=== clock_mode_ctrl ===
==> clock_mode_ctrl/sizing.png <==
Bar = 20 um.
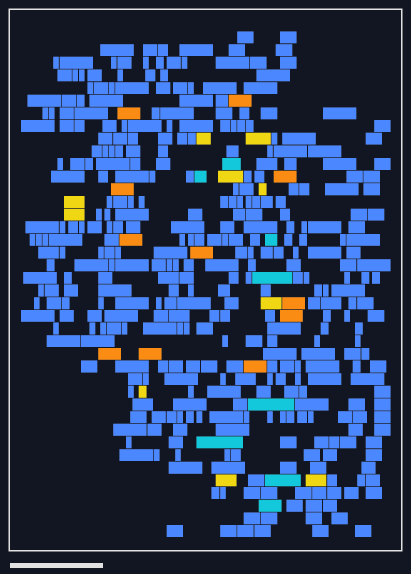

**config.mk**
```make
export PLATFORM = sky130hd
export DESIGN_NAME = clock_mode_ctrl
export DESIGN_NICKNAME = d
export VERILOG_FILES = /design/src/rtl/clock_ctrl_pkg.sv /design/src/rtl/edge_pulse.sv /design/src/rtl/clock_mode_ctrl.sv
export SDC_FILE = /design/constraint.sdc
export NUM_CORES = 1
export LEC_CHECK = 0
export CAP_MARGIN = 20
export CORE_ASPECT_RATIO = 1.4
export CORE_MARGIN = 2
export CORE_UTILIZATION = 35
export CTS_BUF_LIST = sky130_fd_sc_hd__clkbuf_2 sky130_fd_sc_hd__clkbuf_4 sky130_fd_sc_hd__clkbuf_8
export CTS_CLUSTER_DIAMETER = 200
export DETAILED_ROUTE_END_ITERATION = 7
export PLACE_DENSITY = 0.56
export SYNTH_ARGS = -nofsm -noshare
export SYNTH_HDL_FRONTEND = slang
export SYNTH_SLANG_ARGS = --single-unit
```
**constraint.sdc**
```tcl
create_clock -name clk -period 4.03 [get_ports clk]
set_input_delay 1.0075 -clock clk [delete_from_list [all_inputs] [get_ports clk]]
set_output_delay 1.0075 -clock clk [all_outputs]
set_load 0.05 [all_outputs]
```
**src/rtl/clock_ctrl_pkg.sv**
```systemverilog
// rtl/clock_ctrl_pkg.sv - state encoding, display-source and blink-mask constants for clock_mode_ctrl
package clock_ctrl_pkg;

    typedef enum logic [2:0] {
        S_CLOCK    = 3'd0,
        S_SET_HOUR = 3'd1,
        S_SET_MIN  = 3'd2,
        S_SET_SEC  = 3'd3,
        S_ALM_HOUR = 3'd4,
        S_ALM_MIN  = 3'd5,
        S_CHRONO   = 3'd6
    } mode_t;

    localparam logic [1:0] DISP_TIME   = 2'd0;
    localparam logic [1:0] DISP_ALARM  = 2'd1;
    localparam logic [1:0] DISP_CHRONO = 2'd2;

    localparam logic [5:0] MASK_HOUR = 6'b110000;
    localparam logic [5:0] MASK_MIN  = 6'b001100;
    localparam logic [5:0] MASK_SEC  = 6'b000011;

    function automatic logic [1:0] disp_for(input mode_t s);
        case (s)
            S_ALM_HOUR, S_ALM_MIN: disp_for = DISP_ALARM;
            S_CHRONO:              disp_for = DISP_CHRONO;
            default:               disp_for = DISP_TIME;
        endcase
    endfunction

    function automatic logic [5:0] mask_for(input mode_t s);
        case (s)
            S_SET_HOUR, S_ALM_HOUR: mask_for = MASK_HOUR;
            S_SET_MIN, S_ALM_MIN:   mask_for = MASK_MIN;
            S_SET_SEC:              mask_for = MASK_SEC;
            default:                mask_for = 6'd0;
        endcase
    endfunction

    function automatic mode_t next_mode(input mode_t s);
        next_mode = (s == S_CHRONO) ? S_CLOCK : mode_t'(s + 3'd1);
    endfunction

endpackage

```
**src/rtl/edge_pulse.sv**
```systemverilog
// rtl/edge_pulse.sv - level history register with a one-cycle rising-edge pulse
module edge_pulse (
    input  logic clk,
    input  logic rst,
    input  logic level,
    output logic pulse
);

    logic level_q;

    always_ff @(posedge clk) begin
        if (rst) level_q <= 1'b0;
        else     level_q <= level;
    end

    assign pulse = level & ~level_q;

endmodule

```
**src/rtl/clock_mode_ctrl.sv**
```systemverilog
// rtl/clock_mode_ctrl.sv - mode sequencer for the clock/alarm/stopwatch board
// Optional CLOCK_SNOOZE_EN: adjust press while ringing snoozes for SNOOZE_SECS.
module clock_mode_ctrl #(
    parameter int BLINK_DIV      = 25000000,
    parameter int AUTO_EXIT_SECS = 30,
    parameter int RING_SECS      = 60,
    parameter int SNOOZE_SECS    = 300
) (
    input  logic       clk,
    input  logic       rst,
    input  logic       btn_mode,
    input  logic       btn_adj,
    input  logic       tick_1s,
    input  logic [4:0] cur_hour,
    input  logic [5:0] cur_min,
    input  logic [5:0] cur_sec,
    input  logic       alarm_en,
    output logic [2:0] mode,
    output logic [1:0] disp_sel,
    output logic       inc_hour,
    output logic       inc_min,
    output logic       inc_sec,
    output logic [4:0] alarm_hour,
    output logic [5:0] alarm_min,
    output logic       chrono_run,
    output logic       chrono_clr,
    output logic [5:0] blink_mask,
    output logic       ring
);
    import clock_ctrl_pkg::*;

    localparam int BW = $clog2(BLINK_DIV + 1);
    localparam int IW = $clog2(AUTO_EXIT_SECS + 1);
    localparam int RW = $clog2(RING_SECS + 1);

    mode_t         state, state_nxt;
    logic          mode_p, adj_p, any_press, consumed, act_mode, act_adj;
    logic          chrono_both, in_edit, idle_exit;
    logic          match, match_q, ring_start, ring_expire, snooze_fire;
    logic [BW-1:0] blink_cnt;
    logic          blink_phase, blink_wrap, phase_nxt;
    logic [IW-1:0] idle_cnt;
    logic [RW-1:0] ring_cnt;

    edge_pulse u_mode_edge (.clk(clk), .rst(rst), .level(btn_mode), .pulse(mode_p));
    edge_pulse u_adj_edge  (.clk(clk), .rst(rst), .level(btn_adj),  .pulse(adj_p));

    // A press that silences the alarm does nothing else.
    assign any_press   = mode_p | adj_p;
    assign consumed    = ring & any_press;
    assign act_mode    = mode_p & ~consumed;
    assign act_adj     = adj_p & ~consumed;
    assign chrono_both = act_mode & act_adj & (state == S_CHRONO);
    assign in_edit     = (state != S_CLOCK) && (state != S_CHRONO);
    assign idle_exit   = in_edit & tick_1s & ~any_press & (idle_cnt == IW'(AUTO_EXIT_SECS - 1));

    assign match       = alarm_en & (cur_hour == alarm_hour) & (cur_min == alarm_min) & (cur_sec == 6'd0);
    assign ring_start  = match & ~match_q & (state != S_ALM_HOUR) & (state != S_ALM_MIN);
    assign ring_expire = ring & tick_1s & (ring_cnt == RW'(RING_SECS - 1));

    assign blink_wrap  = (blink_cnt == BW'(BLINK_DIV - 1));
    assign phase_nxt   = blink_phase ^ blink_wrap;
    assign mode        = state;

`ifdef CLOCK_SNOOZE_EN
    localparam int SW = $clog2(SNOOZE_SECS + 1);
    logic          snooze_act;
    logic [SW-1:0] snooze_cnt;
    assign snooze_fire = snooze_act & tick_1s & ~mode_p & (snooze_cnt == SW'(SNOOZE_SECS - 1));
`else
    logic unused_snooze;
    assign unused_snooze = ^SNOOZE_SECS;
    assign snooze_fire   = 1'b0;
`endif

    always_comb begin
        state_nxt = state;
        if (act_mode && !chrono_both) state_nxt = next_mode(state);
        else if (idle_exit)           state_nxt = S_CLOCK;
    end

    always_ff @(posedge clk) begin
        if (rst) begin
            state       <= S_CLOCK;
            disp_sel    <= DISP_TIME;
            blink_cnt   <= '0;
            blink_phase <= 1'b0;
            blink_mask  <= 6'd0;
            inc_hour    <= 1'b0;
            inc_min     <= 1'b0;
            inc_sec     <= 1'b0;
            chrono_clr  <= 1'b0;
            chrono_run  <= 1'b0;
            alarm_hour  <= 5'd0;
            alarm_min   <= 6'd0;
            idle_cnt    <= '0;
            match_q     <= 1'b0;
            ring        <= 1'b0;
            ring_cnt    <= '0;
        end else begin
            state       <= state_nxt;
            disp_sel    <= disp_for(state_nxt);
            blink_cnt   <= blink_wrap ? '0 : blink_cnt + 1'b1;
            blink_phase <= phase_nxt;
            blink_mask  <= phase_nxt ? mask_for(state_nxt) : 6'd0;
            inc_hour    <= 1'b0;
            inc_min     <= 1'b0;
            inc_sec     <= 1'b0;
            chrono_clr  <= 1'b0;
            match_q     <= match;

            if (!in_edit || any_press || idle_exit) idle_cnt <= '0;
            else if (tick_1s)                       idle_cnt <= idle_cnt + 1'b1;

            if (chrono_both) begin
                chrono_clr <= 1'b1;
                chrono_run <= 1'b0;
            end else if (act_adj && !act_mode) begin
                case (state)
                    S_SET_HOUR: inc_hour   <= 1'b1;
                    S_SET_MIN:  inc_min    <= 1'b1;
                    S_SET_SEC:  inc_sec    <= 1'b1;
                    S_ALM_HOUR: alarm_hour <= (alarm_hour == 5'd23) ? 5'd0 : alarm_hour + 5'd1;
                    S_ALM_MIN:  alarm_min  <= (alarm_min == 6'd59) ? 6'd0 : alarm_min + 6'd1;
                    S_CHRONO:   chrono_run <= ~chrono_run;
                    default: ;
                endcase
            end

            if (ring && tick_1s) ring_cnt <= ring_cnt + 1'b1;
            if (!alarm_en || consumed || ring_expire) begin
                ring <= 1'b0;
            end else if (ring_start || snooze_fire) begin
                ring     <= 1'b1;
                ring_cnt <= '0;
            end
        end
    end

`ifdef CLOCK_SNOOZE_EN
    always_ff @(posedge clk) begin
        if (rst || !alarm_en || mode_p) begin
            snooze_act <= 1'b0;
            snooze_cnt <= '0;
        end else if (ring && adj_p) begin
            snooze_act <= 1'b1;
            snooze_cnt <= '0;
        end else if (snooze_fire) begin
            snooze_act <= 1'b0;
        end else if (snooze_act && tick_1s) begin
            snooze_cnt <= snooze_cnt + 1'b1;
        end
    end
`endif

endmodule

```
=== rx_block_lock_ctrl ===
<file path="config.mk">
export PLATFORM = sky130hd
export DESIGN_NAME = rx_block_lock_ctrl
export DESIGN_NICKNAME = d
export VERILOG_FILES = /design/src/rtl/pcs_pkg.sv /design/src/rtl/block_lock_lane.sv /design/src/rtl/rx_block_lock_ctrl.sv
export SDC_FILE = /design/constraint.sdc
export NUM_CORES = 1
export LEC_CHECK = 0
export ABC_AREA = 1
export CAP_MARGIN = 20
export CORE_ASPECT_RATIO = 1.2
export CORE_MARGIN = 5
export CORE_UTILIZATION = 53
export CTS_BUF_LIST = sky130_fd_sc_hd__clkbuf_16
export CTS_CLUSTER_DIAMETER = 120
export CTS_CLUSTER_SIZE = 20
export DETAILED_ROUTE_END_ITERATION = 8
export GPL_TIMING_DRIVEN = 0
export PLACE_DENSITY = 0.75
export SYNTH_ARGS = -nofsm -noshare
export SYNTH_HDL_FRONTEND = slang
export SYNTH_SLANG_ARGS = --single-unit
</file>
<file path="constraint.sdc">
create_clock -name RX_CLK -period 2 [get_ports RX_CLK]
set_input_delay 0.4 -clock RX_CLK [delete_from_list [all_inputs] [get_ports RX_CLK]]
set_output_delay 0.4 -clock RX_CLK [all_outputs]
set_load 0.005 [all_outputs]
</file>
<file path="src/rtl/pcs_pkg.sv">
// Shared definitions for the RX PCS block-lock logic: sync header codes,
// per-lane lock FSM states and the header classification helper.
package pcs_pkg;

  localparam logic [1:0] SYNC_DATA = 2'b01;
  localparam logic [1:0] SYNC_CTRL = 2'b10;

  typedef enum logic [1:0] {
    RESET_CNT,
    TEST_SH,
    SLIP_WAIT
  } lock_state_t;

  // A sync header is usable only if its two bits differ (data or control block).
  function automatic logic sh_valid(input logic [1:0] hdr);
    return (hdr == SYNC_DATA) || (hdr == SYNC_CTRL);
  endfunction

endpackage

</file>
<file path="src/rtl/block_lock_lane.sv">
// One lane of the 64b/66b block-lock controller: header window counters,
// lock FSM, gearbox slip pulse and a saturating slip counter.
module block_lock_lane
  import pcs_pkg::*;
#(
  parameter int HEADER_WIDTH     = 2,
  parameter int SH_CNT_MAX       = 64,
  parameter int SH_INVALID_MAX   = 16,
  parameter int SLIP_WAIT_CYCLES = 32
) (
  input  logic                    clk,
  input  logic                    rst,
  input  logic                    enable,
  input  logic                    hdr_valid,
  input  logic [HEADER_WIDTH-1:0] rx_hdr,
  output logic                    slip,
  output logic                    block_lock,
  output logic [7:0]              slip_count
);

  localparam int CNT_W  = $clog2(SH_CNT_MAX + 1);
  localparam int INV_W  = $clog2(SH_INVALID_MAX + 1);
  localparam int WAIT_W = $clog2(SLIP_WAIT_CYCLES + 1);

  localparam logic [CNT_W-1:0]  CNT_LAST  = CNT_W'(SH_CNT_MAX);
  localparam logic [INV_W-1:0]  INV_LAST  = INV_W'(SH_INVALID_MAX);
  localparam logic [WAIT_W-1:0] WAIT_LAST = WAIT_W'(SLIP_WAIT_CYCLES - 1);

  lock_state_t       state;
  lock_state_t       state_nxt;
  logic [CNT_W-1:0]  sh_cnt;
  logic [INV_W-1:0]  sh_inv;
  logic [WAIT_W-1:0] wait_cnt;

  logic              take_hdr;
  logic              hdr_bad;
  logic [CNT_W-1:0]  cnt_nxt;
  logic [INV_W-1:0]  inv_nxt;
  logic              slip_evt;
  logic              win_done;
  logic              lock_nxt;
  logic              slip_nxt;
  logic [7:0]        slip_cnt_nxt;

  // Classify the incoming header and work out the counts including it; a
  // header arriving in RESET_CNT is counted against a freshly cleared window.
  always_comb begin
    take_hdr = enable && hdr_valid && (state != SLIP_WAIT);
    hdr_bad  = !sh_valid(rx_hdr);
    cnt_nxt  = (state == TEST_SH) ? sh_cnt : '0;
    inv_nxt  = (state == TEST_SH) ? sh_inv : '0;
    if (take_hdr) begin
      cnt_nxt = cnt_nxt + CNT_W'(1);
      if (hdr_bad) begin
        inv_nxt = inv_nxt + INV_W'(1);
      end
    end
    // Slip takes priority over window completion on the same header.
    slip_evt = take_hdr && (block_lock ? (inv_nxt == INV_LAST) : hdr_bad);
    win_done = take_hdr && !slip_evt && (cnt_nxt == CNT_LAST);
  end

  // Lock FSM state register.
  always_ff @(posedge clk or posedge rst) begin
    if (rst) begin
      state <= RESET_CNT;
    end else begin
      state <= state_nxt;
    end
  end

  // Lock FSM next-state decode; a low enable parks the lane in RESET_CNT.
  always_comb begin
    state_nxt = state;
    if (!enable) begin
      state_nxt = RESET_CNT;
    end else begin
      case (state)
        RESET_CNT, TEST_SH: begin
          if (slip_evt) begin
            state_nxt = SLIP_WAIT;
          end else if (win_done) begin
            state_nxt = RESET_CNT;
          end else begin
            state_nxt = TEST_SH;
          end
        end
        SLIP_WAIT: begin
          if (wait_cnt == WAIT_LAST) begin
            state_nxt = RESET_CNT;
          end
        end
        default: state_nxt = RESET_CNT;
      endcase
    end
  end

  // Next values of the registered lane outputs.
  always_comb begin
    lock_nxt     = block_lock;
    slip_nxt     = 1'b0;
    slip_cnt_nxt = slip_count;
    if (!enable || slip_evt) begin
      lock_nxt = 1'b0;
    end else if (win_done) begin
      lock_nxt = 1'b1;
    end
    if (slip_evt) begin
      slip_nxt = 1'b1;
      if (slip_count != 8'hFF) begin
        slip_cnt_nxt = slip_count + 8'd1;
      end
    end
  end

  // Window counters, settle timer and output registers; slip_count survives
  // enable drops and is cleared only by reset.
  always_ff @(posedge clk or posedge rst) begin
    if (rst) begin
      sh_cnt     <= '0;
      sh_inv     <= '0;
      wait_cnt   <= '0;
      block_lock <= 1'b0;
      slip       <= 1'b0;
      slip_count <= 8'd0;
    end else begin
      sh_cnt     <= enable ? cnt_nxt : '0;
      sh_inv     <= enable ? inv_nxt : '0;
      wait_cnt   <= (enable && (state == SLIP_WAIT)) ? wait_cnt + WAIT_W'(1) : '0;
      block_lock <= lock_nxt;
      slip       <= slip_nxt;
      slip_count <= slip_cnt_nxt;
    end
  end

endmodule

</file>
<file path="src/rtl/rx_block_lock_ctrl.sv">
// Multi-lane 64b/66b RX block-lock controller. Each lane runs its own lock
// FSM; the lanes only meet in the registered aggregate ALL_LOCKED.
module rx_block_lock_ctrl #(
  parameter int LANES          = 2,
  parameter int HEADER_WIDTH   = 2,
  parameter int SH_CNT_MAX     = 64,
  parameter int SH_INVALID_MAX = 16,
  parameter int SLIP_WAIT      = 32
) (
  input  logic                            RX_CLK,
  input  logic                            RST,
  input  logic                            ENABLE,
  input  logic [LANES-1:0]                HDR_VALID,
  input  logic [LANES*HEADER_WIDTH-1:0]   RX_HDR,
  output logic [LANES-1:0]                SLIP,
  output logic [LANES-1:0]                BLOCK_LOCK,
  output logic                            ALL_LOCKED,
  output logic [LANES*8-1:0]              SLIP_COUNT
);

  for (genvar g = 0; g < LANES; g++) begin : g_lane
    block_lock_lane #(
      .HEADER_WIDTH     (HEADER_WIDTH),
      .SH_CNT_MAX       (SH_CNT_MAX),
      .SH_INVALID_MAX   (SH_INVALID_MAX),
      .SLIP_WAIT_CYCLES (SLIP_WAIT)
    ) u_lane (
      .clk        (RX_CLK),
      .rst        (RST),
      .enable     (ENABLE),
      .hdr_valid  (HDR_VALID[g]),
      .rx_hdr     (RX_HDR[g*HEADER_WIDTH +: HEADER_WIDTH]),
      .slip       (SLIP[g]),
      .block_lock (BLOCK_LOCK[g]),
      .slip_count (SLIP_COUNT[g*8 +: 8])
    );
  end

  // Aggregate lock, one cycle behind the per-lane lock flags.
  always_ff @(posedge RX_CLK or posedge RST) begin
    if (RST) begin
      ALL_LOCKED <= 1'b0;
    end else begin
      ALL_LOCKED <= &BLOCK_LOCK;
    end
  end

endmodule

</file>
==> clock_mode_ctrl/pinout.png <==
Pins as bars across the die edge, other pins in gray.
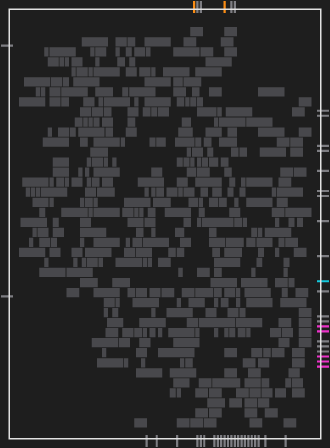
`chrono_run`: shown in cyan, pins 1, direction output, edge right. `cur_hour`: shown in magenta, pins 5, direction input, edge right. `disp_sel`: shown in orange, pins 2, direction output, edge top.
Die X: 84.04 um
# port buffers: 50

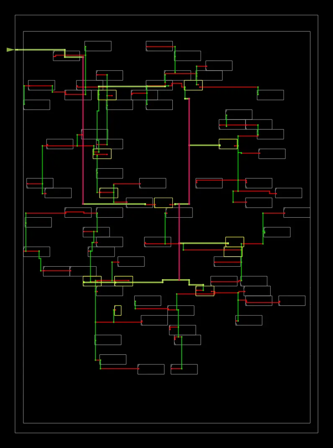
(clock_mode_ctrl/clock_nets.png)
CTS buffer count: 9
Flops: 65

Notes on clock_mode_ctrl/sizing.png above:
x2: shown in yellow, cells 10, share 2.6%. x1 and smaller: shown in blue, cells 361, share 93%. x6 and larger: shown in orange, cells 11, share 2.8%. x3 and x4: shown in cyan, cells 8, share 2.1%.
Final WS setup: 1203 ps
synthesis-to-layout area growth: 22.96%
final instance area: 3860 um^2

==> ci_impl_report.md, clock_mode_ctrl <==
## PnR job results

| Metric | Value |
|---|---|
| Post-synthesis adder-cell area fraction | `0.02790` |
| Worst setup SP type | `register` |
| Switching Share | `0.2316` |
| Netlist Area Pre-Place | `3139 um^2` |
| Core Util at FP | `0.3626` |
| CTS H-tree lvls | `3` |
| OpenROAD warnings | `27` |
| CP cell instances | `clkdlybuf4s50_1` |
| Clock power share | `0.385` |
| Hold Path Depth | `1` |
| Combinational power share | `0.074` |
| Critical path arrival | `1820 ps` |
| Clock Power | `467 uW` |
| Initial antenna violation count | `0` |
| DR top layer | `met4` |
| Outcome | `complete, no violations` |
| F_max | `0.3538 GHz` |
| Setup crit start | `mode[2]` |
| Critical Path Sink Type | `primary output` |
| Stages on worst setup path | `1` |
| Fin nets | `419` |
| RSZ-0062 raised after global routing | `false` |
| Synth Register Bits | `65` |
| Count of different cell masters after synthesis | `56` |
| Flop+latch power | `656 uW` |
| Router iterations before antenna repair | `4` |
| Final Setup Violations | `0` |
| Reg2Reg Capture Point | `blink_mask[3]` |
clock_mode_ctrl: area by class of cell:
type                       count  share of cell area
sequential                    65              0.3371
inverter                       7            0.007131
timing repair buffer          52              0.1335
clock buffer                  11             0.03922
tap                          105             0.03404
multi-input combinational    254              0.4477
clock inverter                 1            0.001297
clock_mode_ctrl: per-stage QoR:
step	hold WS [ps]	std cells	area, um^2	total power, uW
final	465.9	495	3860	1213
after global routing	491.3	495	3860	1262
after CTS	465.4	495	3860	1234
after detailed placement	458.0	483	3704	760.2
after global placement	447.4	483	3704	759.8
after floorplan	429.7	340	3139	722.2
clock_mode_ctrl: worst reg2reg max path, stage by stage, from the launching register on:
cell and delay, ps:
dfxtp_1 590, clkinv_2 200, ha_1 380, o211a_1 300, or4_1 490, a21boi_1 150
clock_mode_ctrl: registers in the layout, summed over array words and instances, names as in the netlist, 2 cells and up:
| signal | flops |
|---|---|
| blink_mask | 3 |
| alarm_hour | 5 |
| idle_cnt | 5 |
| blink_cnt | 25 |
| ring_cnt | 6 |
| mode | 3 |
| alarm_min | 6 |
| disp_sel | 2 |
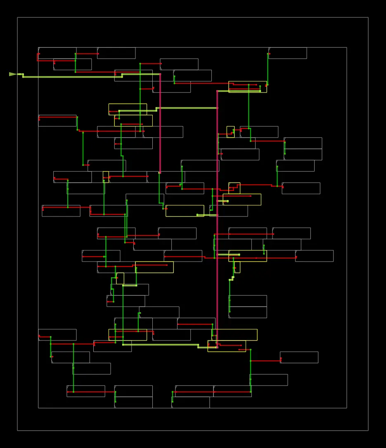
(rx_block_lock_ctrl/clock_nets.png)
CTS buffer count: 9
Clock Power: 1480 uW
clkbuf count: 9

==> ci_impl_report.md, rx_block_lock_ctrl <==
## PnR job results

| Metric | Value |
|---|---|
| Max Root-Sink Buffers | `2` |
| Data required, critical path | `2260 ps` |
| Ant. Diodes | `0` |
| Final Setup Violations | `22` |
| Layout cell share with drive strength beyond 1 | `0.2918` |
| DIE AREA | `8455 um^2` |
| Number of synthesized flops with an enable pin | `0` |
| Final WS setup | `-119.0 ps` |
| Initial DRC count | `184` |
| Post-route setup TNS | `-1522 ps` |
| First-pass GRT wire length | `14,210 um` |
| Synthesis-to-layout area growth | `35.26%` |
| Failing checks | `negative setup slack` |
| Outcome | `finished, violations left` |
| # Cells Yosys | `457` |
| Worst setup SP type | `register` |
| Max_cap viols | `0` |
-- rx_block_lock_ctrl: worst max-delay path: stages (launching register included) --
cell,delay [ps]
dfrtp_2,410
inv_2,90
nand2_4,80
clkinv_4,70
nand2_4,50
inv_4,60
ha_4,130
nand3_2,70
o21bai_1,180
nand2_2,90
buf_4,140
buf_4,120
buf_4,120
buf_4,120
buf_4,120
buf_4,130
nor2_4,60
-- rx_block_lock_ctrl: metal layers --
| layer | global-route usage | up-vias | share of wire |
|---|---|---|---|
| li1 | - | 1573 | - |
| met1 | 0.2484 | 1548 | 0.42 |
| met2 | 0.3659 | 100 | 0.51 |
| met3 | 0.05302 | 16 | 0.059 |
| met4 | 0.06699 | 0 | 0.017 |
| met5 | 0 | - | 0 |
-- rx_block_lock_ctrl: cell usage in the layout (no fill, tap or decap), drive strengths merged, types with 2 or more instances in the layout --
master and count:
clkdlybuf4s50 27, nand3b 4, xor2 10, clkbuf 11
nor3 6, ha 8, a21oi 13, nor4 2
dfrtp 61, nand4 10, o21bai 2, nand3 29
o21ai 29, xnor2 8, inv 79, clkinv 6
buf 46, nand2 114, nor2 69

=== gbfflgofm_rd_ctrl ===
[config.mk]
export PLATFORM = sky130hd
export DESIGN_NAME = gbfflgofm_rd_ctrl
export DESIGN_NICKNAME = d
export VERILOG_FILES = /design/src/rtl/gbfflgofm_pkg.sv /design/src/rtl/gbfflgofm_skid.sv /design/src/rtl/gbfflgofm_rd_ctrl.sv
export SDC_FILE = /design/constraint.sdc
export NUM_CORES = 1
export LEC_CHECK = 0
export CORE_MARGIN = 10
export CORE_UTILIZATION = 40
export DETAILED_ROUTE_END_ITERATION = 8
export PLACE_DENSITY = 0.7
export SYNTH_ARGS = -nofsm -noshare
export SYNTH_HDL_FRONTEND = slang
export SYNTH_SLANG_ARGS = --single-unit
[constraint.sdc]
create_clock -name clk -period 3.4 [get_ports clk]
set_input_delay 0.34 -clock clk [delete_from_list [all_inputs] [get_ports clk]]
set_output_delay 0.34 -clock clk [all_outputs]
set_load 0.005 [all_outputs]
[src/rtl/gbfflgofm_pkg.sv]
// Shared constants for the flag output-feature-map global buffer (RAM wrapper, writer, reader).
package gbfflgofm_pkg;

    localparam int unsigned SRAM_DEPTH_BIT = 6;
    localparam int unsigned SRAM_WIDTH     = 28;
    localparam int unsigned SKID_DEPTH     = 2;

    typedef logic [1:0] skid_occ_t;

    // True when one more word may be requested from the RAM without overrunning the skid buffer:
    // words held + word returning this cycle - word leaving this cycle must stay below capacity.
    function automatic logic slot_free(input skid_occ_t occ, input logic inflight,
                                       input logic pop);
        logic [2:0] held;
        logic [2:0] limit;
        held  = {1'b0, occ} + {2'b00, inflight};
        limit = 3'(SKID_DEPTH) + {2'b00, pop};
        return held < limit;
    endfunction

endpackage

[src/rtl/gbfflgofm_skid.sv]
// Two-entry valid/ready FIFO that absorbs the one-cycle RAM read latency; sync clear flushes it.
module gbfflgofm_skid
    import gbfflgofm_pkg::*;
#(
    parameter int unsigned Width = 28
) (
    input  logic             clk,
    input  logic             rst_n,
    input  logic             clear_i,
    input  logic             in_valid_i,
    input  logic [Width-1:0] in_data_i,
    output logic             out_valid_o,
    output logic [Width-1:0] out_data_o,
    input  logic             out_ready_i,
    output skid_occ_t        occ_o
);

    logic [Width-1:0] mem_q [2];
    logic [Width-1:0] mem_d [2];
    logic             wr_ptr_q, wr_ptr_d;
    logic             rd_ptr_q, rd_ptr_d;
    skid_occ_t        occ_q, occ_d;
    logic             push;
    logic             pop;

    assign pop  = out_ready_i && (occ_q != 2'd0);
    // When full, a push only lands if the head is leaving in the same cycle.
    assign push = in_valid_i && ((occ_q != 2'd2) || pop);

    always_comb begin
        mem_d    = mem_q;
        wr_ptr_d = wr_ptr_q;
        rd_ptr_d = rd_ptr_q;
        occ_d    = occ_q;
        if (clear_i) begin
            wr_ptr_d = 1'b0;
            rd_ptr_d = 1'b0;
            occ_d    = 2'd0;
        end else begin
            if (push) begin
                mem_d[wr_ptr_q] = in_data_i;
                wr_ptr_d        = ~wr_ptr_q;
            end
            if (pop) begin
                rd_ptr_d = ~rd_ptr_q;
            end
            occ_d = occ_q + {1'b0, push} - {1'b0, pop};
        end
    end

    always_ff @(posedge clk or negedge rst_n) begin
        if (!rst_n) begin
            for (int i = 0; i < 2; i++) begin
                mem_q[i] <= '0;
            end
            wr_ptr_q <= 1'b0;
            rd_ptr_q <= 1'b0;
            occ_q    <= 2'd0;
        end else begin
            mem_q    <= mem_d;
            wr_ptr_q <= wr_ptr_d;
            rd_ptr_q <= rd_ptr_d;
            occ_q    <= occ_d;
        end
    end

    assign out_valid_o = (occ_q != 2'd0);
    assign out_data_o  = mem_q[rd_ptr_q];
    assign occ_o       = occ_q;

endmodule

[src/rtl/gbfflgofm_rd_ctrl.sv]
// Read-side controller for the flag OFM global buffer: steals idle address cycles from the
// producer, tracks unread words and streams them out in write order through a skid buffer.
module gbfflgofm_rd_ctrl #(
    parameter int unsigned SRAM_DEPTH_BIT = gbfflgofm_pkg::SRAM_DEPTH_BIT,
    parameter int unsigned SRAM_DEPTH     = 2 ** SRAM_DEPTH_BIT,
    parameter int unsigned SRAM_WIDTH     = gbfflgofm_pkg::SRAM_WIDTH
) (
    input  logic                    clk,
    input  logic                    rst_n,
    input  logic                    clear,
    input  logic                    ram_write_en,
    output logic                    ram_read_en,
    output logic [SRAM_DEPTH_BIT-1:0] ram_addr_r,
    input  logic [SRAM_WIDTH-1:0]   ram_data_out,
    output logic [SRAM_WIDTH-1:0]   out_data,
    output logic                    out_valid,
    input  logic                    out_ready,
    output logic [SRAM_DEPTH_BIT:0] unread,
    output logic                    empty,
    output logic                    overflow
);

    import gbfflgofm_pkg::*;

    localparam int unsigned CntW = SRAM_DEPTH_BIT + 1;
    localparam logic [CntW-1:0] DepthCnt = CntW'(SRAM_DEPTH);

    logic [SRAM_DEPTH_BIT-1:0] rd_ptr_q, rd_ptr_d;
    logic [CntW-1:0]           unread_q, unread_d;
    logic                      inflight_q, inflight_d;
    logic                      overflow_q, overflow_d;
    skid_occ_t                 skid_occ;
    logic                      pop;
    logic                      issue;

    assign pop = out_valid && out_ready;

    // A producer write owns the shared RAM address, so reads only use write-free cycles.
    assign issue = (unread_q != '0) && !ram_write_en && !clear
                   && slot_free(skid_occ, inflight_q, pop);

    assign ram_read_en = issue;
    assign ram_addr_r  = rd_ptr_q;

    always_comb begin
        rd_ptr_d   = rd_ptr_q;
        unread_d   = unread_q;
        inflight_d = issue;
        overflow_d = overflow_q;
        if (clear) begin
            rd_ptr_d   = '0;
            unread_d   = '0;
            inflight_d = 1'b0;
            overflow_d = 1'b0;
        end else if (ram_write_en) begin
            // A write into a full buffer overwrites an unread word; the count saturates.
            if (unread_q == DepthCnt) begin
                overflow_d = 1'b1;
            end else begin
                unread_d = unread_q + CntW'(1);
            end
        end else if (issue) begin
            unread_d = unread_q - CntW'(1);
            rd_ptr_d = rd_ptr_q + SRAM_DEPTH_BIT'(1);
        end
    end

    always_ff @(posedge clk or negedge rst_n) begin
        if (!rst_n) begin
            rd_ptr_q   <= '0;
            unread_q   <= '0;
            inflight_q <= 1'b0;
            overflow_q <= 1'b0;
        end else begin
            rd_ptr_q   <= rd_ptr_d;
            unread_q   <= unread_d;
            inflight_q <= inflight_d;
            overflow_q <= overflow_d;
        end
    end

    // Data returning for a read issued before a clear is dropped here.
    gbfflgofm_skid #(
        .Width(SRAM_WIDTH)
    ) u_skid (
        .clk        (clk),
        .rst_n      (rst_n),
        .clear_i    (clear),
        .in_valid_i (inflight_q && !clear),
        .in_data_i  (ram_data_out),
        .out_valid_o(out_valid),
        .out_data_o (out_data),
        .out_ready_i(out_ready),
        .occ_o      (skid_occ)
    );

    assign unread   = unread_q;
    assign overflow = overflow_q;
    assign empty    = (unread_q == '0) && !inflight_q && (skid_occ == 2'd0);

endmodule

=== execute_sequencer ===
File: config.mk
export PLATFORM = sky130hd
export DESIGN_NAME = execute_sequencer
export DESIGN_NICKNAME = d
export VERILOG_FILES = /design/src/rtl/exec_pkg.sv /design/src/rtl/execute_sequencer.sv
export SDC_FILE = /design/constraint.sdc
export NUM_CORES = 1
export LEC_CHECK = 0
export ABC_AREA = 1
export CAP_MARGIN = 5
export CORE_ASPECT_RATIO = 1.4
export CORE_MARGIN = 2
export CORE_UTILIZATION = 30
export DETAILED_ROUTE_END_ITERATION = 6
export SYNTH_ARGS = -nofsm -noshare
export SYNTH_HDL_FRONTEND = slang
export SYNTH_SLANG_ARGS = --single-unit
File: constraint.sdc
create_clock -name clk -period 12.2 [get_ports clk]
set_input_delay 1.83 -clock clk [delete_from_list [all_inputs] [get_ports clk]]
set_output_delay 1.83 -clock clk [all_outputs]
set_load 0.05 [all_outputs]
File: src/rtl/exec_pkg.sv
// Shared types and helpers for the execute-stage front end: opcodes, ALU
// control encodings, sequencer states and the op-to-ALU-control decode.
package exec_pkg;

    localparam int MUL_BITS_DEFAULT = 64;

    typedef logic [63:0] word_t;

    typedef enum logic [2:0] {
        OP_ADD   = 3'd0,
        OP_SUB   = 3'd1,
        OP_AND   = 3'd2,
        OP_ORR   = 3'd3,
        OP_PASSB = 3'd4,
        OP_MUL   = 3'd5,
        OP_ILL6  = 3'd6,
        OP_ILL7  = 3'd7
    } op_e;

    localparam logic [3:0] ALU_AND   = 4'b0000;
    localparam logic [3:0] ALU_ORR   = 4'b0001;
    localparam logic [3:0] ALU_ADD   = 4'b0010;
    localparam logic [3:0] ALU_SUB   = 4'b0110;
    localparam logic [3:0] ALU_PASSB = 4'b0111;

    typedef enum logic [1:0] {
        ST_IDLE     = 2'd0,
        ST_EXEC     = 2'd1,
        ST_MUL_ITER = 2'd2,
        ST_DONE     = 2'd3
    } state_e;

    // True for the ops that complete in a single ALU cycle.
    function automatic logic op_is_single(input op_e op);
        return (op == OP_ADD) || (op == OP_SUB) || (op == OP_AND) ||
               (op == OP_ORR) || (op == OP_PASSB);
    endfunction

    // ALU control for a single-cycle op; non-ALU ops map to the idle code.
    function automatic logic [3:0] alu_ctrl(input op_e op);
        case (op)
            OP_ADD:   return ALU_ADD;
            OP_SUB:   return ALU_SUB;
            OP_AND:   return ALU_AND;
            OP_ORR:   return ALU_ORR;
            OP_PASSB: return ALU_PASSB;
            default:  return ALU_AND;
        endcase
    endfunction

endpackage

File: src/rtl/execute_sequencer.sv
// Execute-stage sequencer: accepts one op per handshake, drives the shared
// external ALU for single-cycle ops or a shift-add multiply loop, and
// presents the result with zero/error flags until the consumer takes it.
module execute_sequencer
    import exec_pkg::*;
#(
    parameter int MUL_BITS = MUL_BITS_DEFAULT
) (
    input  logic        clk,
    input  logic        reset,
    input  logic        in_valid,
    output logic        in_ready,
    input  logic [2:0]  in_op,
    input  logic [63:0] in_a,
    input  logic [63:0] in_b,
    output logic        alu_req,
    output logic [63:0] alu_a,
    output logic [63:0] alu_b,
    output logic [3:0]  alu_control,
    input  logic [63:0] alu_result,
    output logic        out_valid,
    input  logic        out_ready,
    output logic [63:0] out_result,
    output logic        out_zero,
    output logic        out_err,
    output logic        busy
);

    localparam logic [6:0] LAST_ITER = 7'(MUL_BITS - 1);

    state_e     state_q,  state_d;
    op_e        op_q,     op_d;
    word_t      mcand_q,  mcand_d;   // operand A; shifted left while multiplying
    word_t      mplier_q, mplier_d;  // operand B; shifted right while multiplying
    word_t      acc_q,    acc_d;
    logic [6:0] count_q,  count_d;
    word_t      result_q, result_d;
    logic       err_q,    err_d;

    // State and datapath registers, cleared immediately by reset.
    always_ff @(posedge clk or posedge reset) begin
        if (reset) begin
            state_q  <= ST_IDLE;
            op_q     <= OP_ADD;
            mcand_q  <= '0;
            mplier_q <= '0;
            acc_q    <= '0;
            count_q  <= '0;
            result_q <= '0;
            err_q    <= 1'b0;
        end else begin
            state_q  <= state_d;
            op_q     <= op_d;
            mcand_q  <= mcand_d;
            mplier_q <= mplier_d;
            acc_q    <= acc_d;
            count_q  <= count_d;
            result_q <= result_d;
            err_q    <= err_d;
        end
    end

    // Next-state, datapath updates and ALU drive; ALU inputs idle at zero.
    always_comb begin
        state_d     = state_q;
        op_d        = op_q;
        mcand_d     = mcand_q;
        mplier_d    = mplier_q;
        acc_d       = acc_q;
        count_d     = count_q;
        result_d    = result_q;
        err_d       = err_q;
        alu_req     = 1'b0;
        alu_a       = '0;
        alu_b       = '0;
        alu_control = ALU_AND;

        case (state_q)
            ST_IDLE: begin
                if (in_valid) begin
                    op_d     = op_e'(in_op);
                    mcand_d  = in_a;
                    mplier_d = in_b;
                    acc_d    = '0;
                    count_d  = '0;
                    state_d  = (op_e'(in_op) == OP_MUL) ? ST_MUL_ITER : ST_EXEC;
                end
            end
            ST_EXEC: begin
                if (op_is_single(op_q)) begin
                    alu_req     = 1'b1;
                    alu_a       = mcand_q;
                    alu_b       = mplier_q;
                    alu_control = alu_ctrl(op_q);
                    result_d    = alu_result;
                    err_d       = 1'b0;
                end else begin
                    result_d = '0;
                    err_d    = 1'b1;
                end
                state_d = ST_DONE;
            end
            ST_MUL_ITER: begin
                // Add the shifted multiplicand only for set multiplier bits.
                if (mplier_q[0]) begin
                    alu_req     = 1'b1;
                    alu_a       = acc_q;
                    alu_b       = mcand_q;
                    alu_control = ALU_ADD;
                    acc_d       = alu_result;
                end
                mcand_d  = mcand_q << 1;
                mplier_d = mplier_q >> 1;
                count_d  = count_q + 7'd1;
                // Stop early once no multiplier bits remain.
                if ((mplier_d == '0) || (count_q == LAST_ITER)) begin
                    result_d = acc_d;
                    err_d    = 1'b0;
                    state_d  = ST_DONE;
                end
            end
            ST_DONE: begin
                if (out_ready) begin
                    state_d = ST_IDLE;
                end
            end
            default: state_d = ST_IDLE;
        endcase
    end

    assign in_ready   = (state_q == ST_IDLE);
    assign busy       = (state_q != ST_IDLE);
    assign out_valid  = (state_q == ST_DONE);
    assign out_result = result_q;
    assign out_zero   = (result_q == '0);
    assign out_err    = err_q;

endmodule

=== ex_branch_unit ===
`src/rtl/ex_branch_unit.sv`:
```
// Execute-stage branch resolver: target/condition evaluation, mispredict
// detection with fetch redirect, the fetch-side BHT and perf counters.
package ex_branch_pkg;

  typedef enum logic [1:0] {
    STALL_PASS = 2'd0,
    STALL_HOLD = 2'd1,
    STALL_BUBB = 2'd2
  } stall_e;

  typedef enum logic [4:0] {
    OP_NOP  = 5'd0,
    OP_BEQ  = 5'd1,
    OP_BNE  = 5'd2,
    OP_BLT  = 5'd3,
    OP_BGE  = 5'd4,
    OP_BLTU = 5'd5,
    OP_BGEU = 5'd6,
    OP_JAL  = 5'd7,
    OP_JALR = 5'd8,
    OP_ADD  = 5'd9
  } op_e;

endpackage

module ex_branch_unit
  import ex_branch_pkg::*;
#(
  parameter int BHT_IDX_W = 6,
  parameter int CNT_W     = 32
) (
  input  logic             clk,
  input  logic             rst,
  input  stall_e           stall_i,
  input  logic [31:0]      pc_i,
  input  logic [31:0]      rs1_data_i,
  input  logic [31:0]      rs2_data_i,
  input  op_e              op_i,
  input  logic             branch_i,
  input  logic             jump_i,
  input  logic [31:0]      branch_addr_i,
  input  logic [31:0]      branch_offset_i,
  input  logic             predict_result_i,
  input  logic [31:0]      npc_i,
  output logic             branch_error_o,
  output logic [31:0]      redirect_pc_o,
  input  logic [31:0]      if_pc_i,
  output logic             if_predict_taken_o,
  output logic [CNT_W-1:0] branch_cnt_o,
  output logic [CNT_W-1:0] mispredict_cnt_o
);

  localparam int BHT_N = 1 << BHT_IDX_W;

  logic [1:0]           bht [BHT_N];
  logic [BHT_IDX_W-1:0] upd_idx;
  logic [BHT_IDX_W-1:0] rd_idx;
  logic [31:0]          sum;
  logic [31:0]          target;
  logic [31:0]          actual_next;
  logic                 cond;
  logic                 taken;
  logic                 commit;
  logic                 eq;
  logic                 lt_s;
  logic                 lt_u;
  logic [1:0]           cur;
  logic [1:0]           nxt;

  // The prediction bit is only needed by fetch; the BHT itself is
  // the source of truth for history.
  logic unused_ok;
  assign unused_ok = ^{predict_result_i,
                       if_pc_i[31:BHT_IDX_W+2],
                       if_pc_i[1:0]};

  assign upd_idx = pc_i[BHT_IDX_W+1:2];
  assign rd_idx  = if_pc_i[BHT_IDX_W+1:2];
  assign commit  = (stall_i == STALL_PASS);

  assign eq   = (rs1_data_i == rs2_data_i);
  assign lt_s = ($signed(rs1_data_i) < $signed(rs2_data_i));
  assign lt_u = (rs1_data_i < rs2_data_i);

  always_comb begin
    cond = 1'b0;
    unique case (op_i)
      OP_BEQ:  cond = eq;
      OP_BNE:  cond = ~eq;
      OP_BLT:  cond = lt_s;
      OP_BGE:  cond = ~lt_s;
      OP_BLTU: cond = lt_u;
      OP_BGEU: cond = ~lt_u;
      default: cond = 1'b0;
    endcase
  end

  assign sum    = branch_addr_i + branch_offset_i;
  assign target = (op_i == OP_JALR) ? {sum[31:1], 1'b0} : sum;
  assign taken  = jump_i | (branch_i & cond);

  assign actual_next = taken ? target : pc_i + 32'd4;

  assign branch_error_o = (branch_i | jump_i)
                        & (actual_next != npc_i)
                        & ~rst
                        & (stall_i != STALL_BUBB);

  assign redirect_pc_o = branch_error_o ? actual_next : 32'd0;

  assign if_predict_taken_o = ~rst & bht[rd_idx][1];

  assign cur = bht[upd_idx];

  always_comb begin
    nxt = cur;
    if (cond) begin
      if (cur != 2'b11) nxt = cur + 2'd1;
    end else begin
      if (cur != 2'b00) nxt = cur - 2'd1;
    end
  end

  always_ff @(posedge clk) begin
    if (rst) begin
      for (int i = 0; i < BHT_N; i++) bht[i] <= 2'b01;
    end else if (commit && branch_i) begin
      bht[upd_idx] <= nxt;
    end
  end

  always_ff @(posedge clk) begin
    if (rst) begin
      branch_cnt_o     <= '0;
      mispredict_cnt_o <= '0;
    end else if (commit) begin
      if (branch_i | jump_i)
        branch_cnt_o <= branch_cnt_o + CNT_W'(1);
      if (branch_error_o)
        mispredict_cnt_o <= mispredict_cnt_o + CNT_W'(1);
    end
  end

endmodule

```
`config.mk`:
```
export PLATFORM = sky130hd
export DESIGN_NAME = ex_branch_unit
export DESIGN_NICKNAME = d
export VERILOG_FILES = /design/src/rtl/ex_branch_unit.sv
export SDC_FILE = /design/constraint.sdc
export NUM_CORES = 1
export LEC_CHECK = 0
export CORE_ASPECT_RATIO = 1.25
export CORE_UTILIZATION = 48
export CTS_BUF_LIST = sky130_fd_sc_hd__clkbuf_8
export CTS_CLUSTER_SIZE = 12
export DETAILED_ROUTE_END_ITERATION = 12
export GPL_ROUTABILITY_DRIVEN = 0
export PLACE_DENSITY = 0.86
export SYNTH_ARGS = -nofsm -noshare
export SYNTH_HDL_FRONTEND = slang
export SYNTH_SLANG_ARGS = --single-unit
```
`constraint.sdc`:
```
create_clock -name clk -period 5.95 [get_ports clk]
set_input_delay 1.19 -clock clk [delete_from_list [all_inputs] [get_ports clk]]
set_output_delay 1.19 -clock clk [all_outputs]
set_load 0.1 [all_outputs]
```
=== bonus_ship_controller ===
**src/rtl/bonus_ship_pkg.sv**
```systemverilog
// Shared types and constants for the bonus ship controller.
package bonus_ship_pkg;

  typedef enum logic [1:0] {
    ST_IDLE    = 2'd0,
    ST_WAIT    = 2'd1,
    ST_FLY     = 2'd2,
    ST_EXPLODE = 2'd3
  } ship_state_e;

  // LFSR seed and Fibonacci tap mask (taps 16,14,13,11 -> bits 15,13,12,10).
  localparam logic [15:0] LFSR_SEED = 16'hACE1;
  localparam logic [15:0] LFSR_TAPS = 16'hB400;

  // Award table indexed by the two low bits of the shot counter: 50,100,150,300.
  localparam logic [3:0][8:0] SCORE_TABLE = {9'd300, 9'd150, 9'd100, 9'd50};

  function automatic logic [8:0] score_for(input logic [1:0] idx);
    return SCORE_TABLE[idx];
  endfunction

endpackage

```
**src/rtl/random_lfsr.sv**
```systemverilog
// 16-bit Fibonacci LFSR with enable and synchronous seed load.
module random_lfsr
  import bonus_ship_pkg::*;
(
  input  logic        clk,
  input  logic        reset_i,
  input  logic        en_i,
  input  logic        load_i,
  input  logic [15:0] seed_i,
  output logic [15:0] lfsr_o
);

  logic [15:0] lfsr_q;
  logic [15:0] lfsr_d;
  logic        fb;

  // Next value: explicit load, escape from the all-zero lock-up, or shift.
  always_comb begin
    fb     = ^(lfsr_q & LFSR_TAPS);
    lfsr_d = lfsr_q;
    if (load_i) begin
      lfsr_d = seed_i;
    end else if (lfsr_q == 16'd0) begin
      lfsr_d = LFSR_SEED;
    end else if (en_i) begin
      lfsr_d = {lfsr_q[14:0], fb};
    end
  end

  // State register; reset restores the fixed seed.
  always_ff @(posedge clk) begin
    if (reset_i) begin
      lfsr_q <= LFSR_SEED;
    end else begin
      lfsr_q <= lfsr_d;
    end
  end

  assign lfsr_o = lfsr_q;

endmodule

```
**src/rtl/bonus_ship_controller.sv**
```systemverilog
// Bonus (mystery) ship controller: random launch delay, horizontal flight,
// explosion on hit and a one-cycle score award. Position feeds the bitmap chain.
module bonus_ship_controller
  import bonus_ship_pkg::*;
#(
  parameter int SCREEN_WIDTH   = 640,
  parameter int SHIP_WIDTH     = 64,
  parameter int SHIP_Y         = 40,
  parameter int SPEED          = 2,
  parameter int MIN_DELAY      = 600,
  parameter int EXPLODE_FRAMES = 30
) (
  input  logic        clk,
  input  logic        reset,
  input  logic        startOfFrame,
  input  logic        playGame,
  input  logic        collision,
  input  logic        playerShot,
  output logic [10:0] topLeftX,
  output logic [10:0] topLeftY,
  output logic        shipVisible,
  output logic        explosionActive,
  output logic        scoreValid,
  output logic [8:0]  scoreValue
);

  localparam logic [10:0] RIGHT_X   = 11'(SCREEN_WIDTH - SHIP_WIDTH);
  localparam logic [11:0] RIGHT_X12 = 12'(SCREEN_WIDTH - SHIP_WIDTH);
  localparam logic [10:0] STEP      = 11'(SPEED);
  localparam logic [15:0] DELAY_MIN = 16'(MIN_DELAY);
  localparam logic [15:0] EXPL_LAST = 16'(EXPLODE_FRAMES - 1);

  ship_state_e state_q, state_d;
  logic [10:0] x_q, x_d;
  logic        dir_q, dir_d;
  logic [15:0] wait_cnt_q, wait_cnt_d;
  logic [15:0] expl_cnt_q, expl_cnt_d;
  logic [7:0]  shot_cnt_q, shot_cnt_d;
  logic        ship_visible_q, ship_visible_d;
  logic        explosion_active_q, explosion_active_d;
  logic        score_valid_q, score_valid_d;
  logic [8:0]  score_value_q, score_value_d;

  logic [15:0] lfsr;
  logic [15:0] new_wait;
  logic        unused_bits;

  random_lfsr u_lfsr (
    .clk     (clk),
    .reset_i (reset),
    .en_i    (1'b1),
    .load_i  (1'b0),
    .seed_i  (LFSR_SEED),
    .lfsr_o  (lfsr)
  );

  assign new_wait    = DELAY_MIN + {8'd0, lfsr[7:0]};
  assign unused_bits = ^{lfsr[15:8], shot_cnt_q[7:2]};

  // Next-state, datapath and registered-output logic for the flight FSM.
  always_comb begin
    state_d       = state_q;
    x_d           = x_q;
    dir_d         = dir_q;
    wait_cnt_d    = wait_cnt_q;
    expl_cnt_d    = expl_cnt_q;
    shot_cnt_d    = shot_cnt_q + {7'd0, playerShot};
    score_valid_d = 1'b0;
    score_value_d = score_value_q;

    unique case (state_q)
      ST_IDLE: begin
        if (playGame) begin
          state_d    = ST_WAIT;
          wait_cnt_d = new_wait;
        end
      end
      ST_WAIT: begin
        if (startOfFrame) begin
          if (wait_cnt_q == 16'd0) begin
            state_d = ST_FLY;
            dir_d   = lfsr[0];
            x_d     = lfsr[0] ? RIGHT_X : 11'd0;
          end else begin
            wait_cnt_d = wait_cnt_q - 16'd1;
          end
        end
      end
      ST_FLY: begin
        // A hit beats the edge check so the player always gets the award.
        if (collision) begin
          state_d       = ST_EXPLODE;
          expl_cnt_d    = EXPL_LAST;
          score_valid_d = 1'b1;
          score_value_d = score_for(shot_cnt_q[1:0]);
        end else if (startOfFrame) begin
          if (!dir_q) begin
            if (({1'b0, x_q} + {1'b0, STEP}) > RIGHT_X12) begin
              state_d    = ST_WAIT;
              wait_cnt_d = new_wait;
            end else begin
              x_d = x_q + STEP;
            end
          end else begin
            if (x_q < STEP) begin
              state_d    = ST_WAIT;
              wait_cnt_d = new_wait;
            end else begin
              x_d = x_q - STEP;
            end
          end
        end
      end
      ST_EXPLODE: begin
        if (startOfFrame) begin
          if (expl_cnt_q == 16'd0) begin
            state_d    = ST_WAIT;
            wait_cnt_d = new_wait;
          end else begin
            expl_cnt_d = expl_cnt_q - 16'd1;
          end
        end
      end
      default: state_d = ST_IDLE;
    endcase

    // Leaving the game abandons whatever the ship was doing, award included.
    if (!playGame) begin
      state_d       = ST_IDLE;
      score_valid_d = 1'b0;
    end

    ship_visible_d     = (state_d == ST_FLY);
    explosion_active_d = (state_d == ST_EXPLODE);
  end

  // State and output registers.
  always_ff @(posedge clk) begin
    if (reset) begin
      state_q            <= ST_IDLE;
      x_q                <= 11'd0;
      dir_q              <= 1'b0;
      wait_cnt_q         <= 16'd0;
      expl_cnt_q         <= 16'd0;
      shot_cnt_q         <= 8'd0;
      ship_visible_q     <= 1'b0;
      explosion_active_q <= 1'b0;
      score_valid_q      <= 1'b0;
      score_value_q      <= 9'd0;
    end else begin
      state_q            <= state_d;
      x_q                <= x_d;
      dir_q              <= dir_d;
      wait_cnt_q         <= wait_cnt_d;
      expl_cnt_q         <= expl_cnt_d;
      shot_cnt_q         <= shot_cnt_d;
      ship_visible_q     <= ship_visible_d;
      explosion_active_q <= explosion_active_d;
      score_valid_q      <= score_valid_d;
      score_value_q      <= score_value_d;
    end
  end

  assign topLeftX        = x_q;
  assign topLeftY        = 11'(SHIP_Y);
  assign shipVisible     = ship_visible_q;
  assign explosionActive = explosion_active_q;
  assign scoreValid      = score_valid_q;
  assign scoreValue      = score_value_q;

endmodule

```
**config.mk**
```make
export PLATFORM = sky130hd
export DESIGN_NAME = bonus_ship_controller
export DESIGN_NICKNAME = d
export VERILOG_FILES = /design/src/rtl/bonus_ship_pkg.sv /design/src/rtl/random_lfsr.sv /design/src/rtl/bonus_ship_controller.sv
export SDC_FILE = /design/constraint.sdc
export NUM_CORES = 1
export LEC_CHECK = 0
export CAP_MARGIN = 10
export CORE_MARGIN = 5
export CORE_UTILIZATION = 50
export DETAILED_ROUTE_END_ITERATION = 6
export PLACE_DENSITY = 0.81
export SETUP_SLACK_MARGIN = 0.2
export SLEW_MARGIN = 20
export SYNTH_ARGS = -nofsm -noshare
export SYNTH_HDL_FRONTEND = slang
export SYNTH_SLANG_ARGS = --single-unit
```
**constraint.sdc**
```tcl
create_clock -name clk -period 4.05 [get_ports clk]
set_input_delay 0.81 -clock clk [delete_from_list [all_inputs] [get_ports clk]]
set_output_delay 0.81 -clock clk [all_outputs]
set_load 0.005 [all_outputs]
```
==> execute_sequencer/clock_wires.png <==
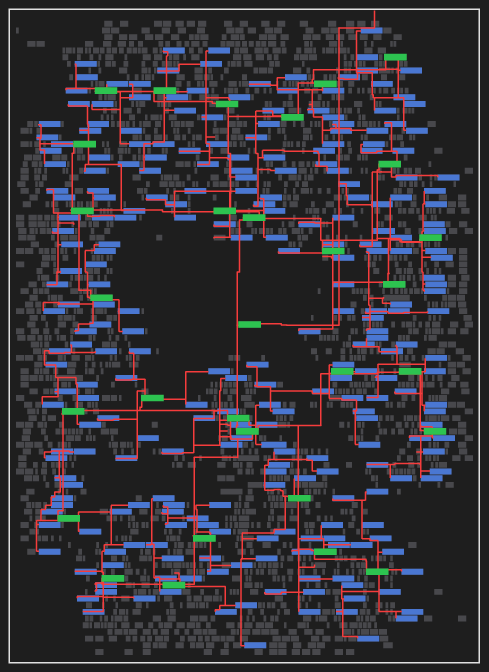
clock wires: shown in red, length 4,140 um. clock-net drivers: shown in green, count 30. flip-flops: shown in blue, count 269.
There are 31 routed clock nets. Position of the flops: spread over the die.
clock power share: 0.161
clk_skew: 10.69 ps
Clock Power: 938 uW
Insertion Delay late pin: 570 ps

==> ci_impl_report.md, execute_sequencer <==
## PnR job results

| Metric | Value |
|---|---|
| Outcome | `complete, no violations` |
| Critical Path Sink Type | `primary output` |
| Vias | `14,660` |
| Flops | `269` |
| Pre-CTS worst setup slack | `6796 ps` |
| Data required, critical path | `10,370 ps` |
| Cell row count | `95` |
| DIE AREA | `50,600 um^2` |
| OpenROAD warnings | `38` |
| Core Util at FP | `0.3041` |
| Seq area share | `0.3380` |
| Core Region | `48,140 um^2` |
| Slew Limit Fails | `0` |
| DP Cell Count | `2,782` |
| Max incr delay on CP | `890 ps` |
| Post-layout period usage | `0.4994` |
| Critical path arrival | `4260 ps` |
| Largest net degree at the start of global routing | `132` |
| Commonest Layout Cell | `clkdlybuf4s50_1` |
| Post-route setup TNS | `0 ps` |
| CTS buffer count | `30` |
| # port buffers | `399` |
| Non-clk invs | `275` |
| Comb_multi_in | `1,192` |
| Final Util | `0.4140` |
| Post-Route WL | `57,070 um` |
| Area leader share | `0.4598` |
| Chip area in the Yosys report | `14,640 um^2` |
execute_sequencer: critical path: cells and delay by family, from the launching register on:
kind | cells | cell delay, ps
AND-OR/OR-AND | 1 | 210
buffers and inverters | 4 | 2490
flip-flops | 1 | 420
AND/OR/NAND/NOR | 3 | 430
execute_sequencer: logic make-up after synthesis:
group | after synthesis | share of synthesized area
other cells | 1 | 0.0002562
simple gates | 529 | 0.1466
flops | 269 | 0.4598
fa+ha+maj | 6 | 0.005128
compound gates | 656 | 0.2684
buf+inv | 431 | 0.1198
execute_sequencer: power groups by stage:
stage,clock network [uW],logic (uW),registers [uW]
2_1_floorplan,0,2040,1800
3_3_place_gp,0,3310,1560
3_5_place_dp,0,3340,1580
4_1_cts,960,3350,1570
5_1_grt,1000,3640,1620
6_report,938,3340,1570
execute_sequencer: layer usage:
metal	vias up	routed length, um	track usage
li1	7004	-	-
met1	6960	24040	0.2899
met2	564	26780	0.3538
met3	127	3566	0.03483
met4	0	2682	0.1087
met5	-	0	0
execute_sequencer: registers in the layout (all words and copies together), names as in the netlist:
register / flops
acc_q: 64
mcand_q: 64
mplier_q: 64
out_result: 64
count_q: 7
op_q: 3
state_q: 2
out_err: 1
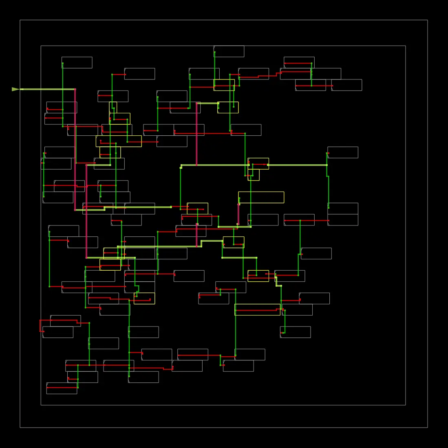
(bonus_ship_controller/clock_nets.png)
CTS buffer count: 9
clkbuf count: 11
clk_skew: 15.37 ps

==> ci_impl_report.md, bonus_ship_controller <==
## PnR job results

| Metric | Value |
|---|---|
| Outcome | `complete, no violations` |
| Comb_multi_in | `367` |
| F_max | `0.3313 GHz` |
| DP Cell Count | `590` |
| Largest net degree at the start of global routing | `42` |
| GP Congestion | `0.8695` |
| Post-DR wirelength/cell | `14.76 um` |
| Synth Register Bits | `72` |
| Netlist Area Pre-Place | `3935 um^2` |
| Root buffer cell | `clkbuf_8` |
| Gate Area | `2215 um^2` |
| Vias | `3,612` |
| Layout cell share with drive strength beyond 1 | `0.04563` |
| Die X | `98.72 um` |
| Clk pin slew, worst setup/hold paths | `80 ps` |
| Clk sinks | `72` |
| Post-layout period usage | `0.7452` |
| CTS H-tree lvls | `3` |
| Crit path kind | `reg -> reg` |
| Total power | `1774 uW` |
| Pre-CTS worst setup slack | `994.0 ps` |
| Synthesis-to-layout area growth | `11.61%` |
| Routed Antenna Nets | `0` |
| Min Hold Slack | `447.0 ps` |
| Final instance area | `4392 um^2` |
bonus_ship_controller: cells by family after synthesis:
family          after synthesis  synth area share
xor+xnor                     17           0.03784
other cells                   2          0.001909
flops                        72            0.3663
compound gates              124            0.2111
fa+ha+maj                     7           0.02226
buf+inv                      68           0.08140
simple gates                205            0.2766
mux                           1          0.002544
bonus_ship_controller: layer usage:
layer / wire length [um] / part of all wire / GRT usage / up-vias
met5: 0 / 0 / 0 / -
met3: 649 / 0.073 / 0.04812 / 16
met1: 4057 / 0.45 / 0.2418 / 1663
met2: 4119 / 0.46 / 0.2912 / 159
li1: - / - / - / 1774
met4: 121 / 0.014 / 0.07353 / 0
bonus_ship_controller: worst max path at each step:
stage / depth (start not counted) / to / startpoint / slack, ps
finish: 9 / topLeftX[5] / wait_cnt_q[0] / 1030
global route: 9 / wait_cnt_q[14] / wait_cnt_q[0] / 760
CTS: 9 / topLeftX[5] / wait_cnt_q[0] / 1080
detailed placement: 8 / wait_cnt_q[15] / playGame / 990
global placement: 8 / wait_cnt_q[13] / playGame / 1090
floorplan: 10 / topLeftX[6] / topLeftX[1] / 1520
bonus_ship_controller: power by group:
part	switching [uW]	internal [uW]
registers	42.5	743
clock network	279	442
logic	159	110
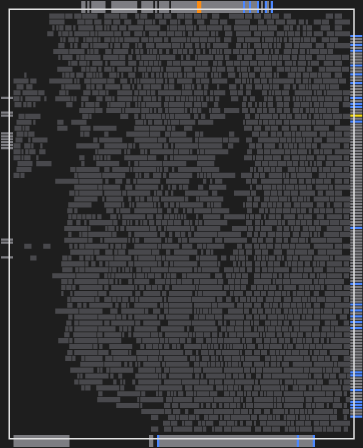
(ex_branch_unit/pinout.png)
Pins as bars across the die edge, other pins in gray.
`branch_addr_i`: shown in blue, pins 32, direction input, edge 24 right, 5 top, 3 bottom. `branch_error_o`: shown in yellow, pins 1, direction output, edge right. `stall_i`: shown in orange, pins 2, direction input, edge top.
Die X: 158.2 um
# port buffers: 306

==> ci_impl_report.md, ex_branch_unit <==
## PnR job results

| Metric | Value |
|---|---|
| Top pwr grp | `combinational logic` |
| Clk sinks | `192` |
| Async set or reset register ratio after synthesis | `0` |
| Final WS setup | `-787.0 ps` |
| OpenROAD warnings | `57` |
| Final Setup Violations | `33` |
| Main logic family after synthesis | `simple AND/OR/NAND/NOR gates` |
| Avg Cell Area, Syn | `9.210 um^2` |
| Initial DRC count | `1,660` |
| Net load switching power | `1376 uW` |
| Outcome | `finished, violations left` |
| Final Util | `0.7228` |
| Post-synthesis adder-cell area fraction | `0.05913` |
| Synth Seq Share | `0.3500` |
| # Cells Yosys | `1,590` |
| Reg with most FFs | `bht` |
| Area leader share | `0.2625` |
| Failing checks | `negative setup slack` |
| Synthesis-to-layout area growth | `48.21%` |
[ex_branch_unit: critical path, cell delays in order]
cell	delay [ps]
clkdlybuf4s50_1	440
ha_1	330
buf_4	130
and2_4	150
nand4_1	410
a21boi_4	350
buf_12	140
a41oi_4	130
buf_4	180
o311a_1	410
xor2_1	260
o21a_4	180
nand4_4	120
a2111oi_4	330
nand2b_4	320
buf_12	150
buf_16	130
nor2_4	40
buf_12	160
[ex_branch_unit: routing by layer]
layer | share of wire | GRT usage | wire [um] | up-vias
met4 | 0.094 | 0.3130 | 5615 | 6
met2 | 0.47 | 0.6103 | 28180 | 1235
li1 | - | - | - | 6743
met3 | 0.12 | 0.1419 | 7177 | 433
met1 | 0.31 | 0.3804 | 18790 | 7398
met5 | 0.0021 | 0 | 126 | -
[ex_branch_unit: final timing paths]
kind	start	end	slack, ps	cells after the start
worst max-delay path	branch_addr_i[8]	redirect_pc_o[1]	-790	19
worst max register to register	bht[23][1]	bht[10][0]	2760	8
worst min-delay path	branch_cnt_o[31]	branch_cnt_o[31]	530	2
worst min register to register	branch_cnt_o[31]	branch_cnt_o[31]	530	2
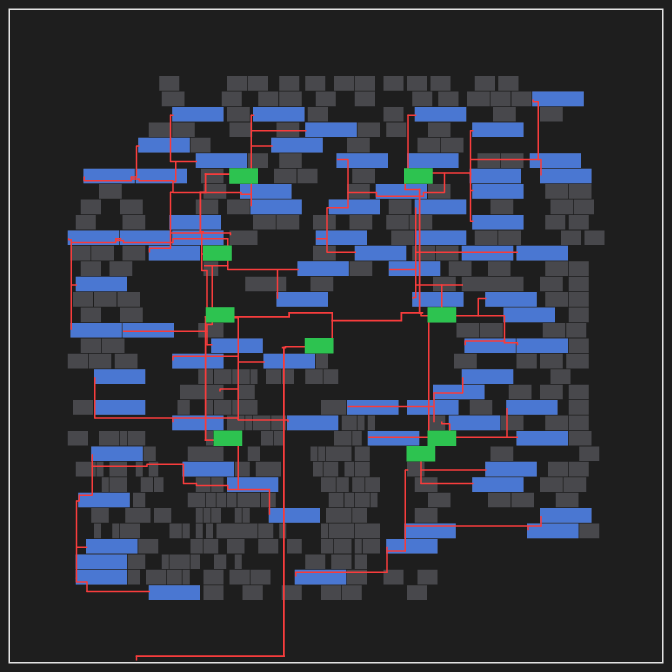
(gbfflgofm_rd_ctrl/clock_wires.png)
clock wires: shown in red, length 994 um. flip-flops: shown in blue, count 75. clock-net drivers: shown in green, count 9.
There are 10 routed clock nets.
Insertion Delay late pin: 340 ps
clock power share: 0.175
clk_skew: 10.80 ps
Clock Power: 719 uW

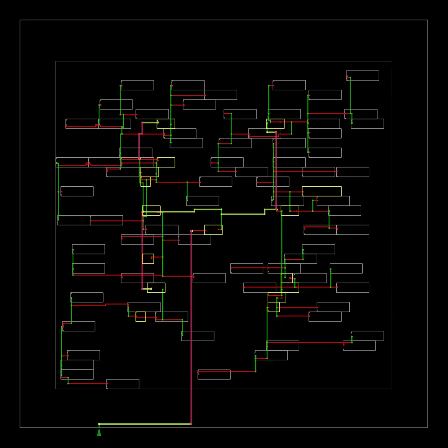
(gbfflgofm_rd_ctrl/clock_nets.png)
CTS buffer count: 9
Flops: 75
clk sinks: 75

==> ci_impl_report.md, gbfflgofm_rd_ctrl <==
## PnR job results

| Metric | Value |
|---|---|
| Synth Seq Share | `0.5205` |
| Critical path arrival | `2750 ps` |
| Final Util | `0.5367` |
| FF/Latch Area | `1877 um^2` |
| Delay-heaviest family, CP | `simple AND/OR/NAND/NOR gates` |
| Pre-CTS worst setup slack | `680.9 ps` |
| CP cell instances | `ha_1 -> ha_1 -> or2_0 -> o22a_4 -> or3_1 -> nor2_1 -> clkdlybuf4s50_1` |
| Setup crit start | `u_skid.occ_o[0]` |
| Pint | `2844 uW` |
| Max incr delay on CP | `510 ps` |
| Core Util at FP | `0.4115` |
| I/O pin count | `78` |
| Vias in the first global route | `2,599` |
| Outcome | `complete, no violations` |
| CTS tree | `yes` |
| Remaining global-route overflow | `0` |
| Crit path buf inv count | `1` |
| Final Setup Violations | `0` |
| GRT Total Usage | `0.1226` |
| Top pwr grp | `combinational logic` |
| Routed Antenna Nets | `0` |
| Comb area share | `0.3498` |
| Synthesis-to-layout area growth | `30.43%` |
| Post-Route WL | `8045 um` |
| Largest class | `flip-flops and latches` |
| Area leader share | `0.5205` |
| Crit Path Max Fanout | `7` |
| Max Root-Sink Buffers | `2` |
| Reg2Reg Capture Point | `ram_addr_r[0]` |
| Vias per std cell | `5.096` |
gbfflgofm_rd_ctrl: metal layers:
metal / global-route usage / share of wire / routed length, um / up-vias
met5: 0 / 0 / 0 / -
met4: 0.05446 / 0.014 / 109 / 0
met3: 0.02969 / 0.049 / 398 / 8
met2: 0.2095 / 0.51 / 4118 / 42
met1: 0.1424 / 0.43 / 3420 / 1192
li1: - / - / - / 1148
gbfflgofm_rd_ctrl: worst register-to-register path, cell delays in order (launching register included):
cell     delay [ps]
dfrtp_1         430
ha_1            210
ha_1            230
or2_0           260
o22a_4          230
or3_1           430
xor2_1          190
nor2_2           50
gbfflgofm_rd_ctrl: kinds of logic (layout without fill, tap and decap cells):
logic type	after synthesis	count (layout)	synth area share
adder cells (fa/ha/maj)	11	11	0.04025
AND-OR/OR-AND	27	27	0.05621
multiplexers	86	86	0.2682
XOR/XNOR	9	9	0.02186
flip-flops	75	75	0.5205
AND/OR/NAND/NOR	49	49	0.06906
buffers and inverters	19	104	0.02394
gbfflgofm_rd_ctrl: per-stage QoR:
step	total power, uW	instance area (um^2)
4_1_cts	4178	4703
3_5_place_dp	3444	4494
6_report	4107	4703
2_1_floorplan	2525	3606
3_3_place_gp	3380	4494
5_1_grt	4401	4703

=== dmem_arbiter_flat ===
==> dmem_arbiter_flat/pinout.png <==
Pins as bars across the die edge, other pins in gray.
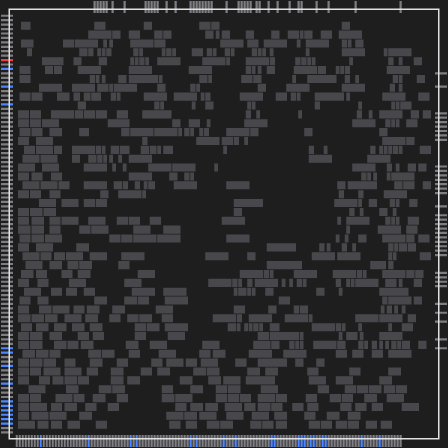

### src/rtl/dmem_arb_pkg.sv
// Shared types and constants for the DMEM two-master arbiter.
// No logic; imported by the interface, the arbiter top and the starvation counter.
package dmem_arb_pkg;

  typedef enum logic [1:0] {
    OWN_NONE = 2'd0,
    OWN_M0   = 2'd1,
    OWN_M1   = 2'd2
  } owner_e;

  localparam int ADDR_W_DEF = 32;
  localparam int DATA_W_DEF = 32;
  localparam int STARVE_CW  = 4;

endpackage

### src/rtl/dmem_arbiter_if.sv
// Bundle of both master ports and the DMEM port; slave = arbiter side, master = environment side.
// Requests are held until granted; grants are same-cycle, read data returns one cycle later.
interface dmem_arbiter_if
  import dmem_arb_pkg::*;
#(
  parameter int ADDR_W = ADDR_W_DEF,
  parameter int DATA_W = DATA_W_DEF
);

  logic              m0_req;
  logic              m0_we;
  logic [ADDR_W-1:0] m0_addr;
  logic [DATA_W-1:0] m0_wdata;
  logic              m0_gnt;
  logic              m0_rvalid;
  logic [DATA_W-1:0] m0_rdata;

  logic              m1_req;
  logic              m1_we;
  logic [ADDR_W-1:0] m1_addr;
  logic [DATA_W-1:0] m1_wdata;
  logic              m1_gnt;
  logic              m1_rvalid;
  logic [DATA_W-1:0] m1_rdata;

  logic              mem_we;
  logic [ADDR_W-1:0] mem_addr;
  logic [DATA_W-1:0] mem_wdata;
  logic [DATA_W-1:0] mem_rdata;

  modport slave (
    input  m0_req, m0_we, m0_addr, m0_wdata,
    output m0_gnt, m0_rvalid, m0_rdata,
    input  m1_req, m1_we, m1_addr, m1_wdata,
    output m1_gnt, m1_rvalid, m1_rdata,
    output mem_we, mem_addr, mem_wdata,
    input  mem_rdata
  );

  modport master (
    output m0_req, m0_we, m0_addr, m0_wdata,
    input  m0_gnt, m0_rvalid, m0_rdata,
    output m1_req, m1_we, m1_addr, m1_wdata,
    input  m1_gnt, m1_rvalid, m1_rdata,
    input  mem_we, mem_addr, mem_wdata,
    output mem_rdata
  );

endinterface

### src/rtl/dmem_arb_starve_ctr.sv
// Master 1 starvation counter; module exists only when DMEM_ARB_STARVE_EN is defined.
// Flag is registered-count based: asserts once m1 has lost STARVE_MAX consecutive cycles.
`ifdef DMEM_ARB_STARVE_EN
module dmem_arb_starve_ctr
  import dmem_arb_pkg::*;
#(
  parameter int STARVE_MAX = 4
) (
  input  logic clk,
  input  logic reset,
  input  logic m1_req,
  input  logic m1_gnt,
  output logic starve_flag
);

  logic [STARVE_CW-1:0] cnt;

  always_ff @(posedge clk) begin
    if (reset) begin
      cnt <= '0;
    end else if (m1_req && !m1_gnt) begin
      if (cnt != {STARVE_CW{1'b1}}) cnt <= cnt + 1'b1;
    end else begin
      cnt <= '0;
    end
  end

  assign starve_flag = (cnt >= STARVE_CW'(STARVE_MAX));

endmodule
`endif

### src/rtl/dmem_arbiter.sv
// Two-master DMEM arbiter, m0 fixed priority; DMEM_ARB_STARVE_EN adds forced m1 grant after STARVE_MAX losses.
// Grant is combinational (0 cycles), read data registered (1 cycle); losers hold req until granted.
module dmem_arbiter
  import dmem_arb_pkg::*;
#(
  parameter int ADDR_W     = ADDR_W_DEF,
  parameter int DATA_W     = DATA_W_DEF,
  parameter int STARVE_MAX = 4
) (
  input  logic           clk,
  input  logic           reset,
  dmem_arbiter_if.slave  bus
);

  if (STARVE_MAX < 1 || STARVE_MAX > 15) begin : g_bad_starve_max
    $error("dmem_arbiter: STARVE_MAX must be within 1..15");
  end

  owner_e            owner;
  logic              starve_flag;
  logic              m0_gnt;
  logic              m1_gnt;
  logic [ADDR_W-1:0] addr_sel;
  logic [DATA_W-1:0] wdata_sel;
  logic              we_sel;

  logic              m0_rvalid_q;
  logic              m1_rvalid_q;
  logic [DATA_W-1:0] m0_rdata_q;
  logic [DATA_W-1:0] m1_rdata_q;

`ifdef DMEM_ARB_STARVE_EN
  dmem_arb_starve_ctr #(
    .STARVE_MAX (STARVE_MAX)
  ) u_starve_ctr (
    .clk         (clk),
    .reset       (reset),
    .m1_req      (bus.m1_req),
    .m1_gnt      (m1_gnt),
    .starve_flag (starve_flag)
  );
`else
  assign starve_flag = 1'b0;
`endif

  // Nothing is granted while reset is asserted, even with requests present.
  always_comb begin
    owner = OWN_NONE;
    if (!reset) begin
      if (bus.m0_req && bus.m1_req) owner = starve_flag ? OWN_M1 : OWN_M0;
      else if (bus.m0_req)          owner = OWN_M0;
      else if (bus.m1_req)          owner = OWN_M1;
    end
  end

  assign m0_gnt = (owner == OWN_M0);
  assign m1_gnt = (owner == OWN_M1);

  // Idle cycles park the DMEM address/data on m0's values.
  always_comb begin
    addr_sel  = bus.m0_addr;
    wdata_sel = bus.m0_wdata;
    we_sel    = 1'b0;
    unique case (owner)
      OWN_M0: we_sel = bus.m0_we;
      OWN_M1: begin
        addr_sel  = bus.m1_addr;
        wdata_sel = bus.m1_wdata;
        we_sel    = bus.m1_we;
      end
      default: ;
    endcase
  end

  always_ff @(posedge clk) begin
    if (reset) begin
      m0_rvalid_q <= 1'b0;
      m1_rvalid_q <= 1'b0;
      m0_rdata_q  <= '0;
      m1_rdata_q  <= '0;
    end else begin
      m0_rvalid_q <= m0_gnt && !bus.m0_we;
      m1_rvalid_q <= m1_gnt && !bus.m1_we;
      if (m0_gnt && !bus.m0_we) m0_rdata_q <= bus.mem_rdata;
      if (m1_gnt && !bus.m1_we) m1_rdata_q <= bus.mem_rdata;
    end
  end

  assign bus.m0_gnt    = m0_gnt;
  assign bus.m1_gnt    = m1_gnt;
  assign bus.mem_addr  = addr_sel;
  assign bus.mem_wdata = wdata_sel;
  assign bus.mem_we    = we_sel;
  assign bus.m0_rvalid = m0_rvalid_q;
  assign bus.m1_rvalid = m1_rvalid_q;
  assign bus.m0_rdata  = m0_rdata_q;
  assign bus.m1_rdata  = m1_rdata_q;

endmodule

### src/flat_wrapper.sv
// flat-port wrapper written by rule: the top's interface ports become plain ports
module dmem_arbiter_flat import dmem_arb_pkg::*;
#(
  parameter int ADDR_W     = ADDR_W_DEF,
  parameter int DATA_W     = DATA_W_DEF,
  parameter int STARVE_MAX = 4
)
  (clk, reset, bus_m0_req, bus_m0_we, bus_m0_addr, bus_m0_wdata, bus_m0_gnt, bus_m0_rvalid, bus_m0_rdata, bus_m1_req, bus_m1_we, bus_m1_addr, bus_m1_wdata, bus_m1_gnt, bus_m1_rvalid, bus_m1_rdata, bus_mem_we, bus_mem_addr, bus_mem_wdata, bus_mem_rdata);
  dmem_arbiter_if #(.ADDR_W(ADDR_W), .DATA_W(DATA_W)) bus_i ();
  input  logic clk;
  input  logic reset;
  input wire logic [$bits(bus_i.m0_req)-1:0] bus_m0_req;
  input wire logic [$bits(bus_i.m0_we)-1:0] bus_m0_we;
  input wire logic [$bits(bus_i.m0_addr)-1:0] bus_m0_addr;
  input wire logic [$bits(bus_i.m0_wdata)-1:0] bus_m0_wdata;
  output wire logic [$bits(bus_i.m0_gnt)-1:0] bus_m0_gnt;
  output wire logic [$bits(bus_i.m0_rvalid)-1:0] bus_m0_rvalid;
  output wire logic [$bits(bus_i.m0_rdata)-1:0] bus_m0_rdata;
  input wire logic [$bits(bus_i.m1_req)-1:0] bus_m1_req;
  input wire logic [$bits(bus_i.m1_we)-1:0] bus_m1_we;
  input wire logic [$bits(bus_i.m1_addr)-1:0] bus_m1_addr;
  input wire logic [$bits(bus_i.m1_wdata)-1:0] bus_m1_wdata;
  output wire logic [$bits(bus_i.m1_gnt)-1:0] bus_m1_gnt;
  output wire logic [$bits(bus_i.m1_rvalid)-1:0] bus_m1_rvalid;
  output wire logic [$bits(bus_i.m1_rdata)-1:0] bus_m1_rdata;
  output wire logic [$bits(bus_i.mem_we)-1:0] bus_mem_we;
  output wire logic [$bits(bus_i.mem_addr)-1:0] bus_mem_addr;
  output wire logic [$bits(bus_i.mem_wdata)-1:0] bus_mem_wdata;
  input wire logic [$bits(bus_i.mem_rdata)-1:0] bus_mem_rdata;
  assign bus_i.m0_req = bus_m0_req;
  assign bus_i.m0_we = bus_m0_we;
  assign bus_i.m0_addr = bus_m0_addr;
  assign bus_i.m0_wdata = bus_m0_wdata;
  assign bus_m0_gnt = bus_i.m0_gnt;
  assign bus_m0_rvalid = bus_i.m0_rvalid;
  assign bus_m0_rdata = bus_i.m0_rdata;
  assign bus_i.m1_req = bus_m1_req;
  assign bus_i.m1_we = bus_m1_we;
  assign bus_i.m1_addr = bus_m1_addr;
  assign bus_i.m1_wdata = bus_m1_wdata;
  assign bus_m1_gnt = bus_i.m1_gnt;
  assign bus_m1_rvalid = bus_i.m1_rvalid;
  assign bus_m1_rdata = bus_i.m1_rdata;
  assign bus_mem_we = bus_i.mem_we;
  assign bus_mem_addr = bus_i.mem_addr;
  assign bus_mem_wdata = bus_i.mem_wdata;
  assign bus_i.mem_rdata = bus_mem_rdata;
  dmem_arbiter #(.ADDR_W(ADDR_W), .DATA_W(DATA_W), .STARVE_MAX(STARVE_MAX)) u_core (.clk(clk), .reset(reset), .bus(bus_i));
endmodule
### config.mk
export PLATFORM = sky130hd
export DESIGN_NAME = dmem_arbiter_flat
export DESIGN_NICKNAME = d
export VERILOG_FILES = /design/src/rtl/dmem_arb_pkg.sv /design/src/rtl/dmem_arbiter_if.sv /design/src/rtl/dmem_arb_starve_ctr.sv /design/src/rtl/dmem_arbiter.sv /design/src/flat_wrapper.sv
export SDC_FILE = /design/constraint.sdc
export NUM_CORES = 1
export LEC_CHECK = 0
export CAP_MARGIN = 20
export CELL_PAD_IN_SITES_DETAIL_PLACEMENT = 0
export CELL_PAD_IN_SITES_GLOBAL_PLACEMENT = 1
export CORE_MARGIN = 2
export CORE_UTILIZATION = 19
export DETAILED_ROUTE_END_ITERATION = 8
export PLACE_DENSITY_LB_ADDON = 0.1
export SLEW_MARGIN = 20
export SYNTH_ARGS = -nofsm -noshare
export SYNTH_HDL_FRONTEND = slang
export SYNTH_SLANG_ARGS = --single-unit
### constraint.sdc
create_clock -name clk -period 1.69 [get_ports clk]
set_input_delay 0.338 -clock clk [delete_from_list [all_inputs] [get_ports clk]]
set_output_delay 0.338 -clock clk [all_outputs]
set_load 0.05 [all_outputs]
=== fir_stream ===
`src/rtl/fir_stream.sv`:
```
// Streaming 4-tap FIR filter with a single time-multiplexed multiplier.
// Each accepted sample is followed by one MAC cycle per tap and then the result is offered downstream.
module fir_stream #(
  parameter logic signed [7:0] C0 = 8'sd1,
  parameter logic signed [7:0] C1 = 8'sd0,
  parameter logic signed [7:0] C2 = 8'sd0,
  parameter logic signed [7:0] C3 = 8'sd0
) (
  input  logic               clk,
  input  logic               rst_n,
  input  logic               in_valid,
  input  logic signed [7:0]  in_data,
  output logic               in_ready,
  output logic               out_valid,
  output logic signed [15:0] out_data,
  input  logic               out_ready,
  input  logic               clear,
  output logic               busy
);

  typedef enum logic [1:0] {IDLE, MAC, OUT} state_t;

  state_t state, state_next;

  logic signed [7:0]  x0, x1, x2, x3;
  logic signed [15:0] acc;
  logic [1:0]         tap;
  logic signed [7:0]  tap_x;
  logic signed [7:0]  tap_c;
  logic [15:0]        product;
  logic [15:0]        sum;
  logic               accept;

  always_comb begin
    tap_x = x0;
    tap_c = C0;
    case (tap)
      2'd0: begin tap_x = x0; tap_c = C0; end
      2'd1: begin tap_x = x1; tap_c = C1; end
      2'd2: begin tap_x = x2; tap_c = C2; end
      default: begin tap_x = x3; tap_c = C3; end
    endcase
  end

  // Low 16 bits of the sign-extended product equal the signed product modulo 2^16.
  assign product = {{8{tap_x[7]}}, tap_x} * {{8{tap_c[7]}}, tap_c};
  assign sum     = acc + product;

  always_comb begin
    state_next = state;
    in_ready   = 1'b0;
    busy       = (state != IDLE);
    case (state)
      IDLE: begin
        in_ready = rst_n && !clear;
        if (in_valid && in_ready) state_next = MAC;
      end
      MAC: if (tap == 2'd3) state_next = OUT;
      OUT: if (out_ready) state_next = IDLE;
      default: state_next = IDLE;
    endcase
    if (clear) state_next = IDLE;
  end

  assign accept = in_valid && in_ready;

  always_ff @(posedge clk) begin
    if (!rst_n) begin
      state     <= IDLE;
      x0        <= '0;
      x1        <= '0;
      x2        <= '0;
      x3        <= '0;
      acc       <= '0;
      tap       <= '0;
      out_data  <= '0;
      out_valid <= 1'b0;
    end else begin
      state <= state_next;
      if (clear) begin
        x0        <= '0;
        x1        <= '0;
        x2        <= '0;
        x3        <= '0;
        acc       <= '0;
        tap       <= '0;
        out_valid <= 1'b0;
      end else begin
        case (state)
          IDLE: begin
            if (accept) begin
              x3  <= x2;
              x2  <= x1;
              x1  <= x0;
              x0  <= in_data;
              acc <= '0;
              tap <= '0;
            end
          end
          MAC: begin
            acc <= sum;
            tap <= tap + 2'd1;
            if (tap == 2'd3) begin
              out_data  <= sum;
              out_valid <= 1'b1;
            end
          end
          OUT: if (out_ready) out_valid <= 1'b0;
          default: ;
        endcase
      end
    end
  end

endmodule

```
`config.mk`:
```
export PLATFORM = sky130hd
export DESIGN_NAME = fir_stream
export DESIGN_NICKNAME = d
export VERILOG_FILES = /design/src/rtl/fir_stream.sv
export SDC_FILE = /design/constraint.sdc
export NUM_CORES = 1
export LEC_CHECK = 0
export CAP_MARGIN = 20
export CORE_MARGIN = 10
export CORE_UTILIZATION = 52
export DETAILED_ROUTE_END_ITERATION = 7
export GPL_TIMING_DRIVEN = 0
export PLACE_DENSITY = 0.87
export SLEW_MARGIN = 40
export SYNTH_ARGS = -nofsm -noshare
export SYNTH_HDL_FRONTEND = slang
export SYNTH_SLANG_ARGS = --single-unit
```
`constraint.sdc`:
```
create_clock -name clk -period 3.11 [get_ports clk]
set_input_delay 0.622 -clock clk [delete_from_list [all_inputs] [get_ports clk]]
set_output_delay 0.622 -clock clk [all_outputs]
set_load 0.02 [all_outputs]
```

==> screenshots <==
Clock network drawn from the DEF.
image #1
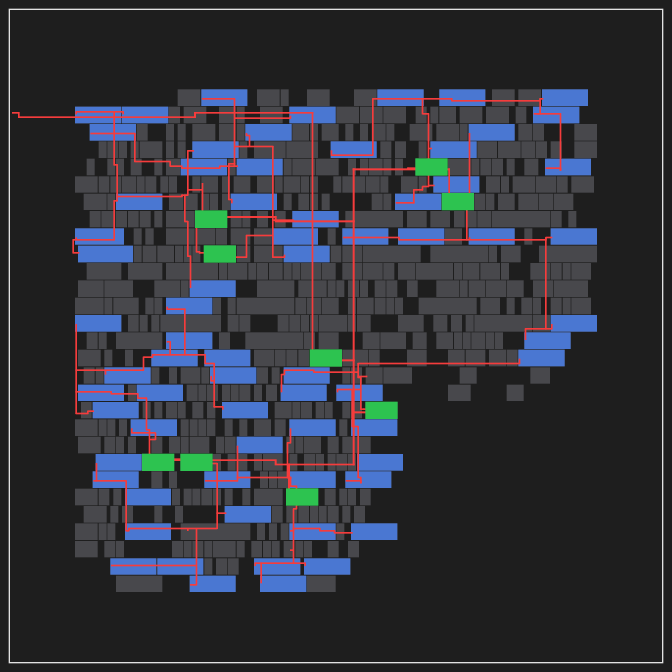
image #2
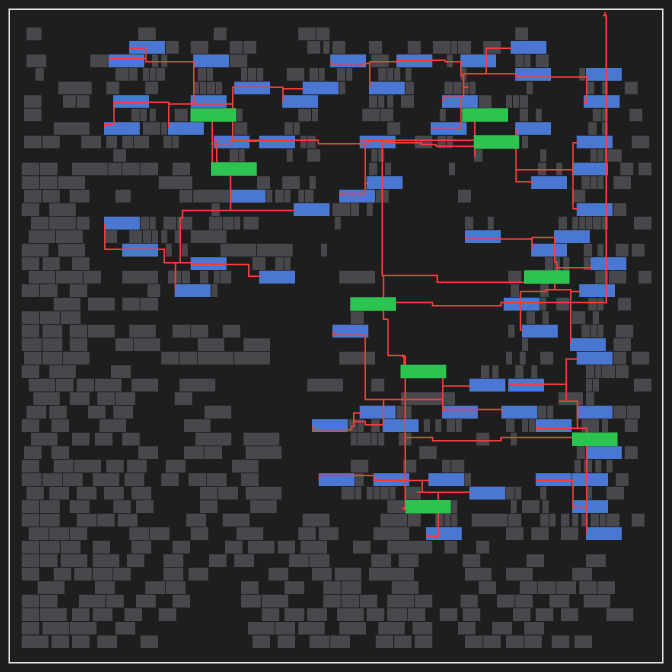
image #2: dmem_arbiter_flat
image #1: fir_stream

==> fir_stream/sizing.png <==
Bar = 20 um.
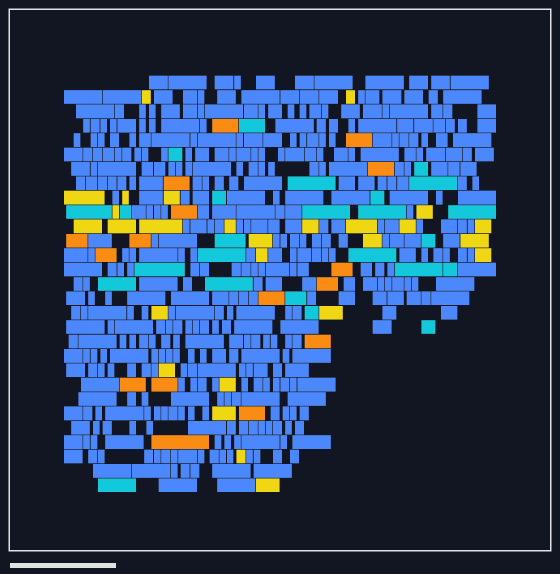
x3 and x4: shown in cyan, cells 25, share 4.9%. x6 and larger: shown in orange, cells 16, share 3.1%. x1 and smaller: shown in blue, cells 442, share 87%. x2: shown in yellow, cells 27, share 5.3%.
Signal buffers: 64
synthesis-to-layout area growth: 26.04%
final instance area: 4420 um^2
Final WS setup: 66.37 ps

==> ci_impl_report.md, fir_stream <==
## PnR job results

| Metric | Value |
|---|---|
| Outcome | `complete, no violations` |
| Vias in the first global route | `3,198` |
| Final Util | `0.6844` |
| Met3 routed WL | `380 um` |
| Post-route setup TNS | `0 ps` |
| Worst min-delay path endpoint | `out_data[9]` |
| Gr busiest metal | `met2` |
| Hold Path Depth | `2` |
| Final Setup Violations | `0` |
| F_max | `0.3286 GHz` |
| Slew Limit Fails | `0` |
| Gate Area | `2198 um^2` |
| Reg2Reg Capture Point | `out_data[8]` |
| DIE AREA | `10,430 um^2` |
| Setup crit start | `tap[1]` |
[fir_stream: state kept, by name, indices dropped and copies added, names as in the netlist]
| name | cells |
|---|---|
| acc | 16 |
| out_data | 16 |
| out_valid | 1 |
| state | 2 |
| tap | 2 |
| x0 | 8 |
| x1 | 8 |
| x2 | 8 |
| x3 | 8 |
[fir_stream: cells in the mapped netlist, types with 3 or more instances]
cell	n	area, um^2
ha_1	19	237.7
a211oi_1	8	60.06
a21oi_1	31	155.2
nand4_1	4	25.02
nor2b_1	5	31.28
inv_1	12	45.04
a21o_1	3	22.52
nand3_1	19	95.09
xor2_1	7	61.31
xnor2_1	7	61.31
nand2b_1	4	25.02
a21boi_0	9	67.56
nand2_1	118	442.9
buf_2	3	15.01
or3_1	3	18.77
o21ai_0	51	255.2
o211a_1	3	30.03
nor3_1	3	15.01
dfxtp_1	69	1381
nor2_1	24	90.09
clkbuf_1	24	90.09
o21a_1	4	30.03
[fir_stream: critical path: stages (launching register included)]
cell and delay, ps:
dfxtp_4 360, ha_2 220, buf_6 170, a211oi_4 240
a21oi_2 100, ha_1 220, inv_1 70, fa_2 230
nand2b_4 150, a21oi_1 80, or3_4 380, a21o_1 200
a21oi_2 140, xor2_1 230, o21ai_0 120
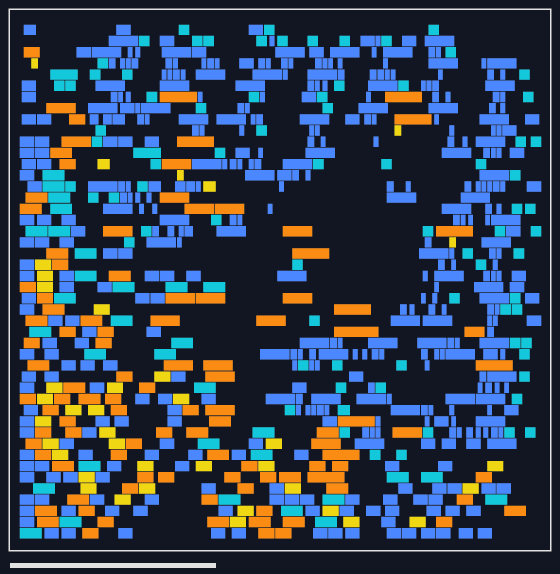
(dmem_arbiter_flat/sizing.png)
Bar = 50 um.
x3 and x4: shown in cyan, cells 110, share 16%. x6 and larger: shown in orange, cells 102, share 15%. x1 and smaller: shown in blue, cells 428, share 63%. x2: shown in yellow, cells 38, share 5.6%.
synthesis-to-layout area growth: 131.5%
Final WS setup: -243.3 ps
final instance area: 7129 um^2
Signal buffers: 329

Notes on dmem_arbiter_flat/pinout.png above:
`bus_m0_rvalid`: shown in red, pins 1, direction output, edge left. `bus_m0_wdata`: shown in blue, pins 32, direction input, edge 19 bottom, 13 left.
Die X: 131.3 um
# port buffers: 298
Die Span Y: 131.3 um

==> ci_impl_report.md, dmem_arbiter_flat <==
## PnR job results

| Metric | Value |
|---|---|
| Crit path kind | `in -> out` |
| I/O pin count | `299` |
| Post-layout period usage | `1.144` |
| Final Setup Violations | `64` |
| R2r setup slk | `1080 ps` |
| Seq pwr share | `0.302` |
| Crit Path Max Fanout | `9` |
| Ant. Diodes | `0` |
| CTS buffer count | `9` |
| Core Util at FP | `0.1938` |
| Failing checks | `negative setup slack` |
| Slew HR | `0.7183` |
| Layout fillers | `1,594` |
| RSZ-0062 raised after global routing | `true` |
| Worst hold start | `u_core.bus.m0_rdata[5]` |
| Comb_multi_in | `267` |
| Worst path most repeated cell | `buf_12` |
| Initial antenna violation count | `0` |
| Hold buffers post-CTS | `0` |
| Outcome | `finished, violations left` |
| Vias | `3,780` |
| Residual DRC count | `0` |
| Cell row count | `46` |
| Combinational power share | `0.359` |
| Final WS setup | `-243.3 ps` |
-- dmem_arbiter_flat: layout by cell type (no fill, tap or decap), types with 3 or more instances in the layout --
master             n
a21oi_1           64
buf_4             75
dfxtp_1           66
buf_12            19
clkinv_2           3
buf_6             45
clkbuf_16         11
mux2_4            32
buf_8             25
clkdlybuf4s50_1  160
nor2b_1            3
nand2_1          129
mux2_2            32
-- dmem_arbiter_flat: worst max-delay path by stage --
stage	slack, ps	depth (start not counted)	from	to
6_report	-240	6	reset	bus_mem_wdata[26]
3_5_place_dp	-640	6	bus_m1_req	bus_mem_wdata[15]
4_1_cts	-250	7	reset	bus_mem_wdata[28]
5_1_grt	-280	6	reset	bus_mem_wdata[26]
2_1_floorplan	-60	3	reset	bus_mem_wdata[23]
3_3_place_gp	-630	6	bus_m1_req	bus_mem_wdata[15]
-- dmem_arbiter_flat: tightest hold or removal path, cell delays in order, from the launching register on --
cell	delay [ps]
dfxtp_1	310
nand2_1	50
a21oi_1	50
-- dmem_arbiter_flat: metal layers --
metal,vias up,global-route usage,share of wire
li1,1828,-,-
met1,1761,0.2122,0.39
met2,174,0.3313,0.51
met3,17,0.06752,0.076
met4,0,0.06159,0.024
met5,-,0,0

=== mips_control_unit ===
==> mips_control_unit/pinout.png <==
Pins as bars across the die edge, other pins in gray.
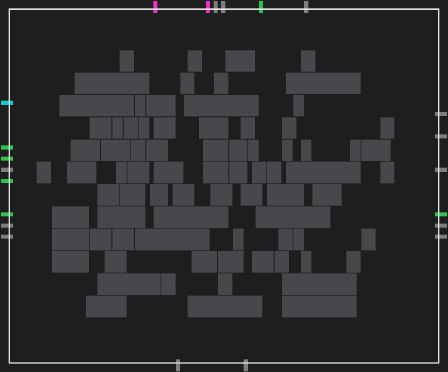

[config.mk]
export PLATFORM = sky130hd
export DESIGN_NAME = mips_control_unit
export DESIGN_NICKNAME = d
export VERILOG_FILES = /design/src/rtl/mips_control_unit.sv
export SDC_FILE = /design/constraint.sdc
export NUM_CORES = 1
export LEC_CHECK = 0
export CORE_ASPECT_RATIO = 0.8
export CORE_MARGIN = 3
export CORE_UTILIZATION = 30
export DETAILED_ROUTE_END_ITERATION = 8
export MAX_ROUTING_LAYER = met4
export PLACE_DENSITY = 0.59
export SLEW_MARGIN = 40
export SYNTH_ARGS = -nofsm -noshare
export SYNTH_HDL_FRONTEND = slang
export SYNTH_SLANG_ARGS = --single-unit
[constraint.sdc]
create_clock -name Clk -period 1.2 [get_ports Clk]
set_clock_uncertainty 0.05 [all_clocks]
set_input_delay 0.18 -clock Clk [delete_from_list [all_inputs] [get_ports Clk]]
set_output_delay 0.18 -clock Clk [all_outputs]
set_load 0.02 [all_outputs]
[src/rtl/mips_control_unit.sv]
// -----------------------------------------------------------------------------
// mips_control_unit
//
// Main decoder for the single-issue MIPS-subset datapath. The 6-bit opcode is
// decoded combinationally into the datapath control word. The word is then
// registered, so it is valid one cycle after the opcode is presented and lines
// up with the next pipeline stage.
//
// The hazard logic can hold the registered word (Stall) or replace it with an
// all-zero bubble (Flush). At each rising edge, Reset beats Flush, Flush beats
// Stall, and Stall beats the normal decode load.
//
// Optional feature (macro CTRL_ILLEGAL_OP_EN):
//   When defined, the design adds the registered output IllegalOp. It is 1 when
//   the latched opcode is not in the decode table. Reset and Flush clear it,
//   and Stall holds it. When the macro is undefined, the port does not exist
//   and undefined opcodes decode as a NOP.
//
// Ports:
//   Clk        in   1  rising-edge clock
//   Reset      in   1  asynchronous, active-high; clears all registered outputs
//   Opcode     in   6  instruction bits [31:26]
//   Stall      in   1  hold all outputs at their current values
//   Flush      in   1  load the all-zero bubble on the next edge
//   RegDst     out  2  00 = rt, 01 = rd, 10 = $31
//   ALUSrc     out  1  0 = register operand, 1 = sign-extended immediate
//   MemtoReg   out  2  00 = ALU result, 01 = memory data, 10 = PC+4
//   RegWrite   out  1  register file write enable
//   MemRead    out  1  data memory read enable
//   MemWrite   out  1  data memory write enable
//   Branch     out  1  conditional branch (beq)
//   Jump       out  1  unconditional jump
//   ALUOp      out  2  00 = add, 01 = subtract, 10 = use funct field
//   IllegalOp  out  1  undefined opcode latched (CTRL_ILLEGAL_OP_EN only)
// -----------------------------------------------------------------------------
module mips_control_unit (
  input  logic       Clk,
  input  logic       Reset,
  input  logic [5:0] Opcode,
  input  logic       Stall,
  input  logic       Flush,
  output logic [1:0] RegDst,
  output logic       ALUSrc,
  output logic [1:0] MemtoReg,
  output logic       RegWrite,
  output logic       MemRead,
  output logic       MemWrite,
  output logic       Branch,
  output logic       Jump,
  output logic [1:0] ALUOp
`ifdef CTRL_ILLEGAL_OP_EN
  ,
  output logic       IllegalOp
`endif
);

  // Opcodes recognised by the decoder.
  typedef enum logic [5:0] {
    OP_RTYPE = 6'b000000,
    OP_J     = 6'b000010,
    OP_JAL   = 6'b000011,
    OP_BEQ   = 6'b000100,
    OP_ADDI  = 6'b001000,
    OP_SUBI  = 6'b001010,
    OP_LW    = 6'b100011,
    OP_SW    = 6'b101011
  } opcode_e;

  // Field encodings.
  localparam logic [1:0] DST_RT    = 2'b00;
  localparam logic [1:0] DST_RD    = 2'b01;
  localparam logic [1:0] DST_RA    = 2'b10;
  localparam logic [1:0] WB_ALU    = 2'b00;
  localparam logic [1:0] WB_MEM    = 2'b01;
  localparam logic [1:0] WB_PC4    = 2'b10;
  localparam logic [1:0] ALU_ADD   = 2'b00;
  localparam logic [1:0] ALU_SUB   = 2'b01;
  localparam logic [1:0] ALU_FUNCT = 2'b10;

  // Control word, with fields in the order of the output ports.
  typedef struct packed {
    logic [1:0] reg_dst;
    logic       alu_src;
    logic [1:0] mem_to_reg;
    logic       reg_write;
    logic       mem_read;
    logic       mem_write;
    logic       branch;
    logic       jump;
    logic [1:0] alu_op;
  } ctrl_t;

  // The bubble is the all-zero word: it writes nothing and does not branch.
  localparam ctrl_t CTRL_NOP = '0;

  ctrl_t ctrl_d;
  ctrl_t ctrl_q;
  logic  illegal_d;

  // ---------------------------------------------------------------------------
  // Combinational decode
  // ---------------------------------------------------------------------------
  // NOTE: every signal driven here gets a default value first. As a result, no
  // path through the case statement leaves a signal unassigned, and no latch
  // is inferred.
  always_comb begin
    ctrl_d    = CTRL_NOP;
    illegal_d = 1'b0;
    case (opcode_e'(Opcode))
      OP_RTYPE: begin
        ctrl_d.reg_dst   = DST_RD;
        ctrl_d.reg_write = 1'b1;
        ctrl_d.alu_op    = ALU_FUNCT;
      end
      OP_J: begin
        ctrl_d.jump = 1'b1;
      end
      OP_JAL: begin
        ctrl_d.reg_dst    = DST_RA;
        ctrl_d.mem_to_reg = WB_PC4;
        ctrl_d.reg_write  = 1'b1;
        ctrl_d.jump       = 1'b1;
      end
      OP_BEQ: begin
        ctrl_d.branch = 1'b1;
        ctrl_d.alu_op = ALU_SUB;
      end
      OP_ADDI: begin
        ctrl_d.alu_src   = 1'b1;
        ctrl_d.reg_write = 1'b1;
        ctrl_d.alu_op    = ALU_ADD;
      end
      OP_SUBI: begin
        ctrl_d.alu_src   = 1'b1;
        ctrl_d.reg_write = 1'b1;
        ctrl_d.alu_op    = ALU_SUB;
      end
      OP_LW: begin
        ctrl_d.reg_dst    = DST_RT;
        ctrl_d.alu_src    = 1'b1;
        ctrl_d.mem_to_reg = WB_MEM;
        ctrl_d.reg_write  = 1'b1;
        ctrl_d.mem_read   = 1'b1;
      end
      OP_SW: begin
        ctrl_d.alu_src   = 1'b1;
        ctrl_d.mem_write = 1'b1;
      end
      default: begin
        // An undefined opcode stays a NOP, so it can never write the register
        // file or memory.
        illegal_d = 1'b1;
      end
    endcase
  end

  // ---------------------------------------------------------------------------
  // Output register: Reset > Flush > Stall > load
  // ---------------------------------------------------------------------------
  // NOTE: state is updated with non-blocking assignments. All registers
  // therefore sample their inputs before any of them change, and the update
  // order within the block does not matter.
  always_ff @(posedge Clk or posedge Reset) begin
    if (Reset) begin
      ctrl_q <= CTRL_NOP;
    end else if (Flush) begin
      ctrl_q <= CTRL_NOP;
    end else if (!Stall) begin
      ctrl_q <= ctrl_d;
    end
  end

`ifdef CTRL_ILLEGAL_OP_EN
  logic illegal_q;

  always_ff @(posedge Clk or posedge Reset) begin
    if (Reset) begin
      illegal_q <= 1'b0;
    end else if (Flush) begin
      illegal_q <= 1'b0;
    end else if (!Stall) begin
      illegal_q <= illegal_d;
    end
  end

  assign IllegalOp = illegal_q;
`else
  // Without the feature, the illegal-opcode flag has no consumer.
  logic unused_illegal;
  assign unused_illegal = illegal_d;
`endif

  assign RegDst   = ctrl_q.reg_dst;
  assign ALUSrc   = ctrl_q.alu_src;
  assign MemtoReg = ctrl_q.mem_to_reg;
  assign RegWrite = ctrl_q.reg_write;
  assign MemRead  = ctrl_q.mem_read;
  assign MemWrite = ctrl_q.mem_write;
  assign Branch   = ctrl_q.branch;
  assign Jump     = ctrl_q.jump;
  assign ALUOp    = ctrl_q.alu_op;

endmodule

=== rot_quad_gen ===
[config.mk]
export PLATFORM = sky130hd
export DESIGN_NAME = rot_quad_gen
export DESIGN_NICKNAME = d
export VERILOG_FILES = /design/src/rtl/rot_quad_gen.sv
export SDC_FILE = /design/constraint.sdc
export NUM_CORES = 1
export LEC_CHECK = 0
export ABC_AREA = 1
export CAP_MARGIN = 10
export CORE_MARGIN = 4
export CORE_UTILIZATION = 57
export CTS_CLUSTER_DIAMETER = 150
export DETAILED_ROUTE_END_ITERATION = 12
export PLACE_DENSITY = 0.78
export SLEW_MARGIN = 10
export SYNTH_ARGS = -nofsm -noshare
export SYNTH_HDL_FRONTEND = slang
export SYNTH_SLANG_ARGS = --single-unit
[constraint.sdc]
create_clock -name CLK -period 3.33 [get_ports CLK]
set_input_delay 0.333 -clock CLK [delete_from_list [all_inputs] [get_ports CLK]]
set_output_delay 0.333 -clock CLK [all_outputs]
set_load 0.005 [all_outputs]
[src/rtl/rot_quad_gen.sv]
// Quadrature rotary-encoder emulator: turns queued CW/CCW step requests into
// Gray-coded ROTA/ROTB phases and keeps a wrapping 8-bit shadow position.
module rot_quad_gen #(
   parameter int unsigned PHASE_CYCLES = 1000,
   parameter int unsigned MAX_PENDING  = 15
) (
   input  logic       CLK,
   input  logic       RSTn,
   input  logic       STEP_VALID,
   input  logic       STEP_DIR,
   output logic       STEP_READY,
   output logic       ROTA,
   output logic       ROTB,
   output logic       BUSY,
   output logic [7:0] POSITION
);

   localparam int unsigned TW = (PHASE_CYCLES > 1) ? $clog2(PHASE_CYCLES) : 1;
   localparam int unsigned PW = 8;
   localparam logic [TW-1:0] T_LAST = TW'(PHASE_CYCLES - 1);
   localparam logic [PW-1:0] P_MAX  = PW'(MAX_PENDING);

   typedef enum logic [2:0] {
      S_IDLE,
      S_P1,
      S_P2,
      S_P3,
      S_P4
   } state_t;

   state_t        state_q, state_d;
   logic [TW-1:0] timer_q, timer_d;
   logic [PW-1:0] pending_q, pending_d;
   logic          q_dir_q, q_dir_d;
   logic          s_dir_q, s_dir_d;
   logic [7:0]    pos_q, pos_d;
   logic          rota_q, rota_d;
   logic          rotb_q, rotb_d;
   logic          busy_q, busy_d;

   logic          accept;
   logic          expire;
   logic          enter_p1;

   // Queue holds one direction only; an opposite request waits for it to drain.
   assign STEP_READY = (pending_q < P_MAX) &&
                       ((pending_q == '0) || (STEP_DIR == q_dir_q));
   assign accept     = STEP_VALID && STEP_READY;
   assign expire     = (timer_q == T_LAST);

   always_comb begin
      state_d   = state_q;
      timer_d   = timer_q;
      pending_d = pending_q;
      q_dir_d   = q_dir_q;
      s_dir_d   = s_dir_q;
      pos_d     = pos_q;
      rota_d    = 1'b0;
      rotb_d    = 1'b0;
      busy_d    = busy_q;
      enter_p1  = 1'b0;

      case (state_q)
         S_IDLE: begin
            if (pending_q != '0) begin
               state_d  = S_P1;
               enter_p1 = 1'b1;
            end
         end
         S_P1: if (expire) state_d = S_P2;
         S_P2: if (expire) state_d = S_P3;
         S_P3: if (expire) state_d = S_P4;
         S_P4: begin
            if (expire) begin
               if (pending_q != '0) begin
                  state_d  = S_P1;
                  enter_p1 = 1'b1;
               end else begin
                  state_d  = S_IDLE;
               end
            end
         end
         default: state_d = S_IDLE;
      endcase

      // Timer restarts on every state change (including P4 -> P1) and idles at 0.
      if (state_q == S_IDLE || state_d != state_q) begin
         timer_d = '0;
      end else begin
         timer_d = timer_q + TW'(1);
      end

      pending_d = pending_q + PW'(accept) - PW'(enter_p1);
      if (accept && pending_q == '0) begin
         q_dir_d = STEP_DIR;
      end

      if (enter_p1) begin
         s_dir_d = q_dir_q;
         pos_d   = q_dir_q ? (pos_q - 8'd1) : (pos_q + 8'd1);
      end

      case (state_d)
         S_P1:    {rota_d, rotb_d} = s_dir_d ? 2'b01 : 2'b10;
         S_P2:    {rota_d, rotb_d} = 2'b11;
         S_P3:    {rota_d, rotb_d} = s_dir_d ? 2'b10 : 2'b01;
         default: {rota_d, rotb_d} = 2'b00;
      endcase

      busy_d = (state_d != S_IDLE) || (pending_d != '0);
   end

   always_ff @(posedge CLK) begin
      if (!RSTn) begin
         state_q   <= S_IDLE;
         timer_q   <= '0;
         pending_q <= '0;
         q_dir_q   <= 1'b0;
         s_dir_q   <= 1'b0;
         pos_q     <= '0;
         rota_q    <= 1'b0;
         rotb_q    <= 1'b0;
         busy_q    <= 1'b0;
      end else begin
         state_q   <= state_d;
         timer_q   <= timer_d;
         pending_q <= pending_d;
         q_dir_q   <= q_dir_d;
         s_dir_q   <= s_dir_d;
         pos_q     <= pos_d;
         rota_q    <= rota_d;
         rotb_q    <= rotb_d;
         busy_q    <= busy_d;
      end
   end

   assign ROTA     = rota_q;
   assign ROTB     = rotb_q;
   assign BUSY     = busy_q;
   assign POSITION = pos_q;

endmodule

=== prio_encoder8_3_seq ===
### config.mk
export PLATFORM = sky130hd
export DESIGN_NAME = prio_encoder8_3_seq
export DESIGN_NICKNAME = d
export VERILOG_FILES = /design/src/rtl/prio_encoder8_3_seq_pkg.sv /design/src/rtl/prio_encoder8_3_seq_core.sv /design/src/rtl/prio_encoder8_3_seq.sv
export SDC_FILE = /design/constraint.sdc
export NUM_CORES = 1
export LEC_CHECK = 0
export CAP_MARGIN = 20
export CELL_PAD_IN_SITES_DETAIL_PLACEMENT = 1
export CELL_PAD_IN_SITES_GLOBAL_PLACEMENT = 1
export CORE_MARGIN = 4
export CORE_UTILIZATION = 26
export DETAILED_ROUTE_END_ITERATION = 10
export PLACE_DENSITY = 0.75
export SYNTH_ARGS = -nofsm -noshare
export SYNTH_HDL_FRONTEND = slang
export SYNTH_SLANG_ARGS = --single-unit
### constraint.sdc
create_clock -name clk -period 1.2 [get_ports clk]
set_clock_uncertainty 0.15 [all_clocks]
set_input_delay 0.36 -clock clk [delete_from_list [all_inputs] [get_ports clk]]
set_output_delay 0.36 -clock clk [all_outputs]
set_load 0.05 [all_outputs]
### src/rtl/prio_encoder8_3_seq_pkg.sv
// Shared definitions for the sequential 8-to-3 priority encoder.
//   REQ_W / CODE_W : request vector width and binary index width
//   ST_IDLE / ST_PRESENT : FSM state encoding (single state bit)
package prio_encoder8_3_seq_pkg;

  localparam int REQ_W  = 8;
  localparam int CODE_W = 3;

  localparam logic ST_IDLE    = 1'b0;
  localparam logic ST_PRESENT = 1'b1;

endpackage

### src/rtl/prio_encoder8_3_seq_core.sv
// Combinational 8-to-3 priority encoder.
//   LSB_PRIORITY : 0 -> highest set index wins, 1 -> lowest set index wins
//   vec          : input request vector
//   idx          : index of the winning bit (0 when vec is empty)
//   any          : at least one bit of vec is set
module prio_enc8_core
  import prio_encoder8_3_seq_pkg::*;
#(
  parameter bit LSB_PRIORITY = 1'b0
) (
  input  logic [REQ_W-1:0]  vec,
  output logic [CODE_W-1:0] idx,
  output logic              any
);

  // Later loop iterations overwrite earlier ones, so the scan direction
  // decides which end of the vector has priority.
  always_comb begin
    idx = '0;
    any = |vec;
    if (LSB_PRIORITY) begin
      for (int i = REQ_W - 1; i >= 0; i--) begin
        if (vec[i]) idx = CODE_W'(i);
      end
    end else begin
      for (int i = 0; i < REQ_W; i++) begin
        if (vec[i]) idx = CODE_W'(i);
      end
    end
  end

endmodule

### src/rtl/prio_encoder8_3_seq.sv
// Sequential 8-to-3 priority encoder with sticky pending register.
// Requests are captured into pend; one index at a time is presented on a
// valid/ready handshake and the serviced pending bit is cleared.
//   clk   : rising-edge clock
//   rst   : asynchronous active-high reset
//   en    : capture / issue enable
//   req   : multi-hot request lines, sampled every clock
//   ready : consumer accepts the presented code
//   code  : binary index of the presented request
//   valid : code is valid
//   pend  : current pending register (status)
module prio_encoder8_3_seq
  import prio_encoder8_3_seq_pkg::*;
#(
  parameter bit LSB_PRIORITY = 1'b0
) (
  input  logic              clk,
  input  logic              rst,
  input  logic              en,
  input  logic [REQ_W-1:0]  req,
  input  logic              ready,
  output logic [CODE_W-1:0] code,
  output logic              valid,
  output logic [REQ_W-1:0]  pend
);

  logic              state;
  logic              state_nxt;
  logic [CODE_W-1:0] enc_idx;
  logic              enc_any;
  logic              accept;
  logic              load_code;
  logic [REQ_W-1:0]  clr_mask;
  logic [REQ_W-1:0]  pend_nxt;

  // The encoder looks at the registered pend, never at req directly, so a
  // request needs one edge to land in pend and another to be presented.
  prio_enc8_core #(
    .LSB_PRIORITY (LSB_PRIORITY)
  ) u_core (
    .vec (pend),
    .idx (enc_idx),
    .any (enc_any)
  );

  assign accept    = valid & ready;
  assign load_code = (state == ST_IDLE) & en & enc_any;

  // Clear is applied before the OR, so a request re-asserted on the
  // accept edge keeps its bit pending.
  always_comb begin
    clr_mask = '0;
    if (accept) clr_mask = REQ_W'(1) << code;
    pend_nxt = (pend & ~clr_mask) | (en ? req : '0);
  end

  // State, code and pending registers
  always_ff @(posedge clk or posedge rst) begin
    if (rst) begin
      state <= ST_IDLE;
      code  <= '0;
      pend  <= '0;
    end else begin
      state <= state_nxt;
      pend  <= pend_nxt;
      if (load_code) code <= enc_idx;
    end
  end

  // Next-state logic; code is frozen while PRESENT regardless of new requests
  always_comb begin
    state_nxt = state;
    case (state)
      ST_IDLE:    if (en && enc_any) state_nxt = ST_PRESENT;
      ST_PRESENT: if (ready)         state_nxt = ST_IDLE;
      default:                       state_nxt = ST_IDLE;
    endcase
  end

  // Output decode from the registered state only
  always_comb begin
    valid = 1'b0;
    if (state == ST_PRESENT) valid = 1'b1;
  end

endmodule

==> prio_encoder8_3_seq/class_map.png <==
Bar = 20 um.
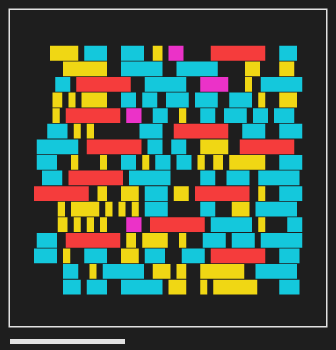
registers: shown in red, cells 12, share of their area 23%. remaining logic cells: shown in yellow, cells 49, share of their area 25%. clock drivers and dummy loads: shown in magenta, cells 4, share of their area 2.6%. remaining buffers and delay cells: shown in cyan, cells 58, share of their area 50%.
cell row count: 16
Seq area share: 0.2209
final instance area: 1428 um^2
Final Util: 0.6991
Core Region: 2042 um^2

==> ci_impl_report.md, prio_encoder8_3_seq <==
## PnR job results

| Metric | Value |
|---|---|
| Outcome | `finished, violations left` |
| Failing checks | `negative setup slack` |
| Post-Route WL | `3365 um` |
| Worst R2R Start | `pend[1]` |
| Initial antenna violation count | `0` |
| Final Setup Violations | `22` |
| Comb group | `1090 uW` |
| Largest net degree at the start of global routing | `13` |
| DP Cell Count | `126` |
| LEAKAGE | `0.0006518 uW` |
| Final WS setup | `-392.2 ps` |
| Layout cell share with drive strength beyond 1 | `0.6341` |
| Post-Layout Cell Count | `150` |
| Reg2Reg Depth | `5` |
| I/O pin count | `24` |
## prio_encoder8_3_seq: per-stage QoR
stage	util	power, uW	TNS (ps)	instance area [um^2]
detailed placement	0.5429	1315	-5080	1109
global route	0.6991	2043	-6367	1428
global placement	0.5429	1292	-4602	1109
finish	0.6991	1973	-5419	1428
floorplan	-	866.9	-1080	604.3
CTS	0.6691	1863	-4344	1366
## prio_encoder8_3_seq: logic make-up (layout without fill, tap and decap cells)
| group | after synthesis | count (layout) | synth area share |
|---|---|---|---|
| buffers and inverters | 5 | 66 | 0.03462 |
| and+or+nand+nor | 27 | 27 | 0.2576 |
| DFF | 12 | 12 | 0.5195 |
| AOI/OAI and AO/OA | 18 | 18 | 0.1883 |
## prio_encoder8_3_seq: sequential cells by signal, summed over array words and instances (netlist names)
name and flops:
pend 8, code 3, state 1
## prio_encoder8_3_seq: area by class of cell
cell class	count	area [um^2]	share of cell area
repair buffers	58	694.4	0.4864
inverters	4	15.01	0.01052
well taps	27	33.78	0.02366
flip-flops and latches	12	315.3	0.2209
clock buffers	4	36.28	0.02542
multi-input cells	45	332.8	0.2331
## prio_encoder8_3_seq: critical path: stages (launching register included)
cell and delay (ps):
dfrtp_2 410, buf_4 140, buf_6 110, buf_12 140
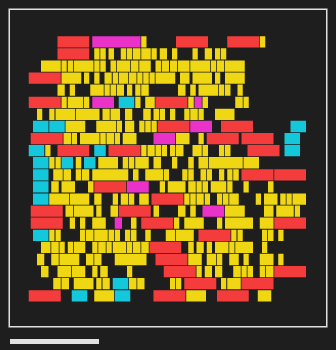
(rot_quad_gen/class_map.png)
Bar = 20 um.
clock drivers and dummy loads: shown in magenta, cells 8, share of their area 4.3%. remaining buffers and delay cells: shown in cyan, cells 18, share of their area 6.8%. remaining logic cells: shown in yellow, cells 271, share of their area 62%. registers: shown in red, cells 34, share of their area 27%.
cell row count: 22
Final Util: 0.6939

==> ci_impl_report.md, rot_quad_gen <==
## PnR job results

| Metric | Value |
|---|---|
| Most common cell in the netlist | `nand2_1` |
| CTS buffer count | `5` |
| Residual DRC count | `0` |
| Detailed placer's ending HPWL | `3422 um` |
| PwrDens | `828.5 nW/um^2` |
| CTS tree | `yes` |
| Max Root-Sink Buffers | `2` |
| Layout cell share with drive strength beyond 1 | `0.1118` |
| # port buffers | `15` |
| # Cells Yosys | `309` |
| Avg Cell Area, Syn | `7.341 um^2` |
| Reg2Reg Depth | `18` |
| Outcome | `complete, no violations` |
| Worst setup SP type | `register` |
| CP cell instances | `inv_1 -> ha_1 -> nand2_1 -> inv_1 -> nand3_2 -> inv_1 -> nor2_2 -> nand2_4 -> clkinv_2 -> ha_1 -> inv_1 -> ha_2 -> fa_2 -> or2_2 -> nor3_1 -> nand3_1 -> nor2_1 -> nor2_1` |
| Hold Path Depth | `1` |
| Netlist Area Pre-Place | `2268 um^2` |
| Area leader, netlist | `dfxtp_1` |
| Hold Crit Class | `reg -> reg` |
rot_quad_gen: layout make-up:
cell class | count | share of cell area
multi-input cells | 221 | 0.5337
clock inverters | 3 | 0.01541
well taps | 48 | 0.02312
clock buffers | 5 | 0.02649
inverters | 50 | 0.07274
flip-flops and latches | 34 | 0.2620
repair buffers | 18 | 0.06647
rot_quad_gen: through the flow:
| stage | cells | area (um^2) | utilization | TNS [ps] |
|---|---|---|---|---|
| 6_report | 379 | 2597 | 0.6939 | 0 |
| 5_1_grt | 379 | 2597 | 0.6939 | -1.946 |
| 4_1_cts | 379 | 2585 | 0.6905 | 0 |
| 3_5_place_dp | 371 | 2476 | 0.6614 | 0 |
| 3_3_place_gp | 371 | 2476 | 0.6614 | 0 |
| 2_1_floorplan | 309 | 2268 | - | 0 |
rot_quad_gen: cells by family after synthesis:
group,count (synthesis),share of synthesized area
AND/OR/NAND/NOR,145,0.3133
buffers and inverters,54,0.09431
AND-OR/OR-AND,38,0.1009
flip-flops,34,0.3001
adder cells (fa/ha/maj),23,0.1335
XOR/XNOR,15,0.05791
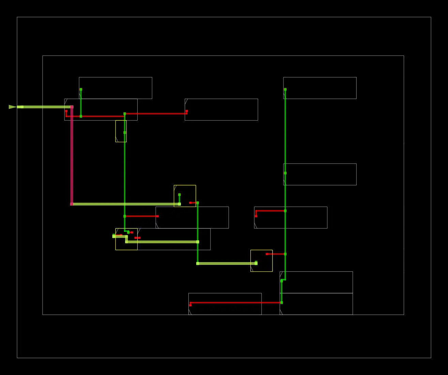
(mips_control_unit/clock_nets.png)
clk sinks: 11
Flops: 11
clkbuf count: 4

About mips_control_unit/pinout.png:
`ALUOp`: shown in magenta, pins 2, direction output, edge top. `Clk`: shown in cyan, pins 1, direction input, edge left. `Opcode`: shown in green, pins 6, direction input, edge 4 left, 1 top, 1 right.
All pins by edge: 8 left, 6 top, 6 right, 2 bottom.
Die X: 52.18 um
Die Span Y: 42.94 um
# port buffers: 21

==> ci_impl_report.md, mips_control_unit <==
## PnR job results

| Metric | Value |
|---|---|
| Top cells excl fill/tap | `12 x clkbuf_2, 11 x dfrtp_1, 8 x nand2_1, 8 x buf_4, 6 x clkdlybuf4s50_1` |
| Layout cell share with drive strength beyond 1 | `0.3671` |
| Synthesis-to-layout area growth | `54.52%` |
| Gate Area | `241.5 um^2` |
| Outcome | `complete, no violations` |
| Reg2Reg Depth | `1` |
| GRT Total Usage | `0.1299` |
| Worst slew pin tran | `408.8 ps` |
| Delay-heaviest family, CP | `buffers and inverters` |
| Worst setup SP type | `input pin` |
| Area leader, netlist | `dfrtp_1` |
| Crit Path Max Fanout | `5` |
| Router iterations before antenna repair | `4` |
| Clock power share | `0.337` |
| Top cells, area | `dfrtp_1 54%, a32o_1 5.9%, nand2_1 5.9%` |
| Hold Crit Class | `in -> async` |
| Clk pin slew, worst setup/hold paths | `70 ps` |
| Mux contribution to synthesized area | `0` |
-- mips_control_unit: layer usage --
layer,GRT usage,wire length [um]
met1,0.1656,576
met2,0.1830,535
met3,0.05614,91
met4,0.04592,12
met5,-,0
-- mips_control_unit: layout make-up --
type,count,share of cell area
Timing Repair Buffer,29,0.2753
Inverter,1,0.004747
Tap cell,21,0.03323
Clock buffer,4,0.03323
Sequential cell,11,0.3481
Multi-Input combinational cell,34,0.3054
-- mips_control_unit: repair_timing --
action	4_1_cts	5_1_grt
endpoints found under the setup margin	23	22
endpoints found under the hold margin	0	0
gates resized	24	20
buffers inserted	1	2
pin swaps	1	3
-- mips_control_unit: power groups by stage --
| stage | registers, uW | clock network, uW | logic [uW] |
|---|---|---|---|
| 5_1_grt | 375 | 280 | 124 |
| 6_report | 375 | 247 | 112 |
| 2_1_floorplan | 385 | 0 | 33.1 |
| 3_3_place_gp | 382 | 0 | 105 |
| 3_5_place_dp | 382 | 0 | 104 |
| 4_1_cts | 375 | 257 | 108 |
-- mips_control_unit: sequential cells by signal (all words and copies together) (netlist names) --
name	count
RegWrite	1
Jump	1
MemtoReg	2
MemRead	1
ALUSrc	1
Branch	1
MemWrite	1
ALUOp	2
RegDst	1


==> gallery <==
Ports around the boundary.
Pins as bars across the die edge, other pins in gray.
(a)
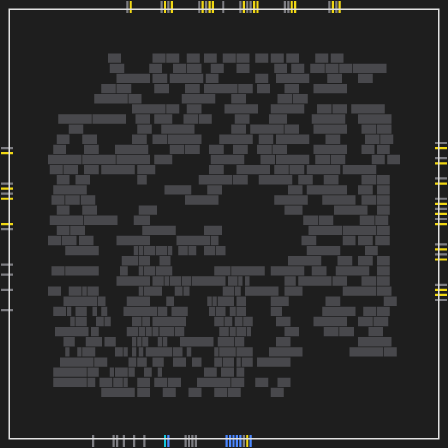
(b)
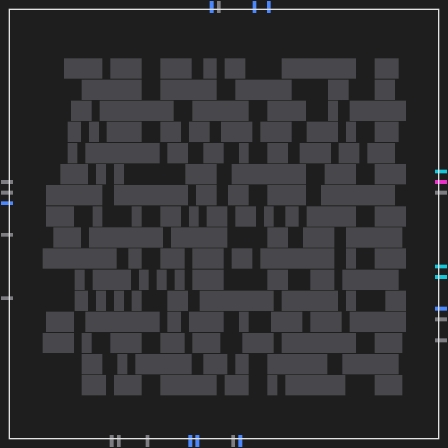
(c)
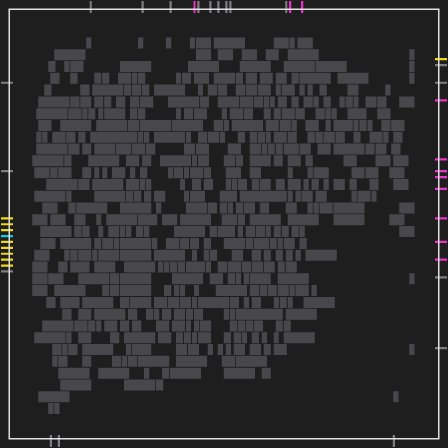
(d)
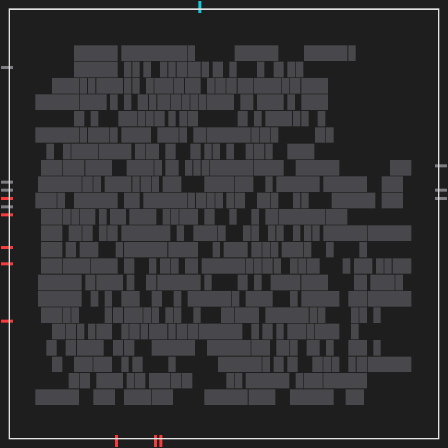
(e)
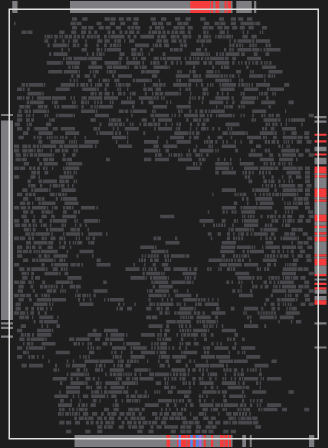
(f)
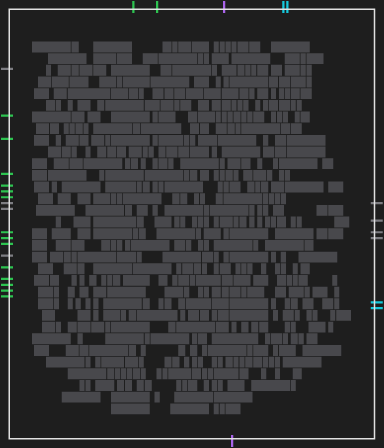
gbfflgofm_rd_ctrl is (a).
prio_encoder8_3_seq is (b).
rot_quad_gen is (d).
bonus_ship_controller is (c).
execute_sequencer is (e).
rx_block_lock_ctrl is (f).
- most pins: (e)
- fewest pins: (d)

Key to (e):
`in_op`: shown in blue, pins 3, direction input, edge bottom. `out_valid`: shown in purple, pins 1, direction output, edge bottom. `alu_result`: shown in red, pins 64, direction input, edge 28 right, 19 top, 17 bottom.


==> screenshots <==
Placement by cell class.
Bar = 20 um.
Plate I
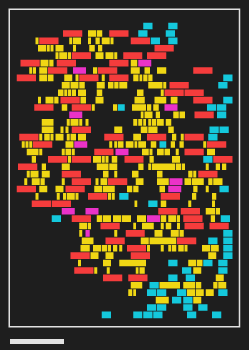
Plate II
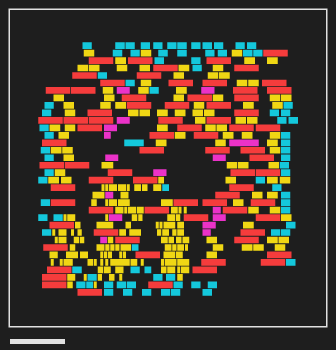
Plate III
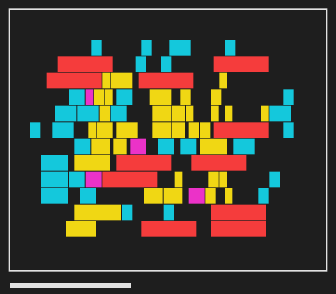
- fewest sequential cells: Plate III
- smallest die: Plate III
- gbfflgofm_rd_ctrl = Plate II
- mips_control_unit = Plate III
- clock_mode_ctrl = Plate I

Power is estimated from default activity; no workload was simulated.
